# ---- csr_sched ----
Figure 1. Signal wires on met3 (csr_sched).
Cells faint in the background.
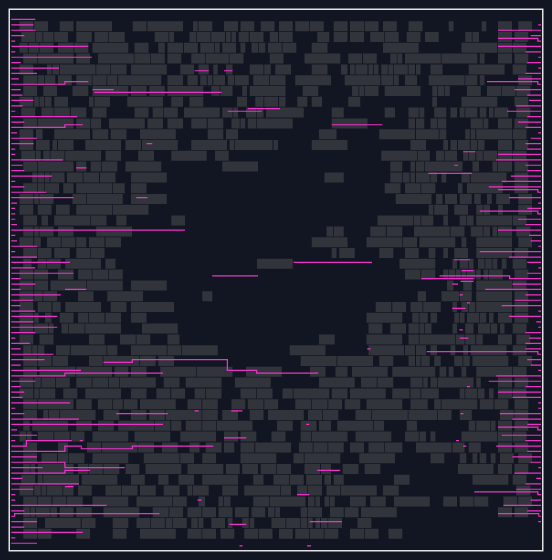
Figure 2. Gate-type map (csr_sched).
Bar = 50 microns.
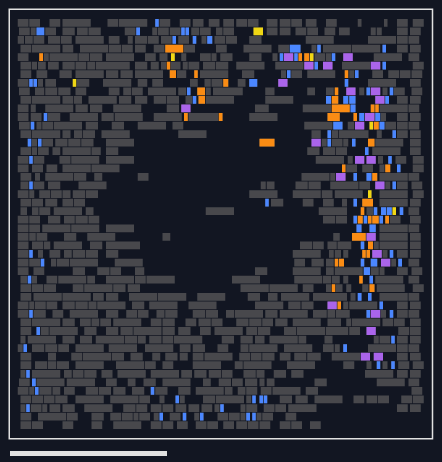
**src/rtl/csr_sched_pkg.sv**
```systemverilog
// Shared definitions for the CSR sequencer: op encodings, machine CSR
// addresses and the sequencer state enum.
package csr_sched_pkg;

  localparam logic [1:0] CSR_W = 2'b01;
  localparam logic [1:0] CSR_S = 2'b10;
  localparam logic [1:0] CSR_C = 2'b11;

  localparam logic [11:0] CSR_MEPC   = 12'h341;
  localparam logic [11:0] CSR_MCAUSE = 12'h342;
  localparam logic [11:0] CSR_MTVAL  = 12'h343;
  localparam logic [11:0] CSR_MTVEC  = 12'h305;

  typedef enum logic [2:0] {
    IDLE    = 3'd0,
    T_EPC   = 3'd1,
    T_CAUSE = 3'd2,
    T_TVAL  = 3'd3,
    T_VEC   = 3'd4,
    R_EPC   = 3'd5
  } csr_sched_state_e;

endpackage

```
**src/rtl/csr_sched_trap_vec_calc.sv**
```systemverilog
// Trap target from mtvec: direct mode jumps to base, vectored mode with an
// interrupt cause jumps to base + 4*code.
module trap_vec_calc #(
  parameter int XLEN = 32
) (
  input  logic [XLEN-1:0] mtvec_i,
  input  logic            irq_i,
  input  logic [4:0]      code_i,
  output logic [XLEN-1:0] target_o
);

  logic [XLEN-1:0] base;
  logic [XLEN-1:0] off;

  // mode bits are stripped from the base; offset wraps modulo 2^XLEN
  always_comb begin
    base = {mtvec_i[XLEN-1:2], 2'b00};
    off  = {{(XLEN-7){1'b0}}, code_i, 2'b00};
    if (mtvec_i[1:0] == 2'b01 && irq_i) target_o = base + off;
    else                                target_o = base;
  end

endmodule

```
**src/rtl/csr_sched.sv**
```systemverilog
// Arbiter and trap/mret sequencer in front of the single CSR file port.
// Exec-unit requests pass straight through in IDLE; trap entry and mret
// are serialised into fixed CSR access sequences ending in a done pulse.
module csr_sched
  import csr_sched_pkg::*;
#(
  parameter int          XLEN        = 32,
  parameter logic [11:0] MEPC_ADDR   = CSR_MEPC,
  parameter logic [11:0] MCAUSE_ADDR = CSR_MCAUSE,
  parameter logic [11:0] MTVAL_ADDR  = CSR_MTVAL,
  parameter logic [11:0] MTVEC_ADDR  = CSR_MTVEC
) (
  input  logic            clk,
  input  logic            rst,
  input  logic            inst_valid,
  output logic            inst_ready,
  input  logic [11:0]     inst_a,
  input  logic [XLEN-1:0] inst_d,
  input  logic [1:0]      inst_t,
  output logic [XLEN-1:0] inst_rdata,
  output logic            inst_exists,
  input  logic            trap_valid,
  output logic            trap_ready,
  input  logic [XLEN-1:0] trap_cause,
  input  logic [XLEN-1:0] trap_epc,
  input  logic [XLEN-1:0] trap_tval,
  input  logic            mret_valid,
  output logic            mret_ready,
  output logic            done,
  output logic [XLEN-1:0] target,
  output logic            busy,
  output logic            csrfile_valid,
  input  logic            csrfile_ready,
  output logic [11:0]     csrfile_a,
  output logic [XLEN-1:0] csrfile_d,
  output logic [1:0]      csrfile_t,
  input  logic [XLEN-1:0] csrfile_rdata,
  input  logic            csrfile_exists
);

  csr_sched_state_e state_q, state_d;
  logic [XLEN-1:0]  cause_q, cause_d;
  logic [XLEN-1:0]  epc_q, epc_d;
  logic [XLEN-1:0]  tval_q, tval_d;
  logic [XLEN-1:0]  target_q, target_d;
  logic             done_q, done_d;
  logic [XLEN-1:0]  vec_target;

  trap_vec_calc #(.XLEN(XLEN)) u_vec (
    .mtvec_i  (csrfile_rdata),
    .irq_i    (cause_q[XLEN-1]),
    .code_i   (cause_q[4:0]),
    .target_o (vec_target)
  );

  assign inst_rdata  = csrfile_rdata;
  assign inst_exists = csrfile_exists;
  assign done        = done_q;
  assign target      = target_q;
  assign busy        = (state_q != IDLE);

  // state, latched trap payload and redirect target
  always_ff @(posedge clk or posedge rst) begin
    if (rst) begin
      state_q  <= IDLE;
      cause_q  <= '0;
      epc_q    <= '0;
      tval_q   <= '0;
      target_q <= '0;
      done_q   <= 1'b0;
    end else begin
      state_q  <= state_d;
      cause_q  <= cause_d;
      epc_q    <= epc_d;
      tval_q   <= tval_d;
      target_q <= target_d;
      done_q   <= done_d;
    end
  end

  // arbitration, CSR port mux and sequence next-state
  always_comb begin
    state_d       = state_q;
    cause_d       = cause_q;
    epc_d         = epc_q;
    tval_d        = tval_q;
    target_d      = target_q;
    done_d        = 1'b0;
    trap_ready    = 1'b0;
    mret_ready    = 1'b0;
    inst_ready    = 1'b0;
    csrfile_valid = 1'b0;
    csrfile_a     = '0;
    csrfile_d     = '0;
    csrfile_t     = '0;
    unique case (state_q)
      IDLE: begin
        trap_ready = 1'b1;
        mret_ready = !trap_valid;
        if (trap_valid) begin
          cause_d = trap_cause;
          epc_d   = trap_epc;
          tval_d  = trap_tval;
          state_d = T_EPC;
        end else if (mret_valid) begin
          state_d = R_EPC;
        end else begin
          // exec unit owns the port with zero added latency
          inst_ready    = csrfile_ready;
          csrfile_valid = inst_valid;
          csrfile_a     = inst_a;
          csrfile_d     = inst_d;
          csrfile_t     = inst_t;
        end
      end
      T_EPC: begin
        csrfile_valid = 1'b1;
        csrfile_a     = MEPC_ADDR;
        csrfile_d     = epc_q;
        csrfile_t     = CSR_W;
        if (csrfile_ready) state_d = T_CAUSE;
      end
      T_CAUSE: begin
        csrfile_valid = 1'b1;
        csrfile_a     = MCAUSE_ADDR;
        csrfile_d     = cause_q;
        csrfile_t     = CSR_W;
        if (csrfile_ready) state_d = T_TVAL;
      end
      T_TVAL: begin
        csrfile_valid = 1'b1;
        csrfile_a     = MTVAL_ADDR;
        csrfile_d     = tval_q;
        csrfile_t     = CSR_W;
        if (csrfile_ready) state_d = T_VEC;
      end
      T_VEC: begin
        // set with zero operand is a pure read of mtvec
        csrfile_valid = 1'b1;
        csrfile_a     = MTVEC_ADDR;
        csrfile_t     = CSR_S;
        if (csrfile_ready) begin
          target_d = vec_target;
          done_d   = 1'b1;
          state_d  = IDLE;
        end
      end
      R_EPC: begin
        csrfile_valid = 1'b1;
        csrfile_a     = MEPC_ADDR;
        csrfile_t     = CSR_S;
        if (csrfile_ready) begin
          target_d = {csrfile_rdata[XLEN-1:2], 2'b00};
          done_d   = 1'b1;
          state_d  = IDLE;
        end
      end
      default: state_d = IDLE;
    endcase
  end

endmodule

```
**config.mk**
```make
export PLATFORM = sky130hd
export DESIGN_NAME = csr_sched
export DESIGN_NICKNAME = d
export VERILOG_FILES = /design/src/rtl/csr_sched_pkg.sv /design/src/rtl/csr_sched_trap_vec_calc.sv /design/src/rtl/csr_sched.sv
export SDC_FILE = /design/constraint.sdc
export NUM_CORES = 1
export LEC_CHECK = 0
export ABC_AREA = 0
export CAP_MARGIN = 15
export CORE_AREA = 2 2 132 134
export DETAILED_ROUTE_END_ITERATION = 10
export DIE_AREA = 0 0 134 136
export PLACE_DENSITY = 0.86
export SLEW_MARGIN = 10
export SYNTH_ARGS = -nofsm -noshare
export SYNTH_HDL_FRONTEND = slang
export SYNTH_SLANG_ARGS = --single-unit
```
**constraint.sdc**
```tcl
create_clock -name clk -period 5.47 [get_ports clk]
set_input_delay 0.547 -clock clk [delete_from_list [all_inputs] [get_ports clk]]
set_output_delay 0.547 -clock clk [all_outputs]
set_load 0.03 [all_outputs]
```
==> metrics.csv <==
metric,value,unit
outcome,"complete, no violations",
total of plain and repair buffers excluding clock buffers,299,
Post-route DRC,0,
violation count after the first detailed-route iteration,258,
"area leader, netlist",dfrtp_1,
TritonCTS Buffers,17,
post-synthesis simple-gate area fraction,10.6,%
net total in the final layout,1088,
number of detailed-route iterations in the first pass,4,
Reg-to-Reg End,cause_q[2],
Mean Syn Cell Area,10.7,sq um
yosys adder share,1.17,%
Leading power group,combinational cells,
sequential group share of total power,28.3,%
XOR/XNOR Fraction of Synth Area,3.09,%
initial antenna violation count,0,
non-clock inverter total of the final layout,7,
dominant cell by count in the synthesized netlist,dfrtp_1,
# clk buffers,17,
endpoint kind of the worst setup timing path,primary output,
Routed met1 length,8.13,mm
list of cells traversed by the critical path,or3_1 -> nor3_4 -> buf_4 -> nand2_1 -> o21ai_0 -> clkdlybuf4s50_1,
"leading cell types in the layout, fill and taps excluded","clkdlybuf4s50_1 (293), dfrtp_1 (128), mux2_2 (88), nand2_1 (80), o21ai_0 (58)",
fin worst setup slack,1.51,ns
Diodes inserted,0,
Notes on Figure 1 above:
The layer carries 1,650 microns of wire. The layer holds 8.1% of the routed length.

Notes on Figure 2 above:
Key: yellow = inverters [cells 7, most used inv_1]; orange = NOR gates [cells 42, most used nor2_1]; purple = XOR/XNOR gates [cells 25, most used xnor2_1]; blue = NAND gates [cells 99, most used nand2_1, where all over the die]
fraction of area in multi-input gates: 31.6%
most frequent standard cell in the layout excluding fill and tap cells: clkdlybuf4s50_1
non-filler instance count after layout: 1,139

state kept, by name (all words and copies together) (netlist names):
register and flops:
epc_q 32, cause_q 32, done 1, state_q 3, target 30, tval_q 32
worst min-delay path by stage:
stage | cells after the start | to | slack, ns | from
after floorplan | 1 | tval_q[0] | 0.45 | tval_q[0]
after global routing | 1 | tval_q[9] | 0.50 | tval_q[9]
after detailed placement | 1 | tval_q[3] | 0.47 | tval_q[3]
after global placement | 2 | target[2] | 0.46 | target[2]
final | 2 | target[9] | 0.48 | target[9]
after CTS | 1 | tval_q[3] | 0.48 | tval_q[3]

# ---- pipe_reg_chain ----
===== config.mk =====
export PLATFORM = sky130hd
export DESIGN_NAME = pipe_reg_chain
export DESIGN_NICKNAME = d
export VERILOG_FILES = /design/src/rtl/pipe_reg_chain.sv
export SDC_FILE = /design/constraint.sdc
export NUM_CORES = 1
export LEC_CHECK = 0
export ABC_CLOCK_PERIOD_IN_PS = 3200
export CAP_MARGIN = 5
export CORE_ASPECT_RATIO = 0.6
export CORE_MARGIN = 5
export CORE_UTILIZATION = 54
export CTS_CLUSTER_DIAMETER = 100
export DETAILED_ROUTE_END_ITERATION = 7
export PLACE_DENSITY = 0.89
export RECOVER_POWER = 25
export SYNTH_ARGS = -nofsm -noshare
export SYNTH_HDL_FRONTEND = slang
export SYNTH_SLANG_ARGS = --single-unit

===== constraint.sdc =====
create_clock -name clk -period 3.2 [get_ports clk]
set_input_delay 0.48 -clock clk [delete_from_list [all_inputs] [get_ports clk]]
set_output_delay 0.48 -clock clk [all_outputs]
set_load 0.02 [all_outputs]

===== src/rtl/pipe_reg_chain.sv =====
// Generic valid/ready pipeline register chain with bubble collapsing,
// global flush and per-stage kill for building hazard-aware pipelines.
module pipe_reg_chain #(
    parameter int               WIDTH      = 32,
    parameter int               DEPTH      = 4,
    parameter logic [WIDTH-1:0] RESET_DATA = '0
) (
    input  logic                       clk,
    input  logic                       rst,
    input  logic                       in_valid,
    output logic                       in_ready,
    input  logic [WIDTH-1:0]           in_data,
    output logic                       out_valid,
    input  logic                       out_ready,
    output logic [WIDTH-1:0]           out_data,
    input  logic                       flush,
    input  logic [DEPTH-1:0]           kill_stage,
    output logic [DEPTH-1:0]           stage_valid,
    output logic [$clog2(DEPTH+1)-1:0] occupancy
);

    localparam int OW = $clog2(DEPTH+1);

    logic [DEPTH-1:0] v;
    logic [DEPTH-1:0] ev;
    logic [DEPTH-1:0] adv;
    logic [DEPTH-1:0] src_v;
    logic [DEPTH-1:0] v_nxt;
    logic [WIDTH-1:0] d     [DEPTH];
    logic [WIDTH-1:0] src_d [DEPTH];
    logic [OW-1:0]    occ;
    logic [OW-1:0]    occ_nxt;

    // A stage may advance when it holds nothing live or its successor moves.
    always_comb begin
        ev           = v & ~kill_stage & {DEPTH{~flush}};
        adv          = '0;
        adv[DEPTH-1] = ~ev[DEPTH-1] | out_ready;
        for (int i = DEPTH - 2; i >= 0; i--) begin
            adv[i] = ~ev[i] | adv[i+1];
        end
    end

    always_comb begin
        src_v    = '0;
        src_v[0] = in_valid & ~flush;
        src_d[0] = in_data;
        for (int i = 1; i < DEPTH; i++) begin
            src_v[i] = ev[i-1];
            src_d[i] = d[i-1];
        end
    end

    always_comb begin
        v_nxt   = '0;
        occ_nxt = '0;
        for (int i = 0; i < DEPTH; i++) begin
            v_nxt[i] = adv[i] ? src_v[i] : v[i];
            occ_nxt  = occ_nxt + OW'(v_nxt[i]);
        end
    end

    always_ff @(posedge clk or negedge rst) begin
        if (!rst) begin
            v   <= '0;
            occ <= '0;
        end else begin
            v   <= v_nxt;
            occ <= occ_nxt;
        end
    end

    // Payload only loads on a live transfer so idle stages keep old data.
    always_ff @(posedge clk or negedge rst) begin
        if (!rst) begin
            for (int i = 0; i < DEPTH; i++) begin
                d[i] <= RESET_DATA;
            end
        end else begin
            for (int i = 0; i < DEPTH; i++) begin
                if (adv[i] && src_v[i]) begin
                    d[i] <= src_d[i];
                end
            end
        end
    end

    assign in_ready    = adv[0] & ~flush & rst;
    assign out_valid   = ev[DEPTH-1];
    assign out_data    = d[DEPTH-1];
    assign stage_valid = ev;
    assign occupancy   = occ;

endmodule


==> metrics.csv <==
metric,value,unit
outcome,finished with violations,
failing checks,"max-capacitance violations, max-slew violations",
final-report max-slew violation count,70,
critical setup path kind,in2out,
Internal Power,3.74,mW
non-filler instance count after layout,652,
max-capacitance violation count,2,
global routing usage on met3,5.91,%
number of placement rows,29,
list of cells traversed by the critical path,clkdlybuf4s50_1 -> or4b_1 -> nor3_4 -> nor3b_1 -> clkdlybuf4s50_1,
sequential group share of total power,43.7,%
number of nets still failing antenna checks after routing,0,
uppermost layer routed,met4,
power in the clock group,2.29,mW
cts hold-fix bufs,0,
post-CTS setup buffer count,0,
Register-to-Register Path Depth,4,
yosys adder share,0.748,%
Overflow after GRT,0,
synthesis-to-layout area growth,23.0,%
Diodes inserted,0,
Yosys chip area,6030,sq um
setup slack of the worst register-to-register path,0.54,ns
maximum clock frequency,334,MHz
endpoint kind of the worst setup timing path,primary output,
Net Sw Power,1.11,mW
power drawn by the sequential cells,2.12,mW
Sink Count,135,
met2 demand-to-capacity share in global routing,35.6,%
combinational gate count,249,
Most used DFF post-synth,dfrtp_1,
share of cell area taken by muxes after synthesis,17.9,%
Mean Syn Cell Area,13.2,sq um
non-clock inverter total of the final layout,2,
Reg-to-Reg End,d[102],
num ports,82,
-- how the worst min path moves through the flow --
| stage | startpoint | endpoint | slack (ns) | depth (start not counted) |
|---|---|---|---|---|
| after floorplan | rst | d[100] | 0.18 | 0 |
| after global placement | d[78] | d[78] | 0.46 | 1 |
| after detailed placement | d[39] | d[39] | 0.47 | 1 |
| after CTS | rst | out_data[7] | 0.28 | 2 |
| after global routing | d[72] | d[72] | 0.50 | 1 |
| final | d[55] | d[55] | 0.49 | 1 |
-- registers in the layout (all words and copies together), names as in the netlist --
| signal | count |
|---|---|
| out_data | 32 |
| d | 96 |
| occupancy | 3 |
| v | 4 |
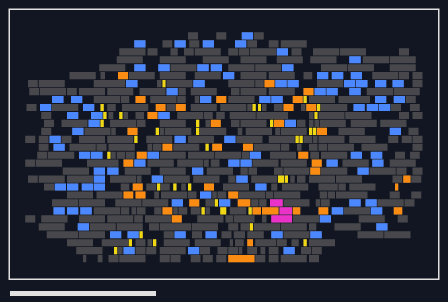
Figure 3: pipe_reg_chain, gate-type map.
Bar = 50 microns.
Key: orange = NOR gates [cells 41, most used nor4bb_1]; magenta = adder and majority cells [cells 3, most used ha_1]; yellow = NAND gates [cells 36, most used nand2_1]; blue = multiplexers [cells 96, most used mux2_1]


# ---- truth_table_sequencer ----
==> src/rtl/truth_table_sequencer.sv <==
// truth_table_sequencer: clocked stimulus/checker for small combinational
// blocks. Walks every input vector in ascending order and holds each one
// for a settle window. It samples the DUT output once per vector and
// accumulates the mismatch count, the first failing vector and a pass flag.
module truth_table_sequencer #(
    parameter int                    N_IN       = 3,
    parameter int                    SETTLE_CYC = 2,
    parameter logic [(2**N_IN)-1:0]  EXPECT     = 8'b0111_1111
) (
    input  logic            i_clk,
    input  logic            i_rst_n,
    input  logic            i_start,
    input  logic            i_abort,
    input  logic            i_dut_y,
    output logic [N_IN-1:0] o_vec,
    output logic            o_vec_valid,
    output logic            o_busy,
    output logic            o_done,
    output logic            o_pass,
    output logic [N_IN:0]   o_err_count,
    output logic [N_IN-1:0] o_first_fail,
    output logic            o_fail_seen
);

    // Counter only ever holds SETTLE_CYC-1 down to 0.
    localparam int CW = (SETTLE_CYC > 1) ? $clog2(SETTLE_CYC) : 1;
    localparam int EW = N_IN + 1;

    localparam logic [CW-1:0]   CNT_RELOAD = CW'(SETTLE_CYC - 1);
    localparam logic [CW-1:0]   CNT_ONE    = CW'(1);
    localparam logic [N_IN-1:0] VEC_LAST   = '1;
    localparam logic [N_IN-1:0] VEC_ONE    = N_IN'(1);
    localparam logic [EW-1:0]   ERR_ONE    = EW'(1);

    typedef enum logic [1:0] {
        S_IDLE   = 2'd0,
        S_SETTLE = 2'd1,
        S_SAMPLE = 2'd2,
        S_DONE   = 2'd3
    } state_t;

    state_t          r_state;
    logic [CW-1:0]   r_cnt;
    logic [N_IN-1:0] r_vec;
    logic            r_vec_valid;
    logic            r_busy;
    logic            r_done;
    logic            r_pass;
    logic [EW-1:0]   r_err;
    logic [N_IN-1:0] r_first_fail;
    logic            r_fail_seen;

    logic            w_mis;
    logic [EW-1:0]   w_err_nxt;

    // Mismatch of the current vector and the error count including it;
    // the latter feeds pass on the final sample so it sees the last result.
    assign w_mis     = i_dut_y ^ EXPECT[r_vec];
    assign w_err_nxt = r_err + (w_mis ? ERR_ONE : '0);

    // Sweep FSM with all outputs registered.
    always_ff @(posedge i_clk or negedge i_rst_n) begin
        if (!i_rst_n) begin
            r_state      <= S_IDLE;
            r_cnt        <= '0;
            r_vec        <= '0;
            r_vec_valid  <= 1'b0;
            r_busy       <= 1'b0;
            r_done       <= 1'b0;
            r_pass       <= 1'b0;
            r_err        <= '0;
            r_first_fail <= '0;
            r_fail_seen  <= 1'b0;
        end else begin
            r_done <= 1'b0;
            case (r_state)
                S_IDLE: begin
                    // abort is irrelevant here; start always wins in IDLE
                    if (i_start) begin
                        r_state      <= S_SETTLE;
                        r_vec        <= '0;
                        r_cnt        <= CNT_RELOAD;
                        r_busy       <= 1'b1;
                        r_vec_valid  <= 1'b1;
                        r_err        <= '0;
                        r_first_fail <= '0;
                        r_fail_seen  <= 1'b0;
                        r_pass       <= 1'b0;
                    end
                end
                S_SETTLE: begin
                    if (i_abort) begin
                        r_state     <= S_IDLE;
                        r_busy      <= 1'b0;
                        r_vec_valid <= 1'b0;
                        r_pass      <= 1'b0;
                    end else if (r_cnt == '0) begin
                        r_state <= S_SAMPLE;
                    end else begin
                        r_cnt <= r_cnt - CNT_ONE;
                    end
                end
                S_SAMPLE: begin
                    // An abort here drops this cycle's sample entirely.
                    if (i_abort) begin
                        r_state     <= S_IDLE;
                        r_busy      <= 1'b0;
                        r_vec_valid <= 1'b0;
                        r_pass      <= 1'b0;
                    end else begin
                        r_err <= w_err_nxt;
                        if (w_mis && !r_fail_seen) begin
                            r_first_fail <= r_vec;
                            r_fail_seen  <= 1'b1;
                        end
                        if (r_vec == VEC_LAST) begin
                            r_state     <= S_DONE;
                            r_done      <= 1'b1;
                            r_busy      <= 1'b0;
                            r_vec_valid <= 1'b0;
                            r_pass      <= (w_err_nxt == '0);
                        end else begin
                            r_vec   <= r_vec + VEC_ONE;
                            r_cnt   <= CNT_RELOAD;
                            r_state <= S_SETTLE;
                        end
                    end
                end
                S_DONE: begin
                    // start is not queued: anything seen here is dropped
                    r_state <= S_IDLE;
                end
                default: r_state <= S_IDLE;
            endcase
        end
    end

    assign o_vec        = r_vec;
    assign o_vec_valid  = r_vec_valid;
    assign o_busy       = r_busy;
    assign o_done       = r_done;
    assign o_pass       = r_pass;
    assign o_err_count  = r_err;
    assign o_first_fail = r_first_fail;
    assign o_fail_seen  = r_fail_seen;

endmodule

==> config.mk <==
export PLATFORM = sky130hd
export DESIGN_NAME = truth_table_sequencer
export DESIGN_NICKNAME = d
export VERILOG_FILES = /design/src/rtl/truth_table_sequencer.sv
export SDC_FILE = /design/constraint.sdc
export NUM_CORES = 1
export LEC_CHECK = 0
export CAP_MARGIN = 20
export CORE_ASPECT_RATIO = 0.8
export CORE_UTILIZATION = 53
export CTS_BUF_LIST = sky130_fd_sc_hd__clkbuf_4
export CTS_CLUSTER_DIAMETER = 80
export DETAILED_ROUTE_END_ITERATION = 7
export HOLD_SLACK_MARGIN = 0.12
export PLACE_DENSITY = 0.82
export SYNTH_ARGS = -nofsm -noshare
export SYNTH_HDL_FRONTEND = slang
export SYNTH_SLANG_ARGS = --single-unit
==> constraint.sdc <==
create_clock -name i_clk -period 2.9 [get_ports i_clk]
set_input_delay 0.435 -clock i_clk [delete_from_list [all_inputs] [get_ports i_clk]]
set_output_delay 0.435 -clock i_clk [all_outputs]
set_load 0.05 [all_outputs]
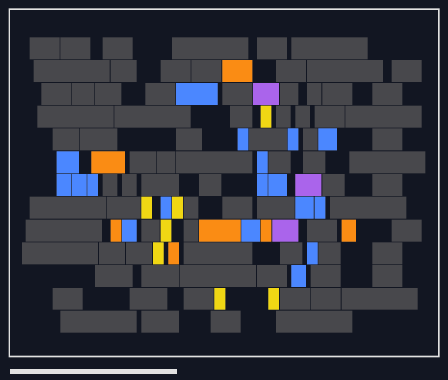
Figure 4: truth_table_sequencer, gate-type map.
Bar = 20 microns.
Key: blue = NAND gates [cells 18, most used nand2_1]; purple = XOR/XNOR gates [cells 3, most used xor2_1]; orange = NOR gates [cells 7, most used nor2_1]; yellow = inverters [cells 7, most used inv_1]
fraction of area in multi-input gates: 43.9%
non-filler instance count after layout: 138
most frequent standard cell in the layout excluding fill and tap cells: clkdlybuf4s50_1

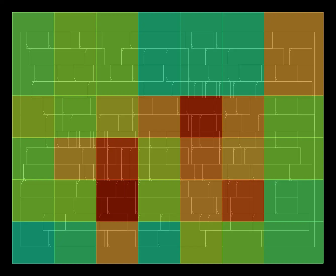
Figure 5: truth_table_sequencer, track usage over the die.
GRT Max-Usage Layer: met2
Total GRT Usage: 23.3%
global routing usage on met3: 10.1%
average wire per cell in the routed design: 15.1 microns

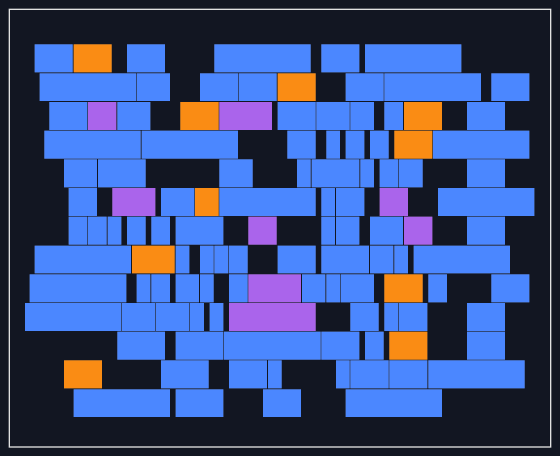
Figure 6: truth_table_sequencer, cells by drive strength.
Key: purple = drive 3 to 4 [cells 8, share 6.9%]; orange = drive 2 [cells 10, share 8.6%]; blue = drive 1 or less [cells 98, share 84%]

-- how the worst max path moves through the flow --
stage	slack, ns	startpoint	cells after the start	to
CTS	0.59	o_vec[0]	10	o_err_count[2]
global route	0.47	o_vec[0]	10	o_err_count[2]
detailed placement	0.64	i_dut_y	9	o_err_count[2]
floorplan	0.50	o_vec[0]	10	o_err_count[2]
global placement	0.68	i_dut_y	9	o_err_count[2]
finish	0.59	o_vec[0]	10	o_err_count[2]
==> metrics.csv <==
metric,value,unit
outcome,"complete, no violations",
capture endpoint of the worst hold path,o_first_fail[1],
list of cells traversed by the critical path,ha_1 -> ha_1 -> xor2_1 -> inv_1 -> ha_1 -> ha_1 -> nand2b_1 -> nor3_1 -> a21o_1 -> a22o_2,
# placed instances,134,
Switching Fraction,41.5,%
non-clock inverter total of the final layout,7,
wire length of the first global-routing pass,3.35,mm
share of cell area taken by muxes after synthesis,5.26,%
Mean Syn Cell Area,10.7,sq um
final hold slack,0.516,ns
critical setup path kind,reg2reg,
post-layout total power,0.861,mW
Clock Latency Late Sink,0.29,ns
slew at the pin closest to its max-slew limit,0.749,ns
Bufs on Longest Clock Path,2,
max-capacitance violation count,0,
violation count after the first detailed-route iteration,9,
"flops & latches, synth",17,
sequential area share after synthesis,41.6,%
WHS Path Cells,1,
XOR/XNOR Fraction of Synth Area,2.57,%
length of routed met2 wiring,1.01,mm
clock tree from TritonCTS,built,
OpenROAD warning count,29,
Logic cell area,548,sq um
fin worst setup slack,0.594,ns
setup slack of the worst register-to-register path,0.59,ns
"FFs w/ async S/R, synth",100,%
HPWL reported at the end of detailed placement,1.50,mm
number of placement rows,13,
power in the clock group,0.137,mW
num ports,20,
clock root buffer master,clkbuf_4,
Core Area,1710,sq um
"Hold Violations, Final",0,
# clk buffers,4,

# ---- multicycle_control ----
Figure 7. Signal wires on met3 (multicycle_control).
Cells faint in the background.
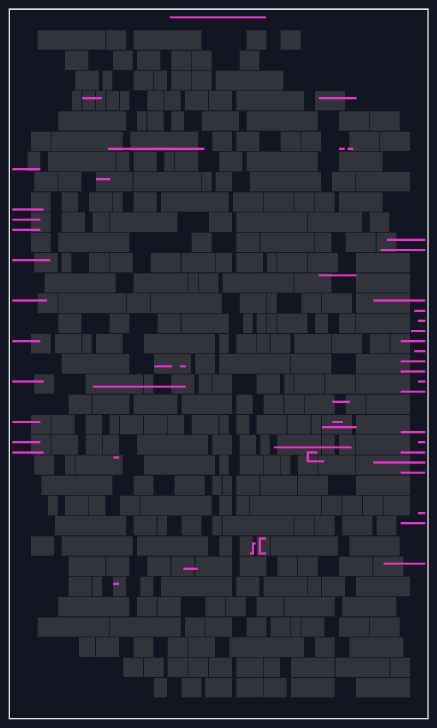
Figure 8. Track usage over the die (multicycle_control).
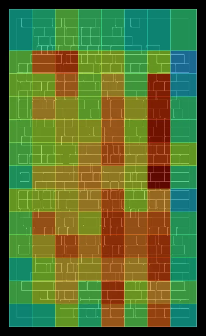
## config.mk

```make
export PLATFORM = sky130hd
export DESIGN_NAME = multicycle_control
export DESIGN_NICKNAME = d
export VERILOG_FILES = /design/src/rtl/multicycle_control.sv
export SDC_FILE = /design/constraint.sdc
export NUM_CORES = 1
export LEC_CHECK = 0
export CAP_MARGIN = 20
export CORE_ASPECT_RATIO = 1.75
export CORE_MARGIN = 2
export CORE_UTILIZATION = 42
export CTS_CLUSTER_SIZE = 20
export DETAILED_ROUTE_END_ITERATION = 8
export HOLD_SLACK_MARGIN = 0.08
export PLACE_DENSITY = 0.76
export SYNTH_ARGS = -nofsm -noshare
export SYNTH_HDL_FRONTEND = slang
export SYNTH_SLANG_ARGS = --single-unit
```

## constraint.sdc

```tcl
create_clock -name clk -period 1.9 [get_ports clk]
set_clock_uncertainty 0.15 [all_clocks]
set_input_delay 0.285 -clock clk [delete_from_list [all_inputs] [get_ports clk]]
set_output_delay 0.285 -clock clk [all_outputs]
set_load 0.05 [all_outputs]
```

## src/rtl/multicycle_control.sv

```systemverilog
// ---------------------------------------------------------------------------
// multicycle_control
//
// Purpose:
//   Sequencer for a multicycle RISC-V datapath. A single ALU and a single
//   unified memory port are shared across fetch, decode, execute, memory and
//   writeback steps. The FSM walks each instruction through those steps,
//   stretching the memory steps while mem_ready is low. It also counts
//   retired instructions and traps on unsupported opcodes.
//
// Ports:
//   clk          in   system clock, rising edge active
//   reset        in   asynchronous, active-low reset
//   opcode[6:0]  in   instruction[6:0] from the instruction register
//   zero         in   ALU zero flag (consumed by the datapath's PC qualifier)
//   mem_ready    in   memory access completes this cycle
//   PCWrite      out  unconditional PC load
//   PCWriteCond  out  PC load qualified externally by zero
//   PCSource     out  PC input select: 0 = ALU result, 1 = ALUOut
//   IorD         out  memory address select: 0 = PC, 1 = ALUOut
//   MemRead      out  memory read strobe
//   MemWrite     out  memory write strobe
//   IRWrite      out  load instruction register and OldPC
//   MemToReg     out  writeback select: 1 = memory data, 0 = ALUOut
//   RegWrite     out  register file write enable
//   ALUSrcA[1:0] out  00 = PC, 01 = rs1, 10 = OldPC
//   ALUSrcB[1:0] out  00 = rs2, 01 = constant 1, 10 = imm
//   ALUOp[1:0]   out  00 = add, 01 = sub, 10 = R-type funct, 11 = I-type funct
//   state[3:0]   out  current state encoding (debug)
//   illegal      out  sticky: unsupported opcode decoded
//   instr_count  out  retired-instruction counter, wraps modulo 2^CNT_W
// ---------------------------------------------------------------------------
module multicycle_control #(
    parameter int CNT_W = 32
) (
    input  logic             clk,
    input  logic             reset,
    input  logic [6:0]       opcode,
    input  logic             zero,
    input  logic             mem_ready,
    output logic             PCWrite,
    output logic             PCWriteCond,
    output logic             PCSource,
    output logic             IorD,
    output logic             MemRead,
    output logic             MemWrite,
    output logic             IRWrite,
    output logic             MemToReg,
    output logic             RegWrite,
    output logic [1:0]       ALUSrcA,
    output logic [1:0]       ALUSrcB,
    output logic [1:0]       ALUOp,
    output logic [3:0]       state,
    output logic             illegal,
    output logic [CNT_W-1:0] instr_count
);

    typedef enum logic [3:0] {
        FETCH     = 4'd0,
        DECODE    = 4'd1,
        MEM_ADDR  = 4'd2,
        MEM_READ  = 4'd3,
        MEM_WB    = 4'd4,
        MEM_WRITE = 4'd5,
        EXEC_R    = 4'd6,
        EXEC_I    = 4'd7,
        ALU_WB    = 4'd8,
        BRANCH    = 4'd9,
        TRAP      = 4'd10
    } state_t;

    localparam logic [6:0] OP_R      = 7'b0110011;
    localparam logic [6:0] OP_I      = 7'b0010011;
    localparam logic [6:0] OP_LOAD   = 7'b0000011;
    localparam logic [6:0] OP_STORE  = 7'b0100011;
    localparam logic [6:0] OP_BRANCH = 7'b1100011;

    state_t           state_q, state_d;
    logic             illegal_q, illegal_d;
    logic [CNT_W-1:0] count_q, count_d;
    logic             retire;

    // The branch decision is made in the datapath (PCWriteCond & zero), so
    // the sequencer itself never looks at the flag.
    logic zero_unused;
    assign zero_unused = zero;

    // State, sticky trap flag and retirement counter.
    always_ff @(posedge clk or negedge reset) begin
        if (!reset) begin
            state_q   <= FETCH;
            illegal_q <= 1'b0;
            count_q   <= '0;
        end else begin
            state_q   <= state_d;
            illegal_q <= illegal_d;
            count_q   <= count_d;
        end
    end

    // Next-state logic, including the wait states on the memory steps.
    always_comb begin
        state_d = state_q;
        retire  = 1'b0;
        case (state_q)
            FETCH: begin
                if (mem_ready) state_d = DECODE;
            end
            DECODE: begin
                case (opcode)
                    OP_R:               state_d = EXEC_R;
                    OP_I:               state_d = EXEC_I;
                    OP_LOAD, OP_STORE:  state_d = MEM_ADDR;
                    OP_BRANCH:          state_d = BRANCH;
                    default:            state_d = TRAP;
                endcase
            end
            MEM_ADDR: begin
                state_d = (opcode == OP_LOAD) ? MEM_READ : MEM_WRITE;
            end
            MEM_READ: begin
                if (mem_ready) state_d = MEM_WB;
            end
            MEM_WB: begin
                state_d = FETCH;
                retire  = 1'b1;
            end
            MEM_WRITE: begin
                if (mem_ready) begin
                    state_d = FETCH;
                    retire  = 1'b1;
                end
            end
            EXEC_R:  state_d = ALU_WB;
            EXEC_I:  state_d = ALU_WB;
            ALU_WB: begin
                state_d = FETCH;
                retire  = 1'b1;
            end
            BRANCH: begin
                state_d = FETCH;
                retire  = 1'b1;
            end
            TRAP:    state_d = TRAP;
            default: state_d = FETCH;
        endcase
    end

    // Counter and trap flag updates; the trapping instruction never retires
    // because TRAP has no exit.
    always_comb begin
        count_d   = retire ? count_q + 1'b1 : count_q;
        illegal_d = illegal_q | (state_q == DECODE && state_d == TRAP);
    end

    // Control decode of the current state. Reset low overrides everything
    // combinationally so the datapath is quiet even mid-instruction.
    always_comb begin
        PCWrite     = 1'b0;
        PCWriteCond = 1'b0;
        PCSource    = 1'b0;
        IorD        = 1'b0;
        MemRead     = 1'b0;
        MemWrite    = 1'b0;
        IRWrite     = 1'b0;
        MemToReg    = 1'b0;
        RegWrite    = 1'b0;
        ALUSrcA     = 2'b00;
        ALUSrcB     = 2'b00;
        ALUOp       = 2'b00;
        case (state_q)
            FETCH: begin
                MemRead = 1'b1;
                ALUSrcB = 2'b01;
                IRWrite = mem_ready;
                PCWrite = mem_ready;
            end
            DECODE: begin
                ALUSrcA = 2'b10;
                ALUSrcB = 2'b10;
            end
            MEM_ADDR: begin
                ALUSrcA = 2'b01;
                ALUSrcB = 2'b10;
            end
            MEM_READ: begin
                MemRead = 1'b1;
                IorD    = 1'b1;
            end
            MEM_WB: begin
                RegWrite = 1'b1;
                MemToReg = 1'b1;
            end
            MEM_WRITE: begin
                MemWrite = 1'b1;
                IorD     = 1'b1;
            end
            EXEC_R: begin
                ALUSrcA = 2'b01;
                ALUOp   = 2'b10;
            end
            EXEC_I: begin
                ALUSrcA = 2'b01;
                ALUSrcB = 2'b10;
                ALUOp   = 2'b11;
            end
            ALU_WB: begin
                RegWrite = 1'b1;
            end
            BRANCH: begin
                ALUSrcA     = 2'b01;
                ALUOp       = 2'b01;
                PCWriteCond = 1'b1;
                PCSource    = 1'b1;
            end
            default: begin
            end
        endcase
        if (!reset) begin
            PCWrite     = 1'b0;
            PCWriteCond = 1'b0;
            PCSource    = 1'b0;
            IorD        = 1'b0;
            MemRead     = 1'b0;
            MemWrite    = 1'b0;
            IRWrite     = 1'b0;
            MemToReg    = 1'b0;
            RegWrite    = 1'b0;
            ALUSrcA     = 2'b00;
            ALUSrcB     = 2'b00;
            ALUOp       = 2'b00;
        end
    end

    assign state       = state_q;
    assign illegal     = illegal_q;
    assign instr_count = count_q;

endmodule

```

==> metrics.csv <==
metric,value,unit
"flops & latches, synth",37,
Signal buf overhead,32.3,%
Yosys chip area,1990,sq um
distinct cell type count of the synthesized netlist,44,
combinational gate count,153,
Static Leak,1.50,nW
sequential standard cell area,956,sq um
fraction of area in multi-input gates,36.1,%
delay contributed by the slowest stage of the critical path,0.41,ns
layout cells sized above 1,56.1,%
flip-flop and latch count,37,
main logic family after synthesis,simple AND/OR/NAND/NOR gates,
Routed met1 length,2.13,mm
yosys adder share,0.627,%
fraction of standard cell area that is sequential,27.1,%
worst slew slack as a fraction of its limit,76.5,%
Diodes inserted,0,
dominant cell by count in the synthesized netlist,dfrtp_1,
fin worst setup slack,-0.135,ns
routed length on met3,184,microns
Die Width,56.1,microns
outcome,finished with violations,
endpoint kind of the worst setup timing path,primary output,
final-report max-slew violation count,0,
"Largest delay share family, worst path",simple AND/OR/NAND/NOR gates,
list of cells traversed by the critical path,buf_6 -> and2b_2 -> nor2b_4 -> a21oi_2 -> nor3b_4 -> buf_12,
Die Span Y,95.2,microns
endpoints failing setup,9,
post-CTS setup buffer count,14,
failing checks,negative setup slack,
post-CTS clock slew at the launch and capture registers of the worst setup and hold paths,0.07,ns
well-tap cell count,52,
final hold slack,0.333,ns
## Picture notes: Figure 7
The wires run mostly horizontal. The longest straight run is 12.6 microns. The layer holds 3.2% of the routed length.
routed via count: 1,935
global routing usage on met3: 2.58%
Routed WL: 5.87 mm

## Picture notes: Figure 8
met2 demand-to-capacity share in global routing: 42.2%
average wire per cell in the routed design: 16.2 microns
grt met1 use: 21.8%
core occupancy in the finished layout: 76.4%

==> path summary, 6_finish.rpt <==
kind,depth (start not counted),to,slack (ns)
max reg2reg,5,illegal,0
min in group asynchronous,3,illegal,0.42
min reg2reg,1,instr_count[31],0.33
max in group asynchronous,3,instr_count[21],0.82
max,6,ALUSrcB[1],-0.14
min,1,instr_count[31],0.33
==> flip-flops by register name, indices dropped and copies added, names as in the netlist <==
register     cells
instr_count     32
state            4
illegal          1
==> report_power, final <==
part,total [mW],internal [mW],switching [mW]
Sequential,1.03,0.911,0.123
Clock,0.560,0.296,0.264
Combinational,2.62,1.17,1.45
Total,4.21,2.37,1.84

# ---- bcd_timer_ctrl ----
$ cat src/rtl/bcd_timer_ctrl.sv
// rtl/bcd_timer_ctrl.sv - four-digit BCD up-counter with prescaler, start/stop/load/clear control and terminal limit
module bcd_timer_ctrl #(
  parameter int TICK_DIV = 100000
) (
  input  logic        Clk,
  input  logic        Rst,
  input  logic        Start,
  input  logic        Stop,
  input  logic        Clear,
  input  logic        Load,
  input  logic [15:0] Preset,
  input  logic [15:0] Limit,
  output logic [15:0] Cuenta,
  output logic        Tick,
  output logic        Running,
  output logic        Done
);

  localparam int              PW      = $clog2(TICK_DIV);
  localparam logic [PW-1:0]   PS_LAST = PW'(TICK_DIV - 1);

  localparam logic [1:0] S_IDLE  = 2'd0;
  localparam logic [1:0] S_RUN   = 2'd1;
  localparam logic [1:0] S_PAUSE = 2'd2;
  localparam logic [1:0] S_DONE  = 2'd3;

  logic [1:0]    state;
  logic [PW-1:0] presc;
  logic [15:0]   count_next;
  logic [15:0]   preset_sat;
  logic          tick_now;
  logic          limit_hit;
  logic          stop_cmd;
  logic          start_cmd;

  // Decimal ripple increment: a digit advances only while every lower digit rolled over from 9.
  function automatic logic [15:0] bcd_inc(input logic [15:0] v);
    logic [15:0] r;
    logic        carry;
    r     = v;
    carry = 1'b1;
    for (int k = 0; k < 4; k++) begin
      if (carry) begin
        if (v[4*k +: 4] >= 4'd9) begin
          r[4*k +: 4] = 4'd0;
        end else begin
          r[4*k +: 4] = v[4*k +: 4] + 4'd1;
          carry       = 1'b0;
        end
      end
    end
    return r;
  endfunction

  // Tick, next count, limit match, saturated preset and the effective Stop/Start after priority masking.
  always_comb begin
    tick_now   = (state == S_RUN) && (presc == PS_LAST);
    count_next = bcd_inc(Cuenta);
    // A limit digit above 9 can never equal a legal BCD count, so no separate validity check is needed.
    limit_hit  = (Limit != 16'h0000) && (count_next == Limit);
    preset_sat = '0;
    for (int k = 0; k < 4; k++) begin
      preset_sat[4*k +: 4] = (Preset[4*k +: 4] > 4'd9) ? 4'd9 : Preset[4*k +: 4];
    end
    // Load masks Stop/Start even in RUN, where Load itself has no effect.
    stop_cmd  = !Clear && !Load && Stop;
    start_cmd = !Clear && !Load && !Stop && Start;
  end

  assign Tick    = tick_now;
  assign Running = (state == S_RUN);
  assign Done    = (state == S_DONE);

  // State, prescaler and count update with Clear > Load > Stop > Start priority.
  always_ff @(posedge Clk) begin
    if (!Rst) begin
      state  <= S_IDLE;
      presc  <= '0;
      Cuenta <= '0;
    end else if (Clear) begin
      state  <= S_IDLE;
      presc  <= '0;
      Cuenta <= '0;
    end else if (Load && (state != S_RUN)) begin
      state  <= S_IDLE;
      presc  <= '0;
      Cuenta <= preset_sat;
    end else begin
      case (state)
        S_IDLE: begin
          if (start_cmd) begin
            state <= S_RUN;
            presc <= '0;
          end
        end
        S_PAUSE: begin
          if (start_cmd) state <= S_RUN;
        end
        S_RUN: begin
          if (tick_now) begin
            // The increment on a tick always completes, even if Stop lands in the same cycle.
            Cuenta <= count_next;
            presc  <= '0;
            if (limit_hit)     state <= S_DONE;
            else if (stop_cmd) state <= S_PAUSE;
          end else if (stop_cmd) begin
            state <= S_PAUSE;
          end else begin
            presc <= presc + PW'(1);
          end
        end
        default: ;
      endcase
    end
  end

endmodule
$ cat config.mk
export PLATFORM = sky130hd
export DESIGN_NAME = bcd_timer_ctrl
export DESIGN_NICKNAME = d
export VERILOG_FILES = /design/src/rtl/bcd_timer_ctrl.sv
export SDC_FILE = /design/constraint.sdc
export NUM_CORES = 1
export LEC_CHECK = 0
export CELL_PAD_IN_SITES_DETAIL_PLACEMENT = 1
export CELL_PAD_IN_SITES_GLOBAL_PLACEMENT = 2
export CORE_MARGIN = 2
export CORE_UTILIZATION = 26
export CTS_CLUSTER_SIZE = 40
export DETAILED_ROUTE_END_ITERATION = 12
export GPL_TIMING_DRIVEN = 0
export PLACE_DENSITY = 0.86
export SETUP_SLACK_MARGIN = 0.5
export SLEW_MARGIN = 25
export SYNTH_ARGS = -nofsm -noshare
export SYNTH_HDL_FRONTEND = slang
export SYNTH_SLANG_ARGS = --single-unit
export TNS_END_PERCENT = 5
$ cat constraint.sdc
create_clock -name Clk -period 2.1 [get_ports Clk]
set_input_delay 0.42 -clock Clk [delete_from_list [all_inputs] [get_ports Clk]]
set_output_delay 0.42 -clock Clk [all_outputs]
set_load 0.01 [all_outputs]
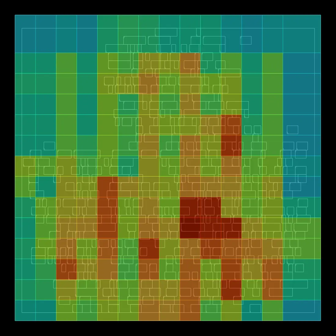
Figure 9: bcd_timer_ctrl, track usage over the die.
average wire per cell in the routed design: 16.4 microns
Total GRT Usage: 17.3%
core occupancy in the finished layout: 40.8%

Yosys cell counts (all sizes together), types with 6 or more instances:
master / number
nor2: 44
dfxtp: 35
nand4: 9
xor2: 17
clkbuf: 6
a21oi: 23
nor3: 9
nand3: 11
o21ai: 16
nor3b: 10
inv: 16
xnor2: 10
nor4: 7
nand2: 29
ha: 13
worst max-delay path, stage by stage (launching register included):
cell and delay [ns]:
dfxtp_4 0.36, inv_2 0.04, ha_1 0.16, or3b_4 0.40, and4_1 0.22, buf_6 0.15
a41oi_2 0.22, nor2_2 0.08, xor2_1 0.14, nor4_1 0.30, nand4_1 0.29, a21oi_1 0.21
==> metrics.csv <==
metric,value,unit
failing checks,negative setup slack,
fin worst setup slack,-0.548,ns
fraction of area in multi-input gates,49.0,%
clock network area share,3.58,%
total negative slack for setup checks,-3.40,ns
distinct cell type count of the synthesized netlist,61,
outcome,finished with violations,
clock root buffer master,clkbuf_8,
sequential group share of total power,39.2,%
XOR/XNOR Fraction of Synth Area,9.40,%
post-CTS setup buffer count,14,
OpenROAD warning count,37,
cts hold-fix bufs,0,
Sink Count,35,
layout filler cell count,1130,
TritonCTS Buffers,5,
required time at the endpoint of the critical path,2.32,ns
"Hold Violations, Final",0,
Diodes inserted,0,
total number of H-tree levels,2,
post-layout total power,1.74,mW
initial antenna violation count,0,
WP data arrival,2.87,ns
power drawn by the sequential cells,0.685,mW
Die Width,102,microns
num ports,57,
Post-route DRC,0,
total of cells resized after clock tree synthesis,60,
number of detailed-route iterations in the first pass,4,
endpoints failing setup,23,

# ---- gouram_trace_buffer ----
`src/rtl/gouram_trace_pkg.sv`:
```
// Shared definitions for the Gouram trace buffer: opcode constants, FSM states
// and the bit layout of a trace record {jump, mem, instr, addr, latency[, timestamp]}.
package gouram_trace_pkg;

    localparam logic [6:0] OPC_LOAD  = 7'b0000011;
    localparam logic [6:0] OPC_STORE = 7'b0100011;

    typedef enum logic [1:0] {
        ST_IDLE        = 2'd0,
        ST_WAIT_GNT    = 2'd1,
        ST_WAIT_RVALID = 2'd2
    } trace_state_e;

    function automatic logic is_mem_opcode(input logic [6:0] opcode);
        return (opcode == OPC_LOAD) || (opcode == OPC_STORE);
    endfunction

    // Timestamp occupies the LSBs; a disabled timestamp has zero width.
    function automatic int ts_field_width(input bit ts_en, input int ts_w);
        return ts_en ? ts_w : 0;
    endfunction

    function automatic int lat_lsb(input int ts_fw);
        return ts_fw;
    endfunction

    function automatic int addr_lsb(input int ts_fw, input int lat_w);
        return ts_fw + lat_w;
    endfunction

    function automatic int instr_lsb(input int ts_fw, input int lat_w, input int addr_w);
        return ts_fw + lat_w + addr_w;
    endfunction

    function automatic int mem_bit(input int ts_fw, input int lat_w, input int addr_w,
                                   input int instr_w);
        return ts_fw + lat_w + addr_w + instr_w;
    endfunction

    function automatic int rec_width(input int ts_fw, input int lat_w, input int addr_w,
                                     input int instr_w);
        return ts_fw + lat_w + addr_w + instr_w + 2;
    endfunction

endpackage

```
`src/rtl/gouram_trace_fifo.sv`:
```
// Synchronous record FIFO with registered head data, full and empty flags.
// A push and a pop in the same cycle both succeed, even when full.
module gouram_trace_fifo #(
    parameter int WIDTH = 8,
    parameter int DEPTH = 8
) (
    input  logic             clk,
    input  logic             rst_n,
    input  logic             push,
    input  logic [WIDTH-1:0] push_data,
    input  logic             pop,
    output logic [WIDTH-1:0] pop_data,
    output logic             full,
    output logic             empty
);

    localparam int AW = $clog2(DEPTH);

    logic [WIDTH-1:0] mem_r [DEPTH];
    logic [AW-1:0]    wr_ptr_r;
    logic [AW-1:0]    rd_ptr_r;
    logic [AW-1:0]    rd_ptr_nxt_s;
    logic [AW:0]      count_r;
    logic [AW:0]      count_nxt_s;
    logic             push_ok_s;
    logic             pop_ok_s;
    logic [WIDTH-1:0] head_nxt_s;
    logic [WIDTH-1:0] data_r;
    logic             full_r;
    logic             empty_r;

    // Next occupancy and the record that will sit at the head after this edge
    always_comb begin
        pop_ok_s     = pop & ~empty_r;
        push_ok_s    = push & (~full_r | pop_ok_s);
        count_nxt_s  = count_r + (AW+1)'(push_ok_s) - (AW+1)'(pop_ok_s);
        rd_ptr_nxt_s = rd_ptr_r;
        if (pop_ok_s) begin
            rd_ptr_nxt_s = rd_ptr_r + AW'(1);
        end else begin
            rd_ptr_nxt_s = rd_ptr_r;
        end
        if (count_nxt_s == (AW+1)'(0)) begin
            head_nxt_s = '0;
        end else if ((count_r == (AW+1)'(0)) || ((count_r == (AW+1)'(1)) && pop_ok_s)) begin
            head_nxt_s = push_data;
        end else begin
            head_nxt_s = mem_r[rd_ptr_nxt_s];
        end
    end

    // Pointer, occupancy and output registers
    always_ff @(posedge clk or negedge rst_n) begin
        if (!rst_n) begin
            wr_ptr_r <= '0;
            rd_ptr_r <= '0;
            count_r  <= '0;
            data_r   <= '0;
            full_r   <= 1'b0;
            empty_r  <= 1'b1;
        end else begin
            if (push_ok_s) begin
                wr_ptr_r <= wr_ptr_r + AW'(1);
            end
            rd_ptr_r <= rd_ptr_nxt_s;
            count_r  <= count_nxt_s;
            data_r   <= head_nxt_s;
            full_r   <= (count_nxt_s == (AW+1)'(DEPTH));
            empty_r  <= (count_nxt_s == (AW+1)'(0));
        end
    end

    // Storage array; slots are only read after being written
    always_ff @(posedge clk) begin
        if (push_ok_s) begin
            mem_r[wr_ptr_r] <= push_data;
        end
    end

    assign pop_data = data_r;
    assign full     = full_r;
    assign empty    = empty_r;

endmodule

```
`src/rtl/gouram_trace_buffer.sv`:
```
// Gouram trace front end: pairs fetched instructions with their data-memory
// transaction and queues records. Define GOURAM_TIMESTAMP_EN to add a timestamp field.
module gouram_trace_buffer
    import gouram_trace_pkg::*;
#(
    parameter int INSTR_DATA_WIDTH = 32,
    parameter int DATA_ADDR_WIDTH  = 32,
    parameter int LAT_WIDTH        = 16,
    parameter int TS_WIDTH         = 32,
    parameter int FIFO_DEPTH       = 8,
    parameter int DROP_WIDTH       = 16,
`ifdef GOURAM_TIMESTAMP_EN
    localparam bit TS_EN = 1'b1,
`else
    localparam bit TS_EN = 1'b0,
`endif
    localparam int TS_FW = ts_field_width(TS_EN, TS_WIDTH),
    localparam int REC_W = rec_width(TS_FW, LAT_WIDTH, DATA_ADDR_WIDTH, INSTR_DATA_WIDTH)
) (
    input  logic                        clk,
    input  logic                        rst_n,
    input  logic                        jump_done,
    input  logic                        instr_rvalid,
    input  logic [INSTR_DATA_WIDTH-1:0] instr_rdata,
    input  logic                        data_mem_req,
    input  logic [DATA_ADDR_WIDTH-1:0]  data_mem_addr,
    input  logic                        data_mem_grant,
    input  logic                        data_mem_rvalid,
    output logic                        trace_valid_o,
    input  logic                        trace_ready_i,
    output logic [REC_W-1:0]            trace_data_o,
    output logic [DROP_WIDTH-1:0]       drop_count_o
);

    localparam int LAT_LSB   = lat_lsb(TS_FW);
    localparam int ADDR_LSB  = addr_lsb(TS_FW, LAT_WIDTH);
    localparam int INSTR_LSB = instr_lsb(TS_FW, LAT_WIDTH, DATA_ADDR_WIDTH);
    localparam int MEM_BIT   = mem_bit(TS_FW, LAT_WIDTH, DATA_ADDR_WIDTH, INSTR_DATA_WIDTH);
    localparam int JUMP_BIT  = MEM_BIT + 1;

    trace_state_e                state_r;
    logic [INSTR_DATA_WIDTH-1:0] cur_instr_r;
    logic [DATA_ADDR_WIDTH-1:0]  cur_addr_r;
    logic [LAT_WIDTH-1:0]        lat_r;
    logic                        nxt_valid_r;
    logic [INSTR_DATA_WIDTH-1:0] nxt_instr_r;
    logic                        jump_r;
    logic [DROP_WIDTH-1:0]       drop_r;

    logic                        nxt_occ_s;
    logic                        take_nxt_s;
    logic                        src_valid_s;
    logic [INSTR_DATA_WIDTH-1:0] src_instr_s;
    logic                        src_is_mem_s;
    logic                        latch_cur_s;
    logic                        load_nxt_s;
    logic                        fetch_drop_s;
    logic                        push_s;
    logic                        pop_s;
    logic                        fifo_drop_s;
    logic                        fifo_full_s;
    logic                        fifo_empty_s;
    logic [REC_W-1:0]            rec_s;
    logic [1:0]                  drop_inc_s;
    logic [DROP_WIDTH+1:0]       drop_sum_s;
    logic [DROP_WIDTH-1:0]       drop_nxt_s;

    // Fetch arbitration: a jump invalidates the prefetch before it can be consumed
    always_comb begin
        nxt_occ_s    = nxt_valid_r & ~jump_done;
        take_nxt_s   = (state_r == ST_IDLE) & nxt_occ_s;
        src_valid_s  = take_nxt_s | ((state_r == ST_IDLE) & instr_rvalid);
        if (take_nxt_s) begin
            src_instr_s = nxt_instr_r;
        end else begin
            src_instr_s = instr_rdata;
        end
        src_is_mem_s = is_mem_opcode(src_instr_s[6:0]);
        latch_cur_s  = src_valid_s & src_is_mem_s;
        if (state_r == ST_IDLE) begin
            load_nxt_s   = instr_rvalid & take_nxt_s;
            fetch_drop_s = 1'b0;
        end else begin
            load_nxt_s   = instr_rvalid & ~nxt_occ_s;
            fetch_drop_s = instr_rvalid & nxt_occ_s;
        end
        push_s      = (src_valid_s & ~src_is_mem_s) |
                      ((state_r == ST_WAIT_RVALID) & data_mem_rvalid);
        pop_s       = ~fifo_empty_s & trace_ready_i;
        fifo_drop_s = push_s & fifo_full_s & ~pop_s;
        drop_inc_s  = {1'b0, fetch_drop_s} + {1'b0, fifo_drop_s};
        drop_sum_s  = {2'b00, drop_r} + {{DROP_WIDTH{1'b0}}, drop_inc_s};
        if (drop_sum_s > {2'b00, {DROP_WIDTH{1'b1}}}) begin
            drop_nxt_s = {DROP_WIDTH{1'b1}};
        end else begin
            drop_nxt_s = drop_sum_s[DROP_WIDTH-1:0];
        end
    end

`ifdef GOURAM_TIMESTAMP_EN
    logic [TS_WIDTH-1:0] ts_r;
    logic [TS_WIDTH-1:0] nxt_ts_r;
    logic [TS_WIDTH-1:0] cur_ts_r;
    logic [TS_WIDTH-1:0] src_ts_s;

    assign src_ts_s = take_nxt_s ? nxt_ts_r : ts_r;

    // Free-running stamp and the stamps that travel with the held fetches
    always_ff @(posedge clk or negedge rst_n) begin
        if (!rst_n) begin
            ts_r     <= '0;
            nxt_ts_r <= '0;
            cur_ts_r <= '0;
        end else begin
            ts_r <= ts_r + TS_WIDTH'(1);
            if (load_nxt_s) begin
                nxt_ts_r <= ts_r;
            end
            if (latch_cur_s) begin
                cur_ts_r <= src_ts_s;
            end
        end
    end
`endif

    // Record assembly: completed memory transaction, else the non-memory fetch
    always_comb begin
        rec_s           = '0;
        rec_s[JUMP_BIT] = jump_r | jump_done;
        if (state_r == ST_WAIT_RVALID) begin
            rec_s[MEM_BIT]                         = 1'b1;
            rec_s[INSTR_LSB +: INSTR_DATA_WIDTH]   = cur_instr_r;
            rec_s[ADDR_LSB +: DATA_ADDR_WIDTH]     = cur_addr_r;
            rec_s[LAT_LSB +: LAT_WIDTH]            = lat_r;
`ifdef GOURAM_TIMESTAMP_EN
            rec_s[0 +: TS_WIDTH]                   = cur_ts_r;
`endif
        end else begin
            rec_s[INSTR_LSB +: INSTR_DATA_WIDTH]   = src_instr_s;
`ifdef GOURAM_TIMESTAMP_EN
            rec_s[0 +: TS_WIDTH]                   = src_ts_s;
`endif
        end
    end

    // Transaction FSM, prefetch slot, sticky jump flag and drop counter
    always_ff @(posedge clk or negedge rst_n) begin
        if (!rst_n) begin
            state_r     <= ST_IDLE;
            cur_instr_r <= '0;
            cur_addr_r  <= '0;
            lat_r       <= '0;
            nxt_valid_r <= 1'b0;
            nxt_instr_r <= '0;
            jump_r      <= 1'b0;
            drop_r      <= '0;
        end else begin
            case (state_r)
                ST_IDLE: begin
                    if (latch_cur_s) begin
                        cur_instr_r <= src_instr_s;
                        state_r     <= ST_WAIT_GNT;
                    end
                end
                ST_WAIT_GNT: begin
                    if (data_mem_req && data_mem_grant) begin
                        cur_addr_r <= data_mem_addr;
                        lat_r      <= LAT_WIDTH'(1);
                        state_r    <= ST_WAIT_RVALID;
                    end
                end
                ST_WAIT_RVALID: begin
                    if (data_mem_rvalid) begin
                        state_r <= ST_IDLE;
                    end else if (lat_r != {LAT_WIDTH{1'b1}}) begin
                        lat_r <= lat_r + LAT_WIDTH'(1);
                    end
                end
                default: begin
                    state_r <= ST_IDLE;
                end
            endcase
            if (load_nxt_s) begin
                nxt_valid_r <= 1'b1;
                nxt_instr_r <= instr_rdata;
            end else if (take_nxt_s || jump_done) begin
                nxt_valid_r <= 1'b0;
            end
            if (push_s) begin
                jump_r <= 1'b0;
            end else if (jump_done) begin
                jump_r <= 1'b1;
            end
            drop_r <= drop_nxt_s;
        end
    end

    gouram_trace_fifo #(
        .WIDTH (REC_W),
        .DEPTH (FIFO_DEPTH)
    ) u_fifo (
        .clk       (clk),
        .rst_n     (rst_n),
        .push      (push_s),
        .push_data (rec_s),
        .pop       (pop_s),
        .pop_data  (trace_data_o),
        .full      (fifo_full_s),
        .empty     (fifo_empty_s)
    );

    assign trace_valid_o = ~fifo_empty_s;
    assign drop_count_o  = drop_r;

endmodule

```
`config.mk`:
```
export PLATFORM = sky130hd
export DESIGN_NAME = gouram_trace_buffer
export DESIGN_NICKNAME = d
export VERILOG_FILES = /design/src/rtl/gouram_trace_pkg.sv /design/src/rtl/gouram_trace_fifo.sv /design/src/rtl/gouram_trace_buffer.sv
export SDC_FILE = /design/constraint.sdc
export NUM_CORES = 1
export LEC_CHECK = 0
export CAP_MARGIN = 20
export CORE_MARGIN = 8
export CORE_UTILIZATION = 60
export CTS_CLUSTER_SIZE = 20
export DETAILED_ROUTE_END_ITERATION = 12
export PLACE_DENSITY = 0.86
export RECOVER_POWER = 50
export SYNTH_ARGS = -nofsm -noshare
export SYNTH_HDL_FRONTEND = slang
export SYNTH_SLANG_ARGS = --single-unit
```
`constraint.sdc`:
```
create_clock -name clk -period 28.4 [get_ports clk]
set_input_delay 2.84 -clock clk [delete_from_list [all_inputs] [get_ports clk]]
set_output_delay 2.84 -clock clk [all_outputs]
set_load 0.02 [all_outputs]
```
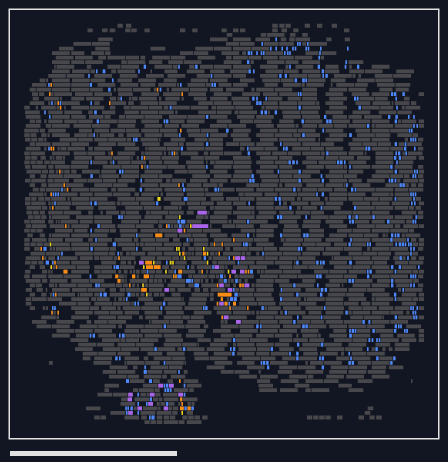
Figure 10: gouram_trace_buffer, gate-type map.
Bar = 100 microns.
Key: purple = XOR/XNOR gates [cells 26, most used xnor2_1]; blue = NAND gates [cells 438, most used nand2_1, where all over the die]; orange = NOR gates [cells 72, most used nor2_1]; yellow = inverters [cells 21, most used inv_1, where centre]

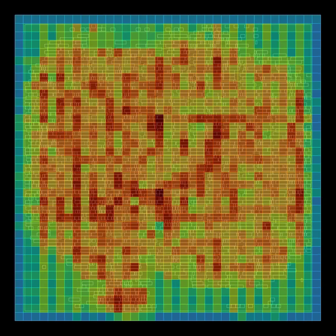
Figure 11: gouram_trace_buffer, track usage over the die.
GRT Max-Usage Layer: met2
global routing usage on met3: 5.51%
grt met1 use: 32.3%
Total GRT Usage: 25.0%

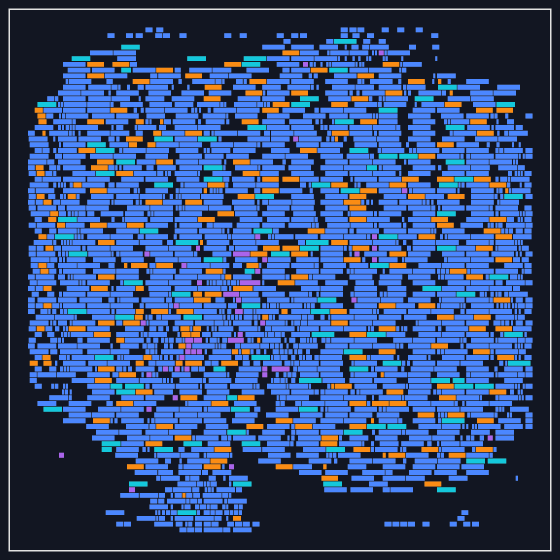
Figure 12: gouram_trace_buffer, cells by drive strength.
Key: cyan = drive 6 and up [cells 104, share 4.6%]; blue = drive 1 or less [cells 1,871, share 83%]; orange = drive 2 [cells 227, share 10%]; purple = drive 3 to 4 [cells 46, share 2.0%]
final instance area: 39,700 sq um
total of plain and repair buffers excluding clock buffers: 207
synthesis-to-layout area growth: 15.2%
fin worst setup slack: 15.25 ns

==> metrics.csv <==
metric,value,unit
outcome,finished with violations,
failing checks,"max-capacitance violations, max-slew violations",
HPWL reported at the end of detailed placement,42.4,mm
"area leader, netlist",edfxtp_1,
Synth top cells by count,"edfxtp_1 (656), nand2_1 (233), dfrtp_1 (225)",
number of global-route vias before repair,20849,
power in combinational cells,1.52,mW
post-layout total power,4.43,mW
Synth warnings,0,
OpenROAD warning count,31,
total negative slack for setup checks,0,ns
Post-route DRC,0,
layout cells sized above 1,16.8,%
Worst VDD drop,0.0000807,V
"FFs w/ async S/R, synth",25.6,%
fraction of area in multi-input gates,21.4,%
Logic cell area,8500,sq um
Static Leak,14.4,nW
fraction of standard cell area that is sequential,63.9,%
sequential area share after synthesis,73.6,%
worst r2r src,u_fifo.empty,
total of cells resized after clock tree synthesis,0,
post-layout period usage of the worst path,46.3,%
max-capacitance violation count,10,
Critical-path top delay cell,clkbuf_1,
final-report max-slew violation count,625,
clock root buffer master,clkbuf_16,
endpoints failing setup,0,
"Cell Area, Placed",36900,sq um
sequential group share of total power,40.0,%
number of vias per cell,6.52,
die outline area,65300,sq um
proportion of netlist area held by the largest area contributor,57.2,%
# placed instances,2855,
core occupancy in the finished layout,69.3,%
final hold slack,0.474,ns
Reg with most FFs,u_fifo.mem_r,
Internal Power,2.99,mW
"Largest delay share family, worst path",buffers and inverters,
non-clock inverter total of the final layout,21,
cell types with the largest area share after synthesis,"edfxtp_1 (57%), dfrtp_1 (16%), mux4_2 (11%)",
how the worst min path moves through the flow:
| stage | slack [ns] | cells after the start | from | to |
|---|---|---|---|---|
| final | 0.47 | 2 | cur_addr_r[22] | cur_addr_r[22] |
| after global routing | 0.49 | 1 | cur_instr_r[0] | cur_instr_r[0] |
| after floorplan | 0.44 | 1 | cur_instr_r[0] | cur_instr_r[0] |
| after CTS | 0.47 | 2 | cur_addr_r[4] | cur_addr_r[4] |
| after global placement | 0.45 | 1 | cur_instr_r[0] | cur_instr_r[0] |
| after detailed placement | 0.46 | 1 | cur_instr_r[1] | cur_instr_r[1] |

# ---- rfc_feature_sequencer ----
===== src/rtl/rfc_feature_sequencer.sv =====
`default_nettype none
// ============================================================================
// Module   : rfc_feature_sequencer
// Brief    : Assembles serial feature words into one datapoint, starts the
//            classifier and returns its label on a valid/ready result port.
// Revision : 1.0 - initial release
// ============================================================================
module rfc_feature_sequencer #(
    parameter int NUM_FEATURES   = 11,
    parameter int FEAT_W         = 32,
    parameter int DONE_GUARD     = 2,
    parameter int LABEL_DELAY    = 1,
    parameter int TIMEOUT_CYCLES = 1024
) (
    input  logic                             clk,
    input  logic                             reset,
    input  logic                             in_valid,
    output logic                             in_ready,
    input  logic [FEAT_W-1:0]                in_data,
    input  logic                             in_last,
    output logic [NUM_FEATURES*FEAT_W-1:0]   feat_bus,
    output logic                             start_traversal,
    input  logic                             done,
    input  logic                             final_label,
    output logic                             res_valid,
    input  logic                             res_ready,
    output logic                             res_label,
    output logic                             res_error,
    output logic                             busy
);

    localparam int c_IDX_W = (NUM_FEATURES > 1) ? $clog2(NUM_FEATURES) : 1;
    localparam int c_CNT_W = $clog2(TIMEOUT_CYCLES + 1);
    localparam int c_LD_W  = (LABEL_DELAY > 0) ? $clog2(LABEL_DELAY + 1) : 1;

    localparam logic [c_IDX_W-1:0] c_LAST_IDX     = c_IDX_W'(NUM_FEATURES - 1);
    localparam logic [c_CNT_W-1:0] c_GUARD        = c_CNT_W'(DONE_GUARD);
    localparam logic [c_CNT_W-1:0] c_TIMEOUT_LAST = c_CNT_W'(TIMEOUT_CYCLES - 1);
    localparam logic [c_LD_W-1:0]  c_LABEL_DELAY  = c_LD_W'(LABEL_DELAY);

    typedef enum logic [2:0] {
        S_LOAD    = 3'd0,
        S_DISCARD = 3'd1,
        S_START   = 3'd2,
        S_WAIT    = 3'd3,
        S_RESULT  = 3'd4
    } state_t;

    state_t              state_q, state_d;
    logic [c_IDX_W-1:0]  idx_q, idx_d;
    logic [FEAT_W-1:0]   feat_q [NUM_FEATURES];
    logic [FEAT_W-1:0]   feat_d [NUM_FEATURES];
    logic [c_CNT_W-1:0]  cnt_q, cnt_d;
    logic                armed_q, armed_d;
    logic [c_LD_W-1:0]   lab_cnt_q, lab_cnt_d;
    logic                err_pending_q, err_pending_d;
    logic                res_label_q, res_label_d;
    logic                res_error_q, res_error_d;

    always_ff @(posedge clk) begin
        if (reset) begin
            state_q       <= S_LOAD;
            idx_q         <= '0;
            cnt_q         <= '0;
            armed_q       <= 1'b0;
            lab_cnt_q     <= '0;
            err_pending_q <= 1'b0;
            res_label_q   <= 1'b0;
            res_error_q   <= 1'b0;
            for (int i = 0; i < NUM_FEATURES; i++) begin
                feat_q[i] <= '0;
            end
        end else begin
            state_q       <= state_d;
            idx_q         <= idx_d;
            cnt_q         <= cnt_d;
            armed_q       <= armed_d;
            lab_cnt_q     <= lab_cnt_d;
            err_pending_q <= err_pending_d;
            res_label_q   <= res_label_d;
            res_error_q   <= res_error_d;
            for (int i = 0; i < NUM_FEATURES; i++) begin
                feat_q[i] <= feat_d[i];
            end
        end
    end

    always_comb begin
        state_d       = state_q;
        idx_d         = idx_q;
        feat_d        = feat_q;
        cnt_d         = cnt_q;
        armed_d       = armed_q;
        lab_cnt_d     = lab_cnt_q;
        err_pending_d = err_pending_q;
        res_label_d   = res_label_q;
        res_error_d   = res_error_q;

        unique case (state_q)
            S_LOAD: begin
                if (in_valid) begin
                    feat_d[idx_q] = in_data;
                    idx_d         = idx_q + 1'b1;
                    if (idx_q == c_LAST_IDX) begin
                        if (in_last) begin
                            state_d = S_START;
                        end else begin
                            err_pending_d = 1'b1;
                            state_d       = S_DISCARD;
                        end
                    end else if (in_last) begin
                        res_label_d = 1'b0;
                        res_error_d = 1'b1;
                        state_d     = S_RESULT;
                    end
                end
            end

            S_DISCARD: begin
                if (in_valid && in_last) begin
                    res_label_d = 1'b0;
                    res_error_d = err_pending_q;
                    state_d     = S_RESULT;
                end
            end

            S_START: begin
                cnt_d     = '0;
                armed_d   = 1'b0;
                lab_cnt_d = '0;
                state_d   = S_WAIT;
            end

            S_WAIT: begin
                cnt_d = cnt_q + 1'b1;
                // Once armed, the label is taken on schedule whatever done does.
                if (armed_q) begin
                    if (lab_cnt_q == c_LABEL_DELAY) begin
                        res_label_d = final_label;
                        res_error_d = 1'b0;
                        state_d     = S_RESULT;
                    end else begin
                        lab_cnt_d = lab_cnt_q + 1'b1;
                    end
                end else if (done && (cnt_q >= c_GUARD)) begin
                    if (LABEL_DELAY == 0) begin
                        res_label_d = final_label;
                        res_error_d = 1'b0;
                        state_d     = S_RESULT;
                    end else begin
                        armed_d   = 1'b1;
                        lab_cnt_d = c_LD_W'(1);
                    end
                end else if (cnt_q == c_TIMEOUT_LAST) begin
                    res_label_d = 1'b0;
                    res_error_d = 1'b1;
                    state_d     = S_RESULT;
                end
            end

            S_RESULT: begin
                if (res_ready) begin
                    idx_d         = '0;
                    err_pending_d = 1'b0;
                    res_label_d   = 1'b0;
                    res_error_d   = 1'b0;
                    state_d       = S_LOAD;
                end
            end

            default: begin
                state_d = S_LOAD;
            end
        endcase
    end

    // Reset masks the state-derived strobes so an aborted frame emits nothing.
    assign in_ready        = ~reset & ((state_q == S_LOAD) | (state_q == S_DISCARD));
    assign start_traversal = ~reset & (state_q == S_START);
    assign res_valid       = ~reset & (state_q == S_RESULT);
    assign busy            = ~reset & ~((state_q == S_LOAD) & (idx_q == '0));
    assign res_label       = res_label_q;
    assign res_error       = res_error_q;

    for (genvar gi = 0; gi < NUM_FEATURES; gi++) begin : g_slot
        assign feat_bus[gi*FEAT_W +: FEAT_W] = feat_q[gi];
    end

endmodule
`default_nettype wire


===== config.mk =====
export PLATFORM = sky130hd
export DESIGN_NAME = rfc_feature_sequencer
export DESIGN_NICKNAME = d
export VERILOG_FILES = /design/src/rtl/rfc_feature_sequencer.sv
export SDC_FILE = /design/constraint.sdc
export NUM_CORES = 1
export LEC_CHECK = 0
export ABC_AREA = 1
export CAP_MARGIN = 30
export CORE_MARGIN = 8
export CORE_UTILIZATION = 40
export CTS_CLUSTER_DIAMETER = 30
export DETAILED_ROUTE_END_ITERATION = 12
export PLACE_DENSITY_LB_ADDON = 0.15
export SETUP_SLACK_MARGIN = 0.3
export SYNTH_ARGS = -nofsm -noshare
export SYNTH_HDL_FRONTEND = slang
export SYNTH_SLANG_ARGS = --single-unit

===== constraint.sdc =====
create_clock -name clk -period 3.2 [get_ports clk]
set_input_delay 0.64 -clock clk [delete_from_list [all_inputs] [get_ports clk]]
set_output_delay 0.64 -clock clk [all_outputs]
set_load 0.005 [all_outputs]

==> metrics.csv <==
metric,value,unit
Most used DFF post-synth,dfxtp_1,
fraction of area in multi-input gates,26.1,%
# clk buffers,113,
cell types with the largest area share after synthesis,"dfxtp_1 (54%), nor2_1 (20%), o21ai_0 (8.6%)",
WHS Path Cells,2,
well-tap cell count,455,
Critical Path Start,state_q[1],
Critical Path Stages,5,
non-clock inverter total of the final layout,41,
Die Width,202,microns
sequential group share of total power,32.8,%
outcome,"complete, no violations",
classification of the worst-slack hold path,reg2reg,
"FFs w/ async S/R, synth",0,%
initial antenna violation count,2,
Switching Fraction,27.1,%
core occupancy in the finished layout,60.4,%
[power by group through the flow]
| stage | logic [mW] | registers [mW] | clock network, mW |
|---|---|---|---|
| 2_1_floorplan | 1.41 | 5.45 | 0 |
| 3_3_place_gp | 2.69 | 5.46 | 0 |
| 3_5_place_dp | 2.72 | 5.46 | 0 |
| 4_1_cts | 2.75 | 5.39 | 8.41 |
| 5_1_grt | 3.01 | 5.43 | 8.67 |
| 6_report | 2.73 | 5.39 | 8.31 |
[cells by family after synthesis]
group,after synthesis
adders and majority gates,6
and+or+nand+nor,839
buffers and inverters,182
DFF,375
AOI/OAI and AO/OA,384
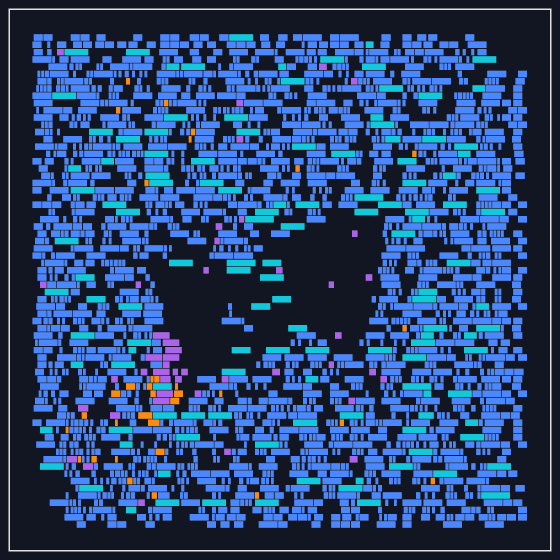
Figure 13: rfc_feature_sequencer, cells by drive strength.
Key: purple = drive 3 to 4 [cells 45, share 2.0%]; blue = drive 1 or less [cells 2,007, share 91%]; orange = drive 2 [cells 33, share 1.5%]; cyan = drive 6 and up [cells 126, share 5.7%]
total of plain and repair buffers excluding clock buffers: 419
final instance area: 20,700 sq um
synthesis-to-layout area growth: 49.4%

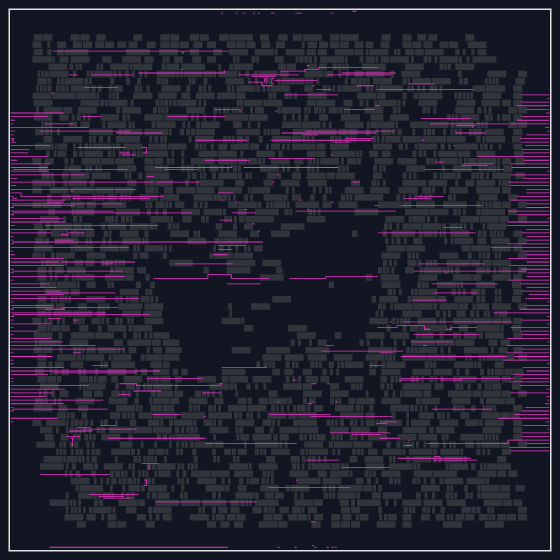
Figure 14: rfc_feature_sequencer, signal wires on met3.
Cells faint in the background.
The layer holds 9.5% of the routed length. The longest straight run is 93.4 microns. The wires run mostly horizontal.

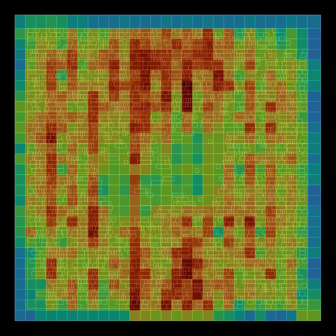
Figure 15: rfc_feature_sequencer, track usage over the die.
Total GRT Usage: 25.2%
GRT Max-Usage Layer: met2
global routing usage on met3: 7.86%
grt met1 use: 30.0%


# ---- guess_round_ctrl ----
Figure 16. Signal wires on met3 (guess_round_ctrl).
Cells faint in the background.
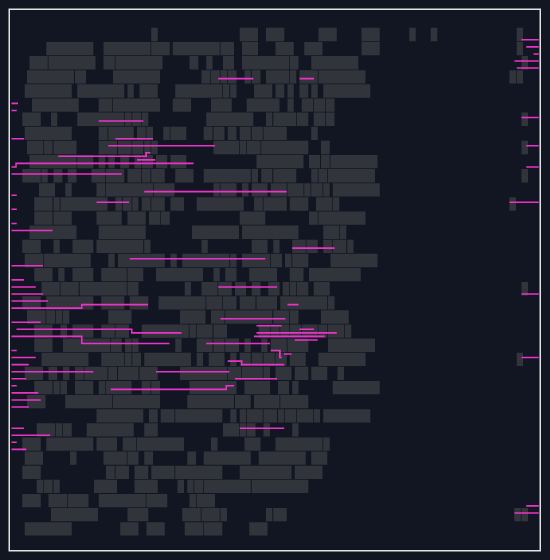
--- config.mk ---
export PLATFORM = sky130hd
export DESIGN_NAME = guess_round_ctrl
export DESIGN_NICKNAME = d
export VERILOG_FILES = /design/src/rtl/guess_round_ctrl.sv
export SDC_FILE = /design/constraint.sdc
export NUM_CORES = 1
export LEC_CHECK = 0
export ABC_CLOCK_PERIOD_IN_PS = 5980
export CORE_AREA = 2 2 100 102
export DETAILED_ROUTE_END_ITERATION = 6
export DIE_AREA = 0 0 102 104
export PLACE_DENSITY = 0.7
export SLEW_MARGIN = 25
export SYNTH_ARGS = -nofsm -noshare
export SYNTH_HDL_FRONTEND = slang
export SYNTH_SLANG_ARGS = --single-unit
export TNS_END_PERCENT = 10
--- constraint.sdc ---
create_clock -name clk -period 5.98 [get_ports clk]
set_clock_uncertainty 0.15 [all_clocks]
set_input_delay 1.196 -clock clk [delete_from_list [all_inputs] [get_ports clk]]
set_output_delay 1.196 -clock clk [all_outputs]
set_load 0.05 [all_outputs]
--- src/rtl/guess_round_ctrl.sv ---
// guess_round_ctrl
// Round sequencer for the number-guessing game. Latches a target from the
// LFSR on start, grades up to MAX_TRIES guesses from the switches as big,
// small or equal, runs a per-round countdown and declares win or lose.
//
// Optional feature macro: GUESS_NARROW_EN
//   defined     -> lo_bound/hi_bound track the still-possible target range
//   not defined -> lo_bound=0, hi_bound=255 constantly, no bound registers
module guess_round_ctrl #(
    parameter int MAX_TRIES  = 7,         // guesses allowed per round (1..15)
    parameter int TICK_DIV   = 50000000,  // clk cycles per countdown second (>=2)
    parameter int TIME_LIMIT = 30         // seconds per round (1..255)
) (
    input  logic       clk,
    input  logic       rst,
    input  logic       start_btn,
    input  logic       guess_btn,
    input  logic [7:0] guess,
    input  logic [7:0] rand_in,
    output logic [7:0] target,
    output logic       big,
    output logic       smal,
    output logic       win,
    output logic       lose,
    output logic [3:0] tries,
    output logic [7:0] time_left,
    output logic       timer_run,
    output logic [2:0] state,
    output logic [7:0] lo_bound,
    output logic [7:0] hi_bound
);

    localparam int                TICK_W     = $clog2(TICK_DIV);
    localparam logic [TICK_W-1:0] TICK_LAST  = TICK_W'(TICK_DIV - 1);
    localparam logic [TICK_W-1:0] TICK_ONE   = TICK_W'(1);
    localparam logic [3:0]        TRIES_MAX  = 4'(MAX_TRIES);
    localparam logic [7:0]        TIME_INIT  = 8'(TIME_LIMIT);
    localparam int                NBTN       = 2;

    typedef enum logic [2:0] {
        ST_IDLE  = 3'd0,
        ST_PLAY  = 3'd1,
        ST_CHECK = 3'd2,
        ST_WIN   = 3'd3,
        ST_LOSE  = 3'd4
    } state_t;

    // ------------------------------------------------------------------
    // Button conditioning: index 0 = start, index 1 = guess.
    // A held button yields exactly one pulse; the pulse is registered so
    // the FSM acts three edges after the edge that first sees the press.
    // ------------------------------------------------------------------
    logic [NBTN-1:0] btn_raw;
    logic [NBTN-1:0] btn_pulse;
    logic            start_p;
    logic            guess_p;

    assign btn_raw = {guess_btn, start_btn};

    genvar gi;
    generate
        for (gi = 0; gi < NBTN; gi++) begin : g_btn
            logic sync1_reg;
            logic sync2_reg;
            logic prev_reg;
            logic pulse_reg;

            // two-flop synchronizer followed by a registered rising-edge detect
            always_ff @(posedge clk or posedge rst) begin
                if (rst) begin
                    sync1_reg <= 1'b0;
                    sync2_reg <= 1'b0;
                    prev_reg  <= 1'b0;
                    pulse_reg <= 1'b0;
                end else begin
                    sync1_reg <= btn_raw[gi];
                    sync2_reg <= sync1_reg;
                    prev_reg  <= sync2_reg;
                    pulse_reg <= sync2_reg & ~prev_reg;
                end
            end

            assign btn_pulse[gi] = pulse_reg;
        end
    endgenerate

    assign start_p = btn_pulse[0];
    assign guess_p = btn_pulse[1];

    // ------------------------------------------------------------------
    // Round state
    // ------------------------------------------------------------------
    state_t            state_reg;
    logic [7:0]        target_reg;
    logic [7:0]        guess_q_reg;
    logic              big_reg;
    logic              smal_reg;
    logic              win_reg;
    logic              lose_reg;
    logic [3:0]        tries_reg;
    logic [7:0]        time_left_reg;
    logic              timer_run_reg;
    logic [TICK_W-1:0] tick_reg;

    logic              guess_eq;
    logic              guess_gt;
    logic [3:0]        tries_inc;

    // unsigned 8-bit grading of the captured guess
    assign guess_eq  = (guess_q_reg == target_reg);
    assign guess_gt  = (guess_q_reg >  target_reg);
    // tries saturates at MAX_TRIES rather than wrapping
    assign tries_inc = (tries_reg >= TRIES_MAX) ? tries_reg : (tries_reg + 4'd1);

`ifdef GUESS_NARROW_EN
    logic [7:0] lo_bound_reg;
    logic [7:0] hi_bound_reg;
    logic [7:0] guess_dec;
    logic [7:0] guess_inc;

    // a big guess is >= 1 and a small guess is <= 254, so these never wrap
    // when they are actually used
    assign guess_dec = guess_q_reg - 8'd1;
    assign guess_inc = guess_q_reg + 8'd1;
`endif

    // round sequencer: one FSM holding every registered output
    always_ff @(posedge clk or posedge rst) begin
        if (rst) begin
            state_reg     <= ST_IDLE;
            target_reg    <= 8'd0;
            guess_q_reg   <= 8'd0;
            big_reg       <= 1'b0;
            smal_reg      <= 1'b0;
            win_reg       <= 1'b0;
            lose_reg      <= 1'b0;
            tries_reg     <= 4'd0;
            time_left_reg <= 8'd0;
            timer_run_reg <= 1'b0;
            tick_reg      <= '0;
`ifdef GUESS_NARROW_EN
            lo_bound_reg  <= 8'd0;
            hi_bound_reg  <= 8'hFF;
`endif
        end else begin
            case (state_reg)
                // idle and end-of-round states only react to start
                ST_IDLE, ST_WIN, ST_LOSE: begin
                    if (start_p) begin
                        target_reg    <= rand_in;
                        tries_reg     <= 4'd0;
                        time_left_reg <= TIME_INIT;
                        big_reg       <= 1'b0;
                        smal_reg      <= 1'b0;
                        win_reg       <= 1'b0;
                        lose_reg      <= 1'b0;
                        tick_reg      <= '0;
                        timer_run_reg <= 1'b1;
                        state_reg     <= ST_PLAY;
`ifdef GUESS_NARROW_EN
                        lo_bound_reg  <= 8'd0;
                        hi_bound_reg  <= 8'hFF;
`endif
                    end
                end

                ST_PLAY: begin
                    if (time_left_reg == 8'd0) begin
                        // timeout takes priority over a guess in the same cycle
                        lose_reg      <= 1'b1;
                        timer_run_reg <= 1'b0;
                        state_reg     <= ST_LOSE;
                    end else begin
                        if (tick_reg == TICK_LAST) begin
                            tick_reg      <= '0;
                            time_left_reg <= time_left_reg - 8'd1;
                        end else begin
                            tick_reg <= tick_reg + TICK_ONE;
                        end
                        if (guess_p) begin
                            guess_q_reg   <= guess;
                            tries_reg     <= tries_inc;
                            timer_run_reg <= 1'b0;
                            state_reg     <= ST_CHECK;
                        end
                    end
                end

                // single grading cycle; the tick counter holds its value here
                ST_CHECK: begin
                    if (guess_eq) begin
                        big_reg   <= 1'b0;
                        smal_reg  <= 1'b0;
                        win_reg   <= 1'b1;
                        state_reg <= ST_WIN;
                    end else begin
                        big_reg  <= guess_gt;
                        smal_reg <= ~guess_gt;
`ifdef GUESS_NARROW_EN
                        if (guess_gt) begin
                            if (guess_dec < hi_bound_reg) begin
                                hi_bound_reg <= guess_dec;
                            end
                        end else begin
                            if (guess_inc > lo_bound_reg) begin
                                lo_bound_reg <= guess_inc;
                            end
                        end
`endif
                        if (tries_reg == TRIES_MAX) begin
                            lose_reg  <= 1'b1;
                            state_reg <= ST_LOSE;
                        end else begin
                            timer_run_reg <= 1'b1;
                            state_reg     <= ST_PLAY;
                        end
                    end
                end

                default: begin
                    timer_run_reg <= 1'b0;
                    state_reg     <= ST_IDLE;
                end
            endcase
        end
    end

    assign target    = target_reg;
    assign big       = big_reg;
    assign smal      = smal_reg;
    assign win       = win_reg;
    assign lose      = lose_reg;
    assign tries     = tries_reg;
    assign time_left = time_left_reg;
    assign timer_run = timer_run_reg;
    assign state     = state_reg;

`ifdef GUESS_NARROW_EN
    assign lo_bound  = lo_bound_reg;
    assign hi_bound  = hi_bound_reg;
`else
    assign lo_bound  = 8'd0;
    assign hi_bound  = 8'hFF;
`endif

endmodule
==> metrics.csv <==
metric,value,unit
Sink Count,70,
"area leader, netlist",dfrtp_1,
unrepaired setup endpoints after global routing,false,
largest net degree at the start of global routing,71,
instance tally after logic synthesis,371,
"FFs w/ async S/R, synth",100,%
Diodes inserted,0,
Clock Latency Late Sink,0.33,ns
WHS Path Cells,0,
Worst VDD drop,0.000360,V
capture endpoint of the worst hold path,g_btn[1].sync2_reg,
layout cells sized above 1,10.7,%
Critical Path Stages,1,
grt met1 use,20.4,%
Overflow after GRT,0,
Yosys chip area,3740,sq um
"Hold Violations, Final",0,
largest fanout of any net on the critical path,11,
WP data arrival,1.71,ns
maximum clock frequency,327,MHz
sequential group share of total power,34.4,%
critical setup path kind,reg2out,
outcome,"complete, no violations",
"Largest delay share family, worst path",buffers and inverters,
combinational power share,44.8,%
number of placement rows,36,
"Cell Area, Placed",4260,sq um
endpoints failing setup,0,
Mean Syn Cell Area,10.1,sq um
Most used DFF post-synth,dfrtp_1,
post-CTS clock slew at the launch and capture registers of the worst setup and hold paths,0.08,ns
hold path startpoint,g_btn[1].sync1_reg,
proportion of netlist area held by the largest area contributor,46.8,%
met2 demand-to-capacity share in global routing,25.0,%
number of nets still failing antenna checks after routing,0,
power in the clock group,0.413,mW
number of detailed-route iterations in the first pass,4,
worst r2r src,state[0],
"leading cell types in the layout, fill and taps excluded","dfrtp_1 (70), clkdlybuf4s50_1 (47), nor2_1 (43), nand2_1 (30), o21ai_0 (18)",
initial antenna violation count,0,
power density of the placed cells,442,nW/um^2
count of buffering cells on the critical path with inverters included,1,
"flops & latches, synth",70,
Routed met1 length,3.34,mm
Die Width,102,microns
Notes on Figure 16 above:
63 nets have wire on it. The longest straight run is 34.0 microns. The layer carries 560 microns of wire. The layer holds 7.1% of the routed length.
routed via count: 2,887
global routing usage on met3: 4.03%

final cells by class:
cell class	count	area, sq um
fill	893	5080
multi-input combinational	270	1790
sequential	70	1750
timing repair buffer	50	493
tap	133	166
clock buffer	10	128
clock inverter	6	86.3
inverter	15	56.3
kinds of logic after synthesis:
group	after synthesis	synth area share, %
multiplexers	11	3.25
buffers and inverters	45	6.82
adder cells (fa/ha/maj)	12	4.01
other	2	0.201
AND-OR/OR-AND	80	16.4
flip-flops	70	46.8
AND/OR/NAND/NOR	127	16.8
XOR/XNOR	24	5.62

# ---- load_align_extender ----
Figure 17. Clock wires, drivers and flops (load_align_extender).
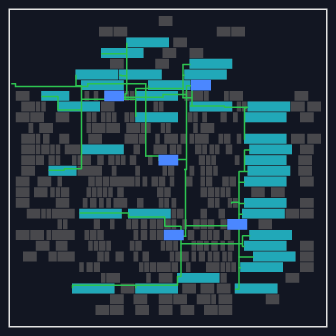
Figure 18. Gate-type map (load_align_extender).
Bar = 20 microns.
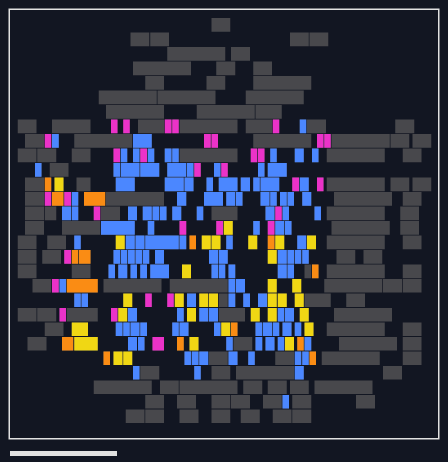
Figure 19. Cells by drive strength (load_align_extender).
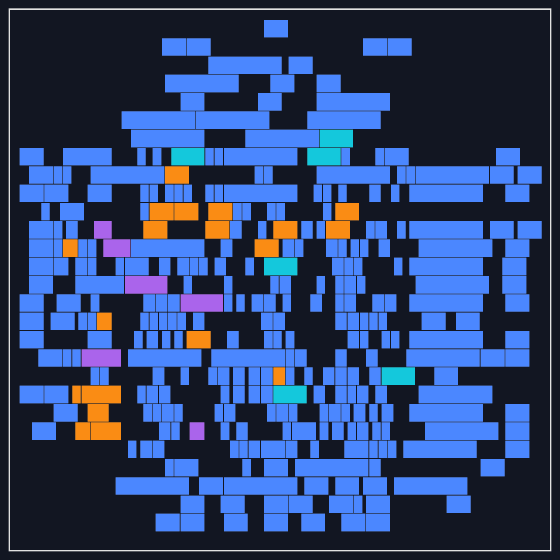
`src/rtl/load_align_extender.sv`:
```
// Load-data aligner/extender for the MEM/WB path: lane select, sign/zero extend,
// alignment check, then a STAGES-deep valid/ready pipeline with flush.
module load_align_extender #(
    parameter int DATA_WIDTH = 32,
    parameter int STAGES     = 1,
    parameter int BIG_ENDIAN = 0,
    parameter int OFS_W      = $clog2(DATA_WIDTH / 8)
) (
    input  logic                  i_CLK,
    input  logic                  i_RST,
    input  logic                  i_flush,
    input  logic                  i_valid,
    output logic                  o_ready,
    input  logic [DATA_WIDTH-1:0] i_A,
    input  logic [OFS_W-1:0]      i_offset,
    input  logic [1:0]            i_size,
    input  logic                  type_select,
    output logic                  o_valid,
    input  logic                  i_ready,
    output logic [DATA_WIDTH-1:0] o_Q,
    output logic                  o_misaligned
);

    localparam int NBYTES = DATA_WIDTH / 8;
    // Two spare bits let a big-endian start that goes "negative" wrap to a
    // value large enough to shift the whole word out, yielding a zero field.
    localparam int SW = OFS_W + 2;

    logic [DATA_WIDTH-1:0] ext_by_size [4];
    logic [3:0]            bad_by_size;
    logic [DATA_WIDTH-1:0] in_q;
    logic                  in_bad;

    genvar gi;

    generate
        for (gi = 0; gi < 4; gi++) begin : g_size
            localparam int FW = 8 << gi;
            if (FW > DATA_WIDTH) begin : g_illegal
                assign ext_by_size[gi] = '0;
                assign bad_by_size[gi] = 1'b1;
            end else begin : g_legal
                localparam logic [SW-1:0] BE_BASE = SW'(NBYTES - (1 << gi));
                logic [SW-1:0]         start_byte;
                logic [DATA_WIDTH-1:0] shifted;

                assign start_byte = (BIG_ENDIAN != 0) ? (BE_BASE - SW'(i_offset))
                                                      : SW'(i_offset);
                assign shifted    = i_A >> {start_byte, 3'b000};

                if (FW == DATA_WIDTH) begin : g_full
                    assign ext_by_size[gi] = shifted;
                end else begin : g_part
                    logic [FW-1:0] field;
                    assign field           = shifted[FW-1:0];
                    assign ext_by_size[gi] = {{(DATA_WIDTH - FW){type_select & field[FW-1]}}, field};
                end

                if (gi == 0) begin : g_byte
                    assign bad_by_size[gi] = 1'b0;
                end else begin : g_wide
                    assign bad_by_size[gi] = |i_offset[gi-1:0];
                end
            end
        end
    endgenerate

    assign in_bad = bad_by_size[i_size];
    assign in_q   = in_bad ? '0 : ext_by_size[i_size];

    logic [STAGES-1:0]     valid_reg;
    logic [STAGES-1:0]     mis_reg;
    logic [DATA_WIDTH-1:0] q_reg [STAGES];
    logic [STAGES-1:0]     load;
    logic [STAGES-1:0]     up_valid;
    logic [STAGES-1:0]     up_mis;
    logic [DATA_WIDTH-1:0] up_q [STAGES];

    // Unrolled form of "empty or consumer loads": stage k can load unless it
    // and every stage after it are full while the output is stalled.
    generate
        for (gi = 0; gi < STAGES; gi++) begin : g_stage
            assign load[gi] = i_ready | ~(&valid_reg[STAGES-1:gi]);
            if (gi == 0) begin : g_head
                assign up_valid[gi] = i_valid;
                assign up_mis[gi]   = in_bad;
                assign up_q[gi]     = in_q;
            end else begin : g_body
                assign up_valid[gi] = valid_reg[gi-1];
                assign up_mis[gi]   = mis_reg[gi-1];
                assign up_q[gi]     = q_reg[gi-1];
            end
        end
    endgenerate

    always_ff @(posedge i_CLK) begin
        if (i_RST) begin
            valid_reg <= '0;
            mis_reg   <= '0;
            for (int k = 0; k < STAGES; k++) begin
                q_reg[k] <= '0;
            end
        end else if (i_flush) begin
            valid_reg <= '0;
        end else begin
            for (int k = 0; k < STAGES; k++) begin
                if (load[k]) begin
                    valid_reg[k] <= up_valid[k];
                    if (up_valid[k]) begin
                        q_reg[k]   <= up_q[k];
                        mis_reg[k] <= up_mis[k];
                    end
                end
            end
        end
    end

    assign o_ready      = load[0];
    assign o_valid      = valid_reg[STAGES-1];
    assign o_Q          = q_reg[STAGES-1];
    assign o_misaligned = mis_reg[STAGES-1];

endmodule

```
`config.mk`:
```
export PLATFORM = sky130hd
export DESIGN_NAME = load_align_extender
export DESIGN_NICKNAME = d
export VERILOG_FILES = /design/src/rtl/load_align_extender.sv
export SDC_FILE = /design/constraint.sdc
export NUM_CORES = 1
export LEC_CHECK = 0
export ABC_AREA = 1
export CAP_MARGIN = 10
export CORE_UTILIZATION = 35
export DETAILED_ROUTE_END_ITERATION = 8
export PLACE_DENSITY = 0.74
export SLEW_MARGIN = 15
export SYNTH_ARGS = -nofsm -noshare
export SYNTH_HDL_FRONTEND = slang
export SYNTH_SLANG_ARGS = --single-unit
```
`constraint.sdc`:
```
create_clock -name i_CLK -period 5.15 [get_ports i_CLK]
set_input_delay 0.515 -clock i_CLK [delete_from_list [all_inputs] [get_ports i_CLK]]
set_output_delay 0.515 -clock i_CLK [all_outputs]
set_load 0.03 [all_outputs]
```
==> metrics.csv <==
metric,value,unit
die outline area,6450,sq um
Post-route DRC,0,
Leading power group,sequential cells,
power drawn by the sequential cells,0.320,mW
critical setup path kind,in2reg,
post-synthesis simple-gate area fraction,33.5,%
XOR/XNOR Fraction of Synth Area,0.758,%
fin worst setup slack,2.41,ns
endpoints failing setup,0,
Critical Path Start Type,input pin,
"FFs w/ async S/R, synth",0,%
Port Buf Inserts,76,
post-CTS setup buffer count,0,
setup slack after placement,2.16,ns
"Cell Area, Placed",2890,sq um
Logic cell area,907,sq um
sequential area share after synthesis,46.6,%
main logic family after synthesis,simple AND/OR/NAND/NOR gates,
global routing usage on met3,4.32,%
Mean Syn Cell Area,8.25,sq um
cts hold-fix bufs,0,
# placed instances,396,
total number of H-tree levels,2,
Worst VDD drop,0.000130,V
Synth top cells by count,"nand2_1 (77), nand3_1 (39), edfxtp_1 (32)",
classification of the worst-slack hold path,reg2reg,
net total in the final layout,370,
"Largest delay share family, worst path",buffers and inverters,
complex-gate fraction of the synthesized area,7.99,%
unrepaired setup endpoints after global routing,false,
clock tree from TritonCTS,built,
outcome,"complete, no violations",
total negative slack for setup checks,0,ns
maximum clock frequency,364,MHz
number of placement rows,28,
number of global-route vias before repair,1851,
Switching Fraction,27.9,%
"flops & latches, synth",34,
number of flops mapped to enable cells by yosys,32,
power density of the placed cells,230,nW/um^2
Notes on Figure 17 above:
Key: green = clock wires [length 435 microns]; cyan = flip-flops [count 34]; blue = cells driving clock nets [count 5]
There are 6 routed clock nets.
Clock Latency Late Sink: 0.28 ns
power in the clock group: 0.201 mW
portion of total power attributed to the clock network: 29.4%
Worst Clk Skew: 0.00660 ns

Notes on Figure 18 above:
Key: magenta = inverters [cells 32, most used inv_1]; blue = NAND gates [cells 129, most used nand2_1]; orange = NOR gates [cells 15, most used nor2_1]; yellow = inverting AOI/OAI gates [cells 32, most used o21ai_0]
non-filler instance count after layout: 404
fraction of area in multi-input gates: 30.4%
most frequent standard cell in the layout excluding fill and tap cells: nand2_1

Notes on Figure 19 above:
Key: purple = drive 3 to 4 [cells 6, share 1.8%]; orange = drive 2 [cells 19, share 5.8%]; cyan = drive 6 and up [cells 6, share 1.8%]; blue = drive 1 or less [cells 298, share 91%]

layout make-up:
class                      instances  area share, %
sequential                        34           33.5
multi-input combinational        178           30.4
timing repair buffer              77           25.7
inverter                          32           4.11
tap                               75           3.14
clock buffer                       7           2.89
clock inverter                     1          0.168
worst paths after layout:
check	from	to	slack [ns]	cells after the start
setup / recovery	i_offset[0]	q_reg[0][20]	2.41	8
hold reg to reg	o_misaligned	o_misaligned	0.47	2
hold / removal	o_misaligned	o_misaligned	0.47	2
setup reg to reg	o_valid	q_reg[0][13]	3.67	5

# ---- truth_table_sweeper ----
Figure 20. Gate-type map (truth_table_sweeper).
Bar = 20 microns.
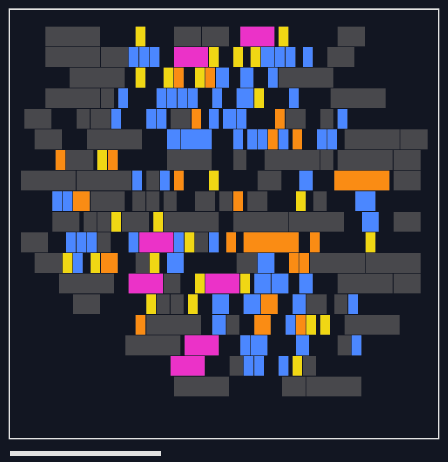
`config.mk`:
```
export PLATFORM = sky130hd
export DESIGN_NAME = truth_table_sweeper
export DESIGN_NICKNAME = d
export VERILOG_FILES = /design/src/rtl/truth_table_sweeper.sv
export SDC_FILE = /design/constraint.sdc
export NUM_CORES = 1
export LEC_CHECK = 0
export ABC_AREA = 1
export CORE_UTILIZATION = 43
export DETAILED_ROUTE_END_ITERATION = 8
export PLACE_DENSITY = 0.77
export SLEW_MARGIN = 10
export SYNTH_ARGS = -nofsm -noshare
export SYNTH_HDL_FRONTEND = slang
export SYNTH_SLANG_ARGS = --single-unit
```
`constraint.sdc`:
```
create_clock -name clk -period 1.95 [get_ports clk]
set_input_delay 0.39 -clock clk [delete_from_list [all_inputs] [get_ports clk]]
set_output_delay 0.39 -clock clk [all_outputs]
set_load 0.02 [all_outputs]
```
`src/rtl/truth_table_sweeper.sv`:
```
// Walks an N_IN-bit vector through every combination, samples the network output once per
// vector and scores it against EXPECT. Optional macro SWEEP_STOP_ON_FAIL_EN ends on first miss.
module truth_table_sweeper #(
    parameter int N_IN   = 3,
    parameter int HOLD   = 50,
    parameter int SETTLE = 2,
    parameter logic [(1<<N_IN)-1:0] EXPECT = 8'h3A
) (
    input  logic            clk,
    input  logic            rst,
    input  logic            start,
    output logic [N_IN-1:0] vec,
    input  logic            f_in,
    output logic            busy,
    output logic            sample_valid,
    output logic            mismatch,
    output logic            done,
    output logic            pass,
    output logic [N_IN:0]   err_count,
    output logic [N_IN-1:0] fail_idx
);
    localparam int NV = 1 << N_IN;
    localparam int HW = $clog2(HOLD);
    localparam logic [N_IN-1:0] LAST_VEC   = N_IN'(NV - 1);
    localparam logic [HW-1:0]   HCNT_SMPL  = HW'(SETTLE);
    localparam logic [HW-1:0]   HCNT_LAST  = HW'(HOLD - 1);
    localparam logic [N_IN:0]   ERR_MAX    = (N_IN + 1)'(NV);

    localparam logic [1:0] S_IDLE = 2'd0;
    localparam logic [1:0] S_RUN  = 2'd1;
    localparam logic [1:0] S_DONE = 2'd2;

    logic [1:0]      state_q, state_d;
    logic [HW-1:0]   hcnt_q, hcnt_d;
    logic [N_IN-1:0] vec_q, vec_d;
    logic            busy_q, busy_d;
    logic            sample_valid_q, sample_valid_d;
    logic            mismatch_q, mismatch_d;
    logic            done_q, done_d;
    logic            pass_q, pass_d;
    logic [N_IN:0]   err_count_q, err_count_d;
    logic [N_IN-1:0] fail_idx_q, fail_idx_d;

    logic sample_now;
    logic hit;
    logic stop_now;

    function automatic logic [N_IN:0] sat_inc(input logic [N_IN:0] v);
        return (v == ERR_MAX) ? v : v + 1'b1;
    endfunction

    assign sample_now = (state_q == S_RUN) && (hcnt_q == HCNT_SMPL);
    assign hit        = (f_in != EXPECT[vec_q]);

`ifdef SWEEP_STOP_ON_FAIL_EN
    assign stop_now = sample_now && hit;
`else
    assign stop_now = 1'b0;
`endif

    always_comb begin
        state_d        = state_q;
        hcnt_d         = hcnt_q;
        vec_d          = vec_q;
        busy_d         = busy_q;
        sample_valid_d = 1'b0;
        mismatch_d     = 1'b0;
        done_d         = done_q;
        pass_d         = pass_q;
        err_count_d    = err_count_q;
        fail_idx_d     = fail_idx_q;

        case (state_q)
            S_IDLE, S_DONE: begin
                if (start) begin
                    state_d     = S_RUN;
                    busy_d      = 1'b1;
                    vec_d       = '0;
                    hcnt_d      = '0;
                    done_d      = 1'b0;
                    pass_d      = 1'b0;
                    err_count_d = '0;
                    fail_idx_d  = '0;
                end
            end
            S_RUN: begin
                hcnt_d = hcnt_q + 1'b1;
                if (sample_now) begin
                    sample_valid_d = 1'b1;
                    mismatch_d     = hit;
                    if (hit) begin
                        err_count_d = sat_inc(err_count_q);
                        if (err_count_q == '0) fail_idx_d = vec_q;
                    end
                end
                // pass looks at err_count_d so a sample on the final hold cycle still counts
                if (stop_now || (hcnt_q == HCNT_LAST && vec_q == LAST_VEC)) begin
                    state_d = S_DONE;
                    busy_d  = 1'b0;
                    done_d  = 1'b1;
                    pass_d  = (err_count_d == '0);
                    hcnt_d  = '0;
                end else if (hcnt_q == HCNT_LAST) begin
                    vec_d  = vec_q + 1'b1;
                    hcnt_d = '0;
                end
            end
            default: state_d = S_IDLE;
        endcase
    end

    always_ff @(posedge clk) begin
        if (rst) begin
            state_q        <= S_IDLE;
            hcnt_q         <= '0;
            vec_q          <= '0;
            busy_q         <= 1'b0;
            sample_valid_q <= 1'b0;
            mismatch_q     <= 1'b0;
            done_q         <= 1'b0;
            pass_q         <= 1'b0;
            err_count_q    <= '0;
            fail_idx_q     <= '0;
        end else begin
            state_q        <= state_d;
            hcnt_q         <= hcnt_d;
            vec_q          <= vec_d;
            busy_q         <= busy_d;
            sample_valid_q <= sample_valid_d;
            mismatch_q     <= mismatch_d;
            done_q         <= done_d;
            pass_q         <= pass_d;
            err_count_q    <= err_count_d;
            fail_idx_q     <= fail_idx_d;
        end
    end

    assign vec          = vec_q;
    assign busy         = busy_q;
    assign sample_valid = sample_valid_q;
    assign mismatch     = mismatch_q;
    assign done         = done_q;
    assign pass         = pass_q;
    assign err_count    = err_count_q;
    assign fail_idx     = fail_idx_q;

endmodule

```
==> metrics.csv <==
metric,value,unit
fraction of standard cell area that is sequential,31.6,%
total negative slack for setup checks,0,ns
setup slack of the worst register-to-register path,0.40,ns
Bufs on Longest Clock Path,2,
Synth warnings,0,
"Largest delay share family, worst path",buffers and inverters,
number of vias per cell,5.03,
number of placement rows,19,
global routing usage on met3,3.46,%
power in combinational cells,0.207,mW
WHS Path Cells,2,
Die Width,56.5,microns
non-clock inverter total of the final layout,26,
portion of total power attributed to the clock network,22.5,%
hold path startpoint,done,
power drawn by the sequential cells,0.536,mW
Core Area,2780,sq um
outcome,"complete, no violations",
About Figure 20:
Key: orange = NOR gates [cells 22, most used nor2_1]; yellow = inverters [cells 26, most used inv_1]; blue = NAND gates [cells 65, most used nand2_1]; magenta = adder and majority cells [cells 7, most used ha_1]

## through the flow
step	area [sq um]	power [mW]	util, %	setup WS (ns)
floorplan	1280	0.684	-	0.465
global placement	1500	0.749	53.8	0.184
detailed placement	1500	0.753	53.8	0.136
CTS	1520	0.965	54.7	0.132
global route	1520	1.01	54.7	0.0897
finish	1520	0.957	54.7	0.133
## sequential cells by signal (all words and copies together), names as in the netlist, named ones only
name,cells
busy,1
done,1
err_count,4
fail_idx,3
hcnt_q,6
mismatch,1
pass,1
sample_valid,1
state_q,2
vec,3

# ---- seq_det_ctrl ----
$ cat src/rtl/seq_det_pkg.sv
// Shared types and sizing helpers for the seq_det_ctrl pattern-detector slice.
package seq_det_pkg;

  typedef enum logic [1:0] {
    IDLE = 2'd0,
    RUN  = 2'd1,
    DONE = 2'd2
  } ctrl_state_t;

  localparam int PAT_W_DEF = 8;
  localparam int CNT_W_DEF = 8;

  // Length fields must hold the value PAT_W itself, hence the extra bit.
  function automatic int len_w(input int pat_w);
    return $clog2(pat_w) + 1;
  endfunction

endpackage

$ cat src/rtl/seq_match_core.sv
// History shift register, fill counter and masked pattern compare for seq_det_ctrl.
module seq_match_core
  import seq_det_pkg::*;
#(
  parameter int PAT_W = PAT_W_DEF,
  parameter int LEN_W = len_w(PAT_W)
) (
  input  logic             clk,
  input  logic             rst,
  input  logic             clr_all,
  input  logic             shift_en,
  input  logic             clr_fill,
  input  logic             din,
  input  logic [PAT_W-1:0] pattern,
  input  logic [LEN_W-1:0] len,
  output logic             match_next
);

  localparam logic [LEN_W-1:0] FILL_MAX = LEN_W'(PAT_W);

  logic [PAT_W-1:0] hist_q, hist_d, hist_shift, mask;
  logic [LEN_W-1:0] fill_q, fill_d, fill_inc;

  // Compare is made against the post-shift view so a match reports on the accepting edge.
  always_comb begin
    hist_shift = {hist_q[PAT_W-2:0], din};
    fill_inc   = (fill_q == FILL_MAX) ? fill_q : fill_q + LEN_W'(1);
    for (int i = 0; i < PAT_W; i++) begin
      mask[i] = (LEN_W'(i) < len);
    end
    match_next = shift_en && (len != '0) && (fill_inc >= len) &&
                 ((hist_shift & mask) == (pattern & mask));
  end

  always_comb begin
    hist_d = hist_q;
    fill_d = fill_q;
    if (clr_all) begin
      hist_d = '0;
      fill_d = '0;
    end else begin
      if (shift_en) begin
        hist_d = hist_shift;
        fill_d = fill_inc;
      end else begin
        fill_d = fill_q;
      end
      if (clr_fill) begin
        fill_d = '0;
      end else begin
        hist_d = hist_d;
      end
    end
  end

  always_ff @(posedge clk) begin
    if (rst) begin
      hist_q <= '0;
      fill_q <= '0;
    end else begin
      hist_q <= hist_d;
      fill_q <= fill_d;
    end
  end

endmodule

$ cat src/rtl/seq_det_ctrl.sv
// Run controller for the programmable serial pattern detector.
// Optional idle-gap timeout is built when SEQ_DET_TIMEOUT_EN is defined.
module seq_det_ctrl
  import seq_det_pkg::*;
#(
  parameter int PAT_W       = PAT_W_DEF,
  parameter int CNT_W       = CNT_W_DEF,
  parameter int TIMEOUT_CYC = 64
) (
  input  logic                     clk,
  input  logic                     rst,
  input  logic                     cfg_we,
  input  logic [PAT_W-1:0]         cfg_pattern,
  input  logic [len_w(PAT_W)-1:0]  cfg_len,
  input  logic                     cfg_overlap,
  input  logic [CNT_W-1:0]         cfg_thresh,
  input  logic                     start,
  input  logic                     stop,
  input  logic                     din,
  input  logic                     din_valid,
  output logic                     din_ready,
  output logic                     match_pulse,
  output logic [CNT_W-1:0]         match_count,
  output logic                     busy,
  output logic                     done,
  output logic                     irq,
  output logic                     timeout
);

  localparam int LEN_W = len_w(PAT_W);

  ctrl_state_t      state_q, state_d;
  logic [PAT_W-1:0] pat_q, pat_d;
  logic [LEN_W-1:0] len_q, len_d;
  logic             ovl_q, ovl_d;
  logic [CNT_W-1:0] thr_q, thr_d;
  logic [CNT_W-1:0] cnt_q, cnt_d, cnt_inc;
  logic             match_pulse_q, match_pulse_d;
  logic             din_ready_q, din_ready_d;
  logic             busy_q, busy_d;
  logic             done_q, done_d;
  logic             irq_q, irq_d;
  logic             timeout_q, timeout_d;
  logic             accept, go, match_next, thr_hit, clr_fill, to_hit;

  assign accept  = din_valid && din_ready_q;
  assign go      = start && !stop && (state_q != RUN);
  assign cnt_inc = (cnt_q == '1) ? cnt_q : cnt_q + CNT_W'(1);
  assign thr_hit = match_next && (thr_q != '0) && (cnt_inc == thr_q);
  assign clr_fill = to_hit || (match_next && !ovl_q);

  seq_match_core #(
    .PAT_W (PAT_W),
    .LEN_W (LEN_W)
  ) u_core (
    .clk        (clk),
    .rst        (rst),
    .clr_all    (go),
    .shift_en   (accept),
    .clr_fill   (clr_fill),
    .din        (din),
    .pattern    (pat_q),
    .len        (len_q),
    .match_next (match_next)
  );

`ifdef SEQ_DET_TIMEOUT_EN
  localparam int GAP_W = $clog2(TIMEOUT_CYC + 1);
  logic [GAP_W-1:0] gap_q, gap_d;

  always_comb begin
    to_hit = 1'b0;
    gap_d  = '0;
    if ((state_q == RUN) && !din_valid) begin
      if (gap_q == GAP_W'(TIMEOUT_CYC - 1)) begin
        to_hit = 1'b1;
      end else begin
        gap_d = gap_q + GAP_W'(1);
      end
    end else begin
      gap_d = '0;
    end
  end

  always_ff @(posedge clk) begin
    if (rst) gap_q <= '0;
    else     gap_q <= gap_d;
  end
`else
  // No gap counter in this build; the parameter only shapes the interface.
  assign to_hit = 1'b0 && (TIMEOUT_CYC > 0);
`endif

  // Stop outranks both start and a threshold hit on the same edge.
  always_comb begin
    case (state_q)
      IDLE:    state_d = go ? RUN : IDLE;
      RUN: begin
        if (stop)         state_d = IDLE;
        else if (thr_hit) state_d = DONE;
        else              state_d = RUN;
      end
      DONE:    state_d = go ? RUN : DONE;
      default: state_d = IDLE;
    endcase
  end

  always_comb begin
    din_ready_d = (state_d == RUN);
    busy_d      = (state_d == RUN);
    done_d      = (state_d == DONE);
    irq_d       = (state_q == RUN) && (state_d == DONE);
    timeout_d   = to_hit;
  end

  always_comb begin
    pat_d = pat_q;
    len_d = len_q;
    ovl_d = ovl_q;
    thr_d = thr_q;
    if (cfg_we && (state_q != RUN)) begin
      pat_d = cfg_pattern;
      len_d = (cfg_len > LEN_W'(PAT_W)) ? LEN_W'(PAT_W) : cfg_len;
      ovl_d = cfg_overlap;
      thr_d = cfg_thresh;
    end else begin
      pat_d = pat_q;
    end
    if (go)              cnt_d = '0;
    else if (match_next) cnt_d = cnt_inc;
    else                 cnt_d = cnt_q;
    match_pulse_d = match_next;
  end

  always_ff @(posedge clk) begin
    if (rst) state_q <= IDLE;
    else     state_q <= state_d;
  end

  always_ff @(posedge clk) begin
    if (rst) begin
      pat_q         <= '0;
      len_q         <= '0;
      ovl_q         <= 1'b0;
      thr_q         <= '0;
      cnt_q         <= '0;
      match_pulse_q <= 1'b0;
      din_ready_q   <= 1'b0;
      busy_q        <= 1'b0;
      done_q        <= 1'b0;
      irq_q         <= 1'b0;
      timeout_q     <= 1'b0;
    end else begin
      pat_q         <= pat_d;
      len_q         <= len_d;
      ovl_q         <= ovl_d;
      thr_q         <= thr_d;
      cnt_q         <= cnt_d;
      match_pulse_q <= match_pulse_d;
      din_ready_q   <= din_ready_d;
      busy_q        <= busy_d;
      done_q        <= done_d;
      irq_q         <= irq_d;
      timeout_q     <= timeout_d;
    end
  end

  assign din_ready   = din_ready_q;
  assign match_pulse = match_pulse_q;
  assign match_count = cnt_q;
  assign busy        = busy_q;
  assign done        = done_q;
  assign irq         = irq_q;
  assign timeout     = timeout_q;

endmodule

$ cat config.mk
export PLATFORM = sky130hd
export DESIGN_NAME = seq_det_ctrl
export DESIGN_NICKNAME = d
export VERILOG_FILES = /design/src/rtl/seq_det_pkg.sv /design/src/rtl/seq_match_core.sv /design/src/rtl/seq_det_ctrl.sv
export SDC_FILE = /design/constraint.sdc
export NUM_CORES = 1
export LEC_CHECK = 0
export ABC_AREA = 1
export CORE_ASPECT_RATIO = 0.6
export CORE_MARGIN = 2
export CORE_UTILIZATION = 50
export CTS_CLUSTER_DIAMETER = 30
export DETAILED_ROUTE_END_ITERATION = 10
export PLACE_DENSITY = 0.79
export SYNTH_ARGS = -nofsm -noshare
export SYNTH_HDL_FRONTEND = slang
export SYNTH_HIERARCHICAL = 1
export SYNTH_SLANG_ARGS = --single-unit
$ cat constraint.sdc
create_clock -name clk -period 3.56 [get_ports clk]
set_clock_uncertainty 0.1 [all_clocks]
set_input_delay 1.068 -clock clk [delete_from_list [all_inputs] [get_ports clk]]
set_output_delay 1.068 -clock clk [all_outputs]
set_load 0.02 [all_outputs]
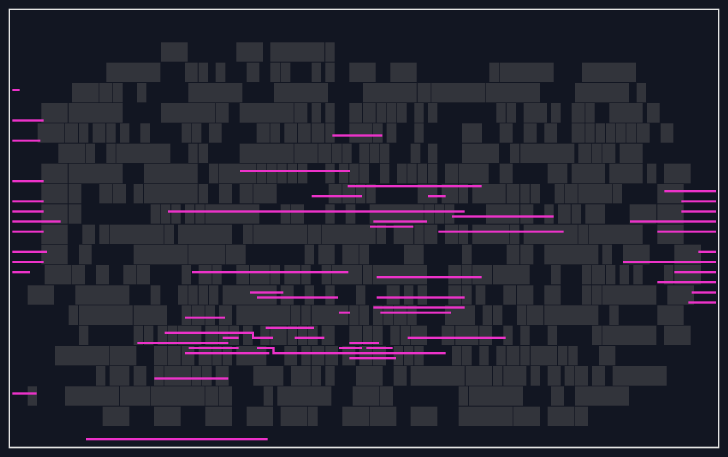
Figure 21: seq_det_ctrl, signal wires on met3.
Cells faint in the background.
The longest straight run is 39.6 microns. 52 nets have wire on it. The layer holds 7.9% of the routed length. The wires run mostly horizontal. The layer carries 473 microns of wire.
routed via count: 2,438
global routing usage on met3: 5.76%
Routed WL: 6.01 mm

## final cells by class
class | instances | area share, %
Tap cell | 63 | 2.60
Clock inverter | 2 | 0.413
Clock buffer | 6 | 2.73
Multi-Input combinational cell | 259 | 42.7
Timing Repair Buffer | 43 | 14.0
Inverter | 58 | 7.19
Sequential cell | 46 | 30.4
## metal layers
metal	part of all wire, %	global-route usage, %	wire length [microns]	up-vias
li1	-	-	-	1251
met5	0	0	0	-
met4	0.92	4.55	55	0
met1	55	36.6	3280	1089
met2	37	30.3	2200	91
met3	7.9	5.76	472	7
==> metrics.csv <==
metric,value,unit
Switching Fraction,27.5,%
Sink Count,46,
number of nets still failing antenna checks after routing,0,
final hold slack,0.379,ns
"leading cell types in the layout, fill and taps excluded","nand2_1 (69), nor2_1 (60), inv_1 (51), dfxtp_1 (46), clkdlybuf4s50_1 (40)",
total of cells resized after clock tree synthesis,0,
final-report max-slew violation count,0,
number of flops mapped to enable cells by yosys,0,
sequential area share after synthesis,36.9,%
dominant cell by count in the synthesized netlist,nand2_1,
main logic family after synthesis,simple AND/OR/NAND/NOR gates,
outcome,"complete, no violations",
final instance area,3030,sq um
core occupancy in the finished layout,64.7,%
worst r2r src,u_core/fill_q[0],
Critical-path top delay cell,clkdlybuf4s50_1,
largest fanout of any net on the critical path,13,
average wire per cell in the routed design,12.6,microns
endpoints failing setup,0,
HPWL reported at the end of detailed placement,4.74,mm
post-CTS clock slew at the launch and capture registers of the worst setup and hold paths,0.09,ns
Synth top cells by count,"nand2_1 (69), nor2_1 (60), inv_1 (51)",
"Cell Area, Placed",2930,sq um
Overflow after GRT,0,
OpenROAD warning count,27,
yosys adder share,3.51,%
classification of the worst-slack hold path,reg2reg,
Reg-to-Reg End,irq,

# ---- mips_cpu_muldiv ----
**src/rtl/mips_cpu_muldiv.sv**
```systemverilog
// mips_cpu_muldiv: iterative multiply/divide sequencer owning the HI/LO pair.
// MULT/MULTU run a 32-step shift-add; DIV/DIVU run a 32-step restoring divide
// on operand magnitudes, followed by one FIX cycle that applies sign
// correction and commits HI/LO. Every operation takes the same latency.
// Ports:
//   clk, reset       core clock, synchronous active-high reset
//   clk_enable       global stall; low holds all state
//   start, op        begin MULT(00)/MULTU(01)/DIV(10)/DIVU(11)
//   operand_a/b      rs/rt operands; operand_a is also MTHI/MTLO data
//   write_hi/lo      MTHI/MTLO strobes, honoured only when idle
//   busy, done       sequence in flight / one-cycle commit pulse
//   hi, lo           architectural HI/LO registers
module mips_cpu_muldiv (
  input  logic        clk,
  input  logic        reset,
  input  logic        clk_enable,
  input  logic        start,
  input  logic [1:0]  op,
  input  logic [31:0] operand_a,
  input  logic [31:0] operand_b,
  input  logic        write_hi,
  input  logic        write_lo,
  output logic        busy,
  output logic        done,
  output logic [31:0] hi,
  output logic [31:0] lo
);

  localparam int unsigned W  = 32;
  localparam int unsigned CW = $clog2(W);

  typedef enum logic [1:0] {S_IDLE, S_MUL, S_DIV, S_FIX} state_t;

  state_t          state, state_nx;
  logic [CW-1:0]   cnt;
  logic [2*W-1:0]  acc;      // product, or remainder in the low half
  logic [2*W-1:0]  mcand;    // shifting multiplicand, or dividend/quotient in the low half
  logic [W-1:0]    mplier;   // shifting multiplier, or divisor
  logic            neg_q, neg_r, div_zero, is_div;

  logic            load, step_mul, step_div, commit, mtx;
  logic            a_neg, b_neg;
  logic [W-1:0]    a_mag, b_mag;
  logic [2*W-1:0]  acc_add;
  logic [W:0]      rem_sh;
  logic            q_bit;
  logic [W-1:0]    diff;
  logic [2*W-1:0]  prod_fix;
  logic [W-1:0]    quo_fix, rem_fix;

  // State register
  always_ff @(posedge clk) begin
    if (reset)           state <= S_IDLE;
    else if (clk_enable) state <= state_nx;
  end

  // Next-state logic
  always_comb begin
    state_nx = state;
    case (state)
      S_IDLE:  if (start) state_nx = op[1] ? S_DIV : S_MUL;
      S_MUL:   if (cnt == CW'(W - 1)) state_nx = S_FIX;
      S_DIV:   if (cnt == CW'(W - 1)) state_nx = S_FIX;
      S_FIX:   state_nx = S_IDLE;
      default: state_nx = S_IDLE;
    endcase
  end

  // Per-state datapath controls; start beats MTHI/MTLO in IDLE
  always_comb begin
    load     = 1'b0;
    mtx      = 1'b0;
    step_mul = 1'b0;
    step_div = 1'b0;
    commit   = 1'b0;
    case (state)
      S_IDLE:  begin load = start; mtx = !start; end
      S_MUL:   step_mul = 1'b1;
      S_DIV:   step_div = 1'b1;
      S_FIX:   commit   = 1'b1;
      default: ;
    endcase
  end

  // Operand magnitudes; op[0]=0 selects the signed variants
  always_comb begin
    a_neg = !op[0] && operand_a[W-1];
    b_neg = !op[0] && operand_b[W-1];
    a_mag = a_neg ? W'(-operand_a) : operand_a;
    b_mag = b_neg ? W'(-operand_b) : operand_b;
  end

  // One shift-add / restoring-divide step and the final sign fix-up
  always_comb begin
    acc_add  = acc + (mplier[0] ? mcand : (2*W)'(0));
    rem_sh   = {acc[W-1:0], mcand[W-1]};
    q_bit    = rem_sh >= {1'b0, mplier};
    diff     = rem_sh[W-1:0] - mplier;  // exact whenever q_bit is set
    prod_fix = neg_q ? (2*W)'(-acc) : acc;
    quo_fix  = neg_q ? W'(-mcand[W-1:0]) : mcand[W-1:0];
    rem_fix  = neg_r ? W'(-acc[W-1:0]) : acc[W-1:0];
  end

  // Datapath and architectural registers
  always_ff @(posedge clk) begin
    if (reset) begin
      busy     <= 1'b0;
      done     <= 1'b0;
      hi       <= '0;
      lo       <= '0;
      cnt      <= '0;
      acc      <= '0;
      mcand    <= '0;
      mplier   <= '0;
      neg_q    <= 1'b0;
      neg_r    <= 1'b0;
      div_zero <= 1'b0;
      is_div   <= 1'b0;
    end else if (clk_enable) begin
      done <= commit;
      if (load) begin
        busy     <= 1'b1;
        cnt      <= '0;
        acc      <= '0;
        mcand    <= {W'(0), a_mag};
        mplier   <= b_mag;
        neg_q    <= a_neg ^ b_neg;
        neg_r    <= a_neg;
        div_zero <= (operand_b == W'(0));
        is_div   <= op[1];
      end else if (step_mul) begin
        acc    <= acc_add;
        mcand  <= mcand << 1;
        mplier <= mplier >> 1;
        cnt    <= cnt + CW'(1);
      end else if (step_div) begin
        acc[W-1:0] <= q_bit ? diff : rem_sh[W-1:0];
        mcand      <= {W'(0), mcand[W-2:0], q_bit};
        cnt        <= cnt + CW'(1);
      end else if (commit) begin
        busy <= 1'b0;
        if (is_div) begin
          // Magnitude divide by zero already leaves the dividend as the remainder
          hi <= rem_fix;
          lo <= div_zero ? {W{1'b1}} : quo_fix;
        end else begin
          hi <= prod_fix[2*W-1:W];
          lo <= prod_fix[W-1:0];
        end
      end
      if (mtx && write_hi) hi <= operand_a;
      if (mtx && write_lo) lo <= operand_a;
    end
  end

endmodule

```
**config.mk**
```make
export PLATFORM = sky130hd
export DESIGN_NAME = mips_cpu_muldiv
export DESIGN_NICKNAME = d
export VERILOG_FILES = /design/src/rtl/mips_cpu_muldiv.sv
export SDC_FILE = /design/constraint.sdc
export NUM_CORES = 1
export LEC_CHECK = 0
export ABC_AREA = 1
export ABC_CLOCK_PERIOD_IN_PS = 2700
export CORE_UTILIZATION = 30
export DETAILED_ROUTE_END_ITERATION = 16
export HOLD_SLACK_MARGIN = 0.1
export SYNTH_ARGS = -nofsm -noshare
export SYNTH_HDL_FRONTEND = slang
export SYNTH_SLANG_ARGS = --single-unit
export TNS_END_PERCENT = 50
```
**constraint.sdc**
```tcl
create_clock -name clk -period 2.7 [get_ports clk]
set_clock_uncertainty 0.2 [all_clocks]
set_input_delay 0.54 -clock clk [delete_from_list [all_inputs] [get_ports clk]]
set_output_delay 0.54 -clock clk [all_outputs]
set_load 0.005 [all_outputs]
```
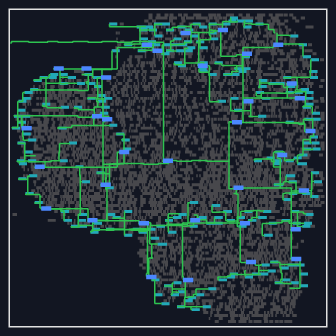
Figure 22: mips_cpu_muldiv, clock wires, drivers and flops.
Key: cyan = flip-flops [count 237]; green = clock wires [length 4,680 microns]; blue = cells driving clock nets [count 35]
Position of the flops: all over the die. There are 36 routed clock nets.
power in the clock group: 4.81 mW
Clock Latency Late Sink: 0.57 ns

==> metrics.csv <==
metric,value,unit
average wire per cell in the routed design,19.1,microns
Register-to-Register Path Depth,15,
Internal Power,14.1,mW
endpoints failing setup,2,
registers with the most flip-flops,"acc (64), mcand (64)",
Most common cell on crit path,nand2_1,
outcome,finished with violations,
Post-route DRC,0,
length of routed met2 wiring,51.5,mm
Synth warnings,0,
list of cells traversed by the critical path,buf_12 -> buf_16 -> nand2_1 -> inv_1 -> ha_1 -> a21oi_2 -> o21ai_1 -> a21oi_1 -> nand2_1 -> a21oi_2 -> buf_4 -> nand2_1 -> nand2_1 -> nand3_1 -> a21oi_1,
"Largest delay share family, worst path",AND-OR/OR-AND gates,
failing checks,negative setup slack,
number of detailed-route iterations in the first pass,7,
met2 demand-to-capacity share in global routing,42.0,%
Reg-to-Reg End,acc[60],
"FFs w/ async S/R, synth",0,%
Leading power group,combinational cells,
sequential group share of total power,14.0,%
layout filler cell count,8706,
combinational power share,70.1,%
delay contributed by the slowest stage of the critical path,0.39,ns
sequential area share after synthesis,19.2,%
"Cell Area, Placed",30800,sq um
"flops & latches, synth",237,
fin worst setup slack,-0.122,ns
Net Sw Power,16.2,mW
nets in the synthesized netlist,4766,
number of nets still failing antenna checks after routing,0,
Die Span Y,289,microns
dominant cell by count in the synthesized netlist,nand2_1,
Critical-path top delay cell,dfxtp_4,
endpoint of the most critical setup path,acc[60],
Sink Count,237,
-- kinds of logic (layout without fill, tap and decap cells) --
logic type	after synthesis	count (layout)	synth area share, %
AND-OR/OR-AND	800	800	17.4
buffers and inverters	839	1413	13.1
flip-flops	237	237	19.2
adder cells (fa/ha/maj)	111	111	5.69
XOR/XNOR	56	56	1.99
AND/OR/NAND/NOR	2540	2542	42.6
-- repair_timing --
item,CTS,global route
gates resized,75,545
pin swaps,7,76
endpoints found under the setup margin,35,101
endpoints found under the hold margin,0,0
hold buffers,0,0
cloned,0,7
setup buffers,4,14


## Gallery

Clock wires, drivers and flops.
panel A
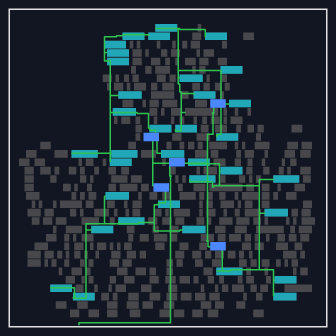
panel B
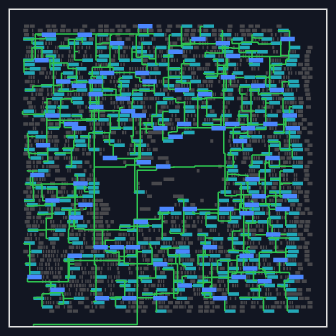
panel C
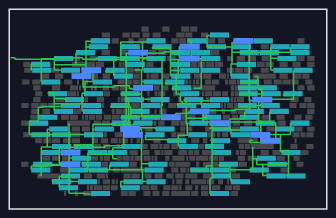
panel D
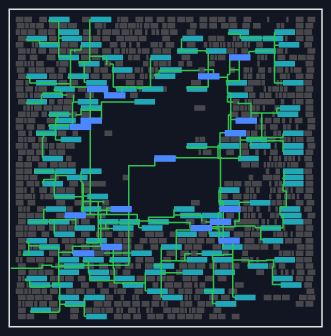
panel E
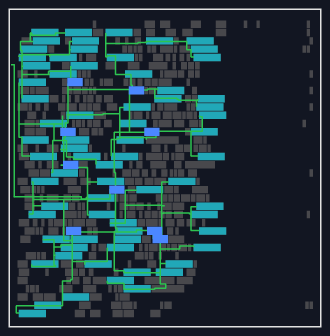
panel F
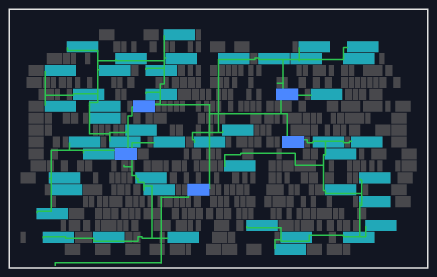
panel C: pipe_reg_chain
panel B: rfc_feature_sequencer
panel D: csr_sched
panel F: seq_det_ctrl
panel E: guess_round_ctrl
panel A: bcd_timer_ctrl
- fewest sequential cells: panel A
- most sequential cells: panel B

Key to panel D:
Key: blue = cells driving clock nets [count 17]; green = clock wires [length 1,780 microns]; cyan = flip-flops [count 130]
Position of the flops: all over the die. There are 18 routed clock nets.


==> screenshots <==
Cells by drive strength.
image #1
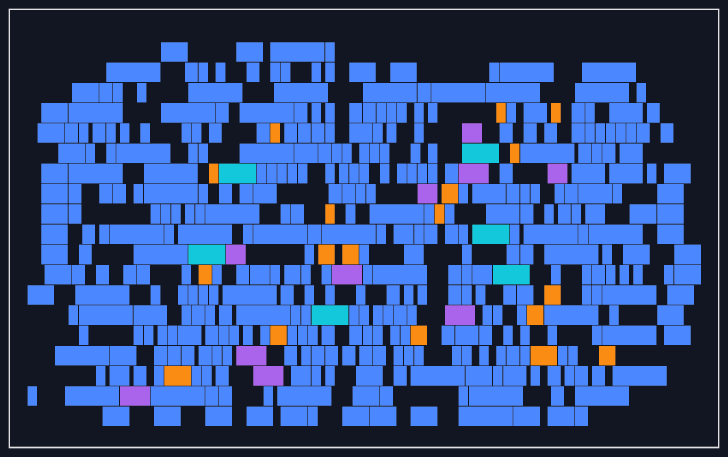
image #2
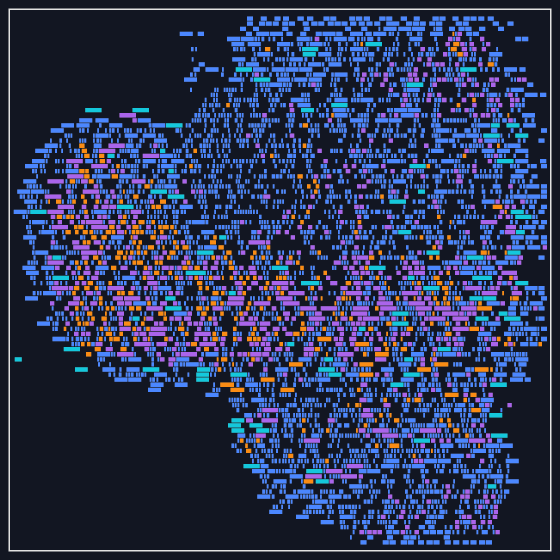
image #3
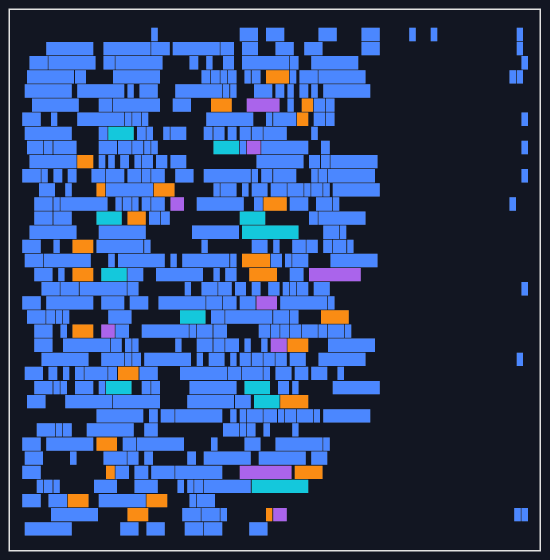
image #4
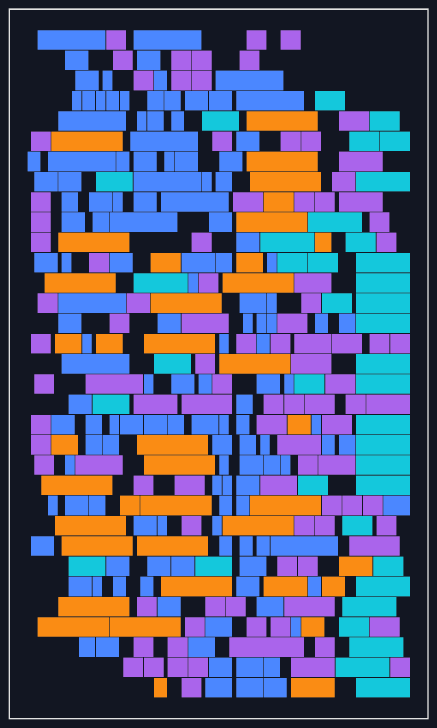
image #5
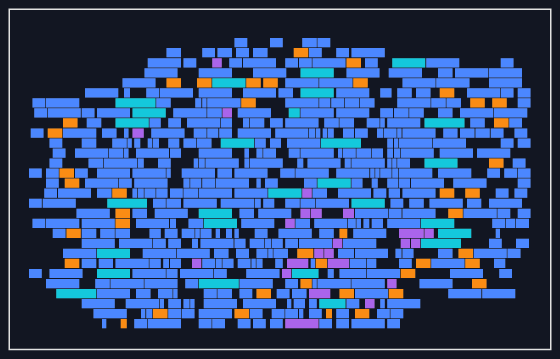
image #6
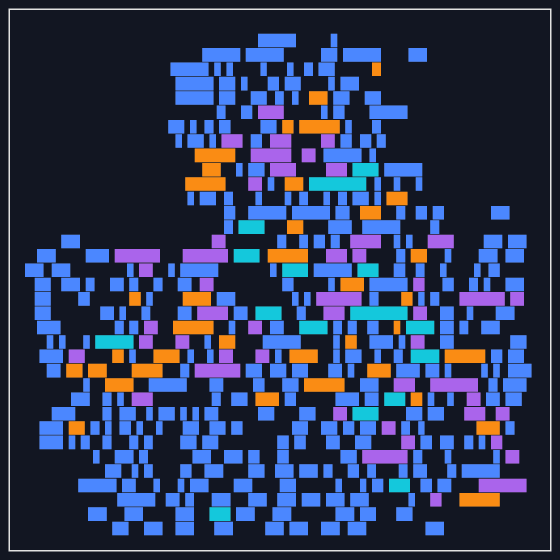
| from | picture |
|---|---|
| seq_det_ctrl | image #1 |
| pipe_reg_chain | image #5 |
| multicycle_control | image #4 |
| mips_cpu_muldiv | image #2 |
| guess_round_ctrl | image #3 |
| bcd_timer_ctrl | image #6 |
- fewest cells: image #4
- most cells: image #2

Key to image #1:
Key: cyan = drive 6 and up [cells 6, share 1.4%]; orange = drive 2 [cells 18, share 4.3%]; blue = drive 1 or less [cells 380, share 92%]; purple = drive 3 to 4 [cells 10, share 2.4%]

Power is estimated from default activity; no workload was simulated.
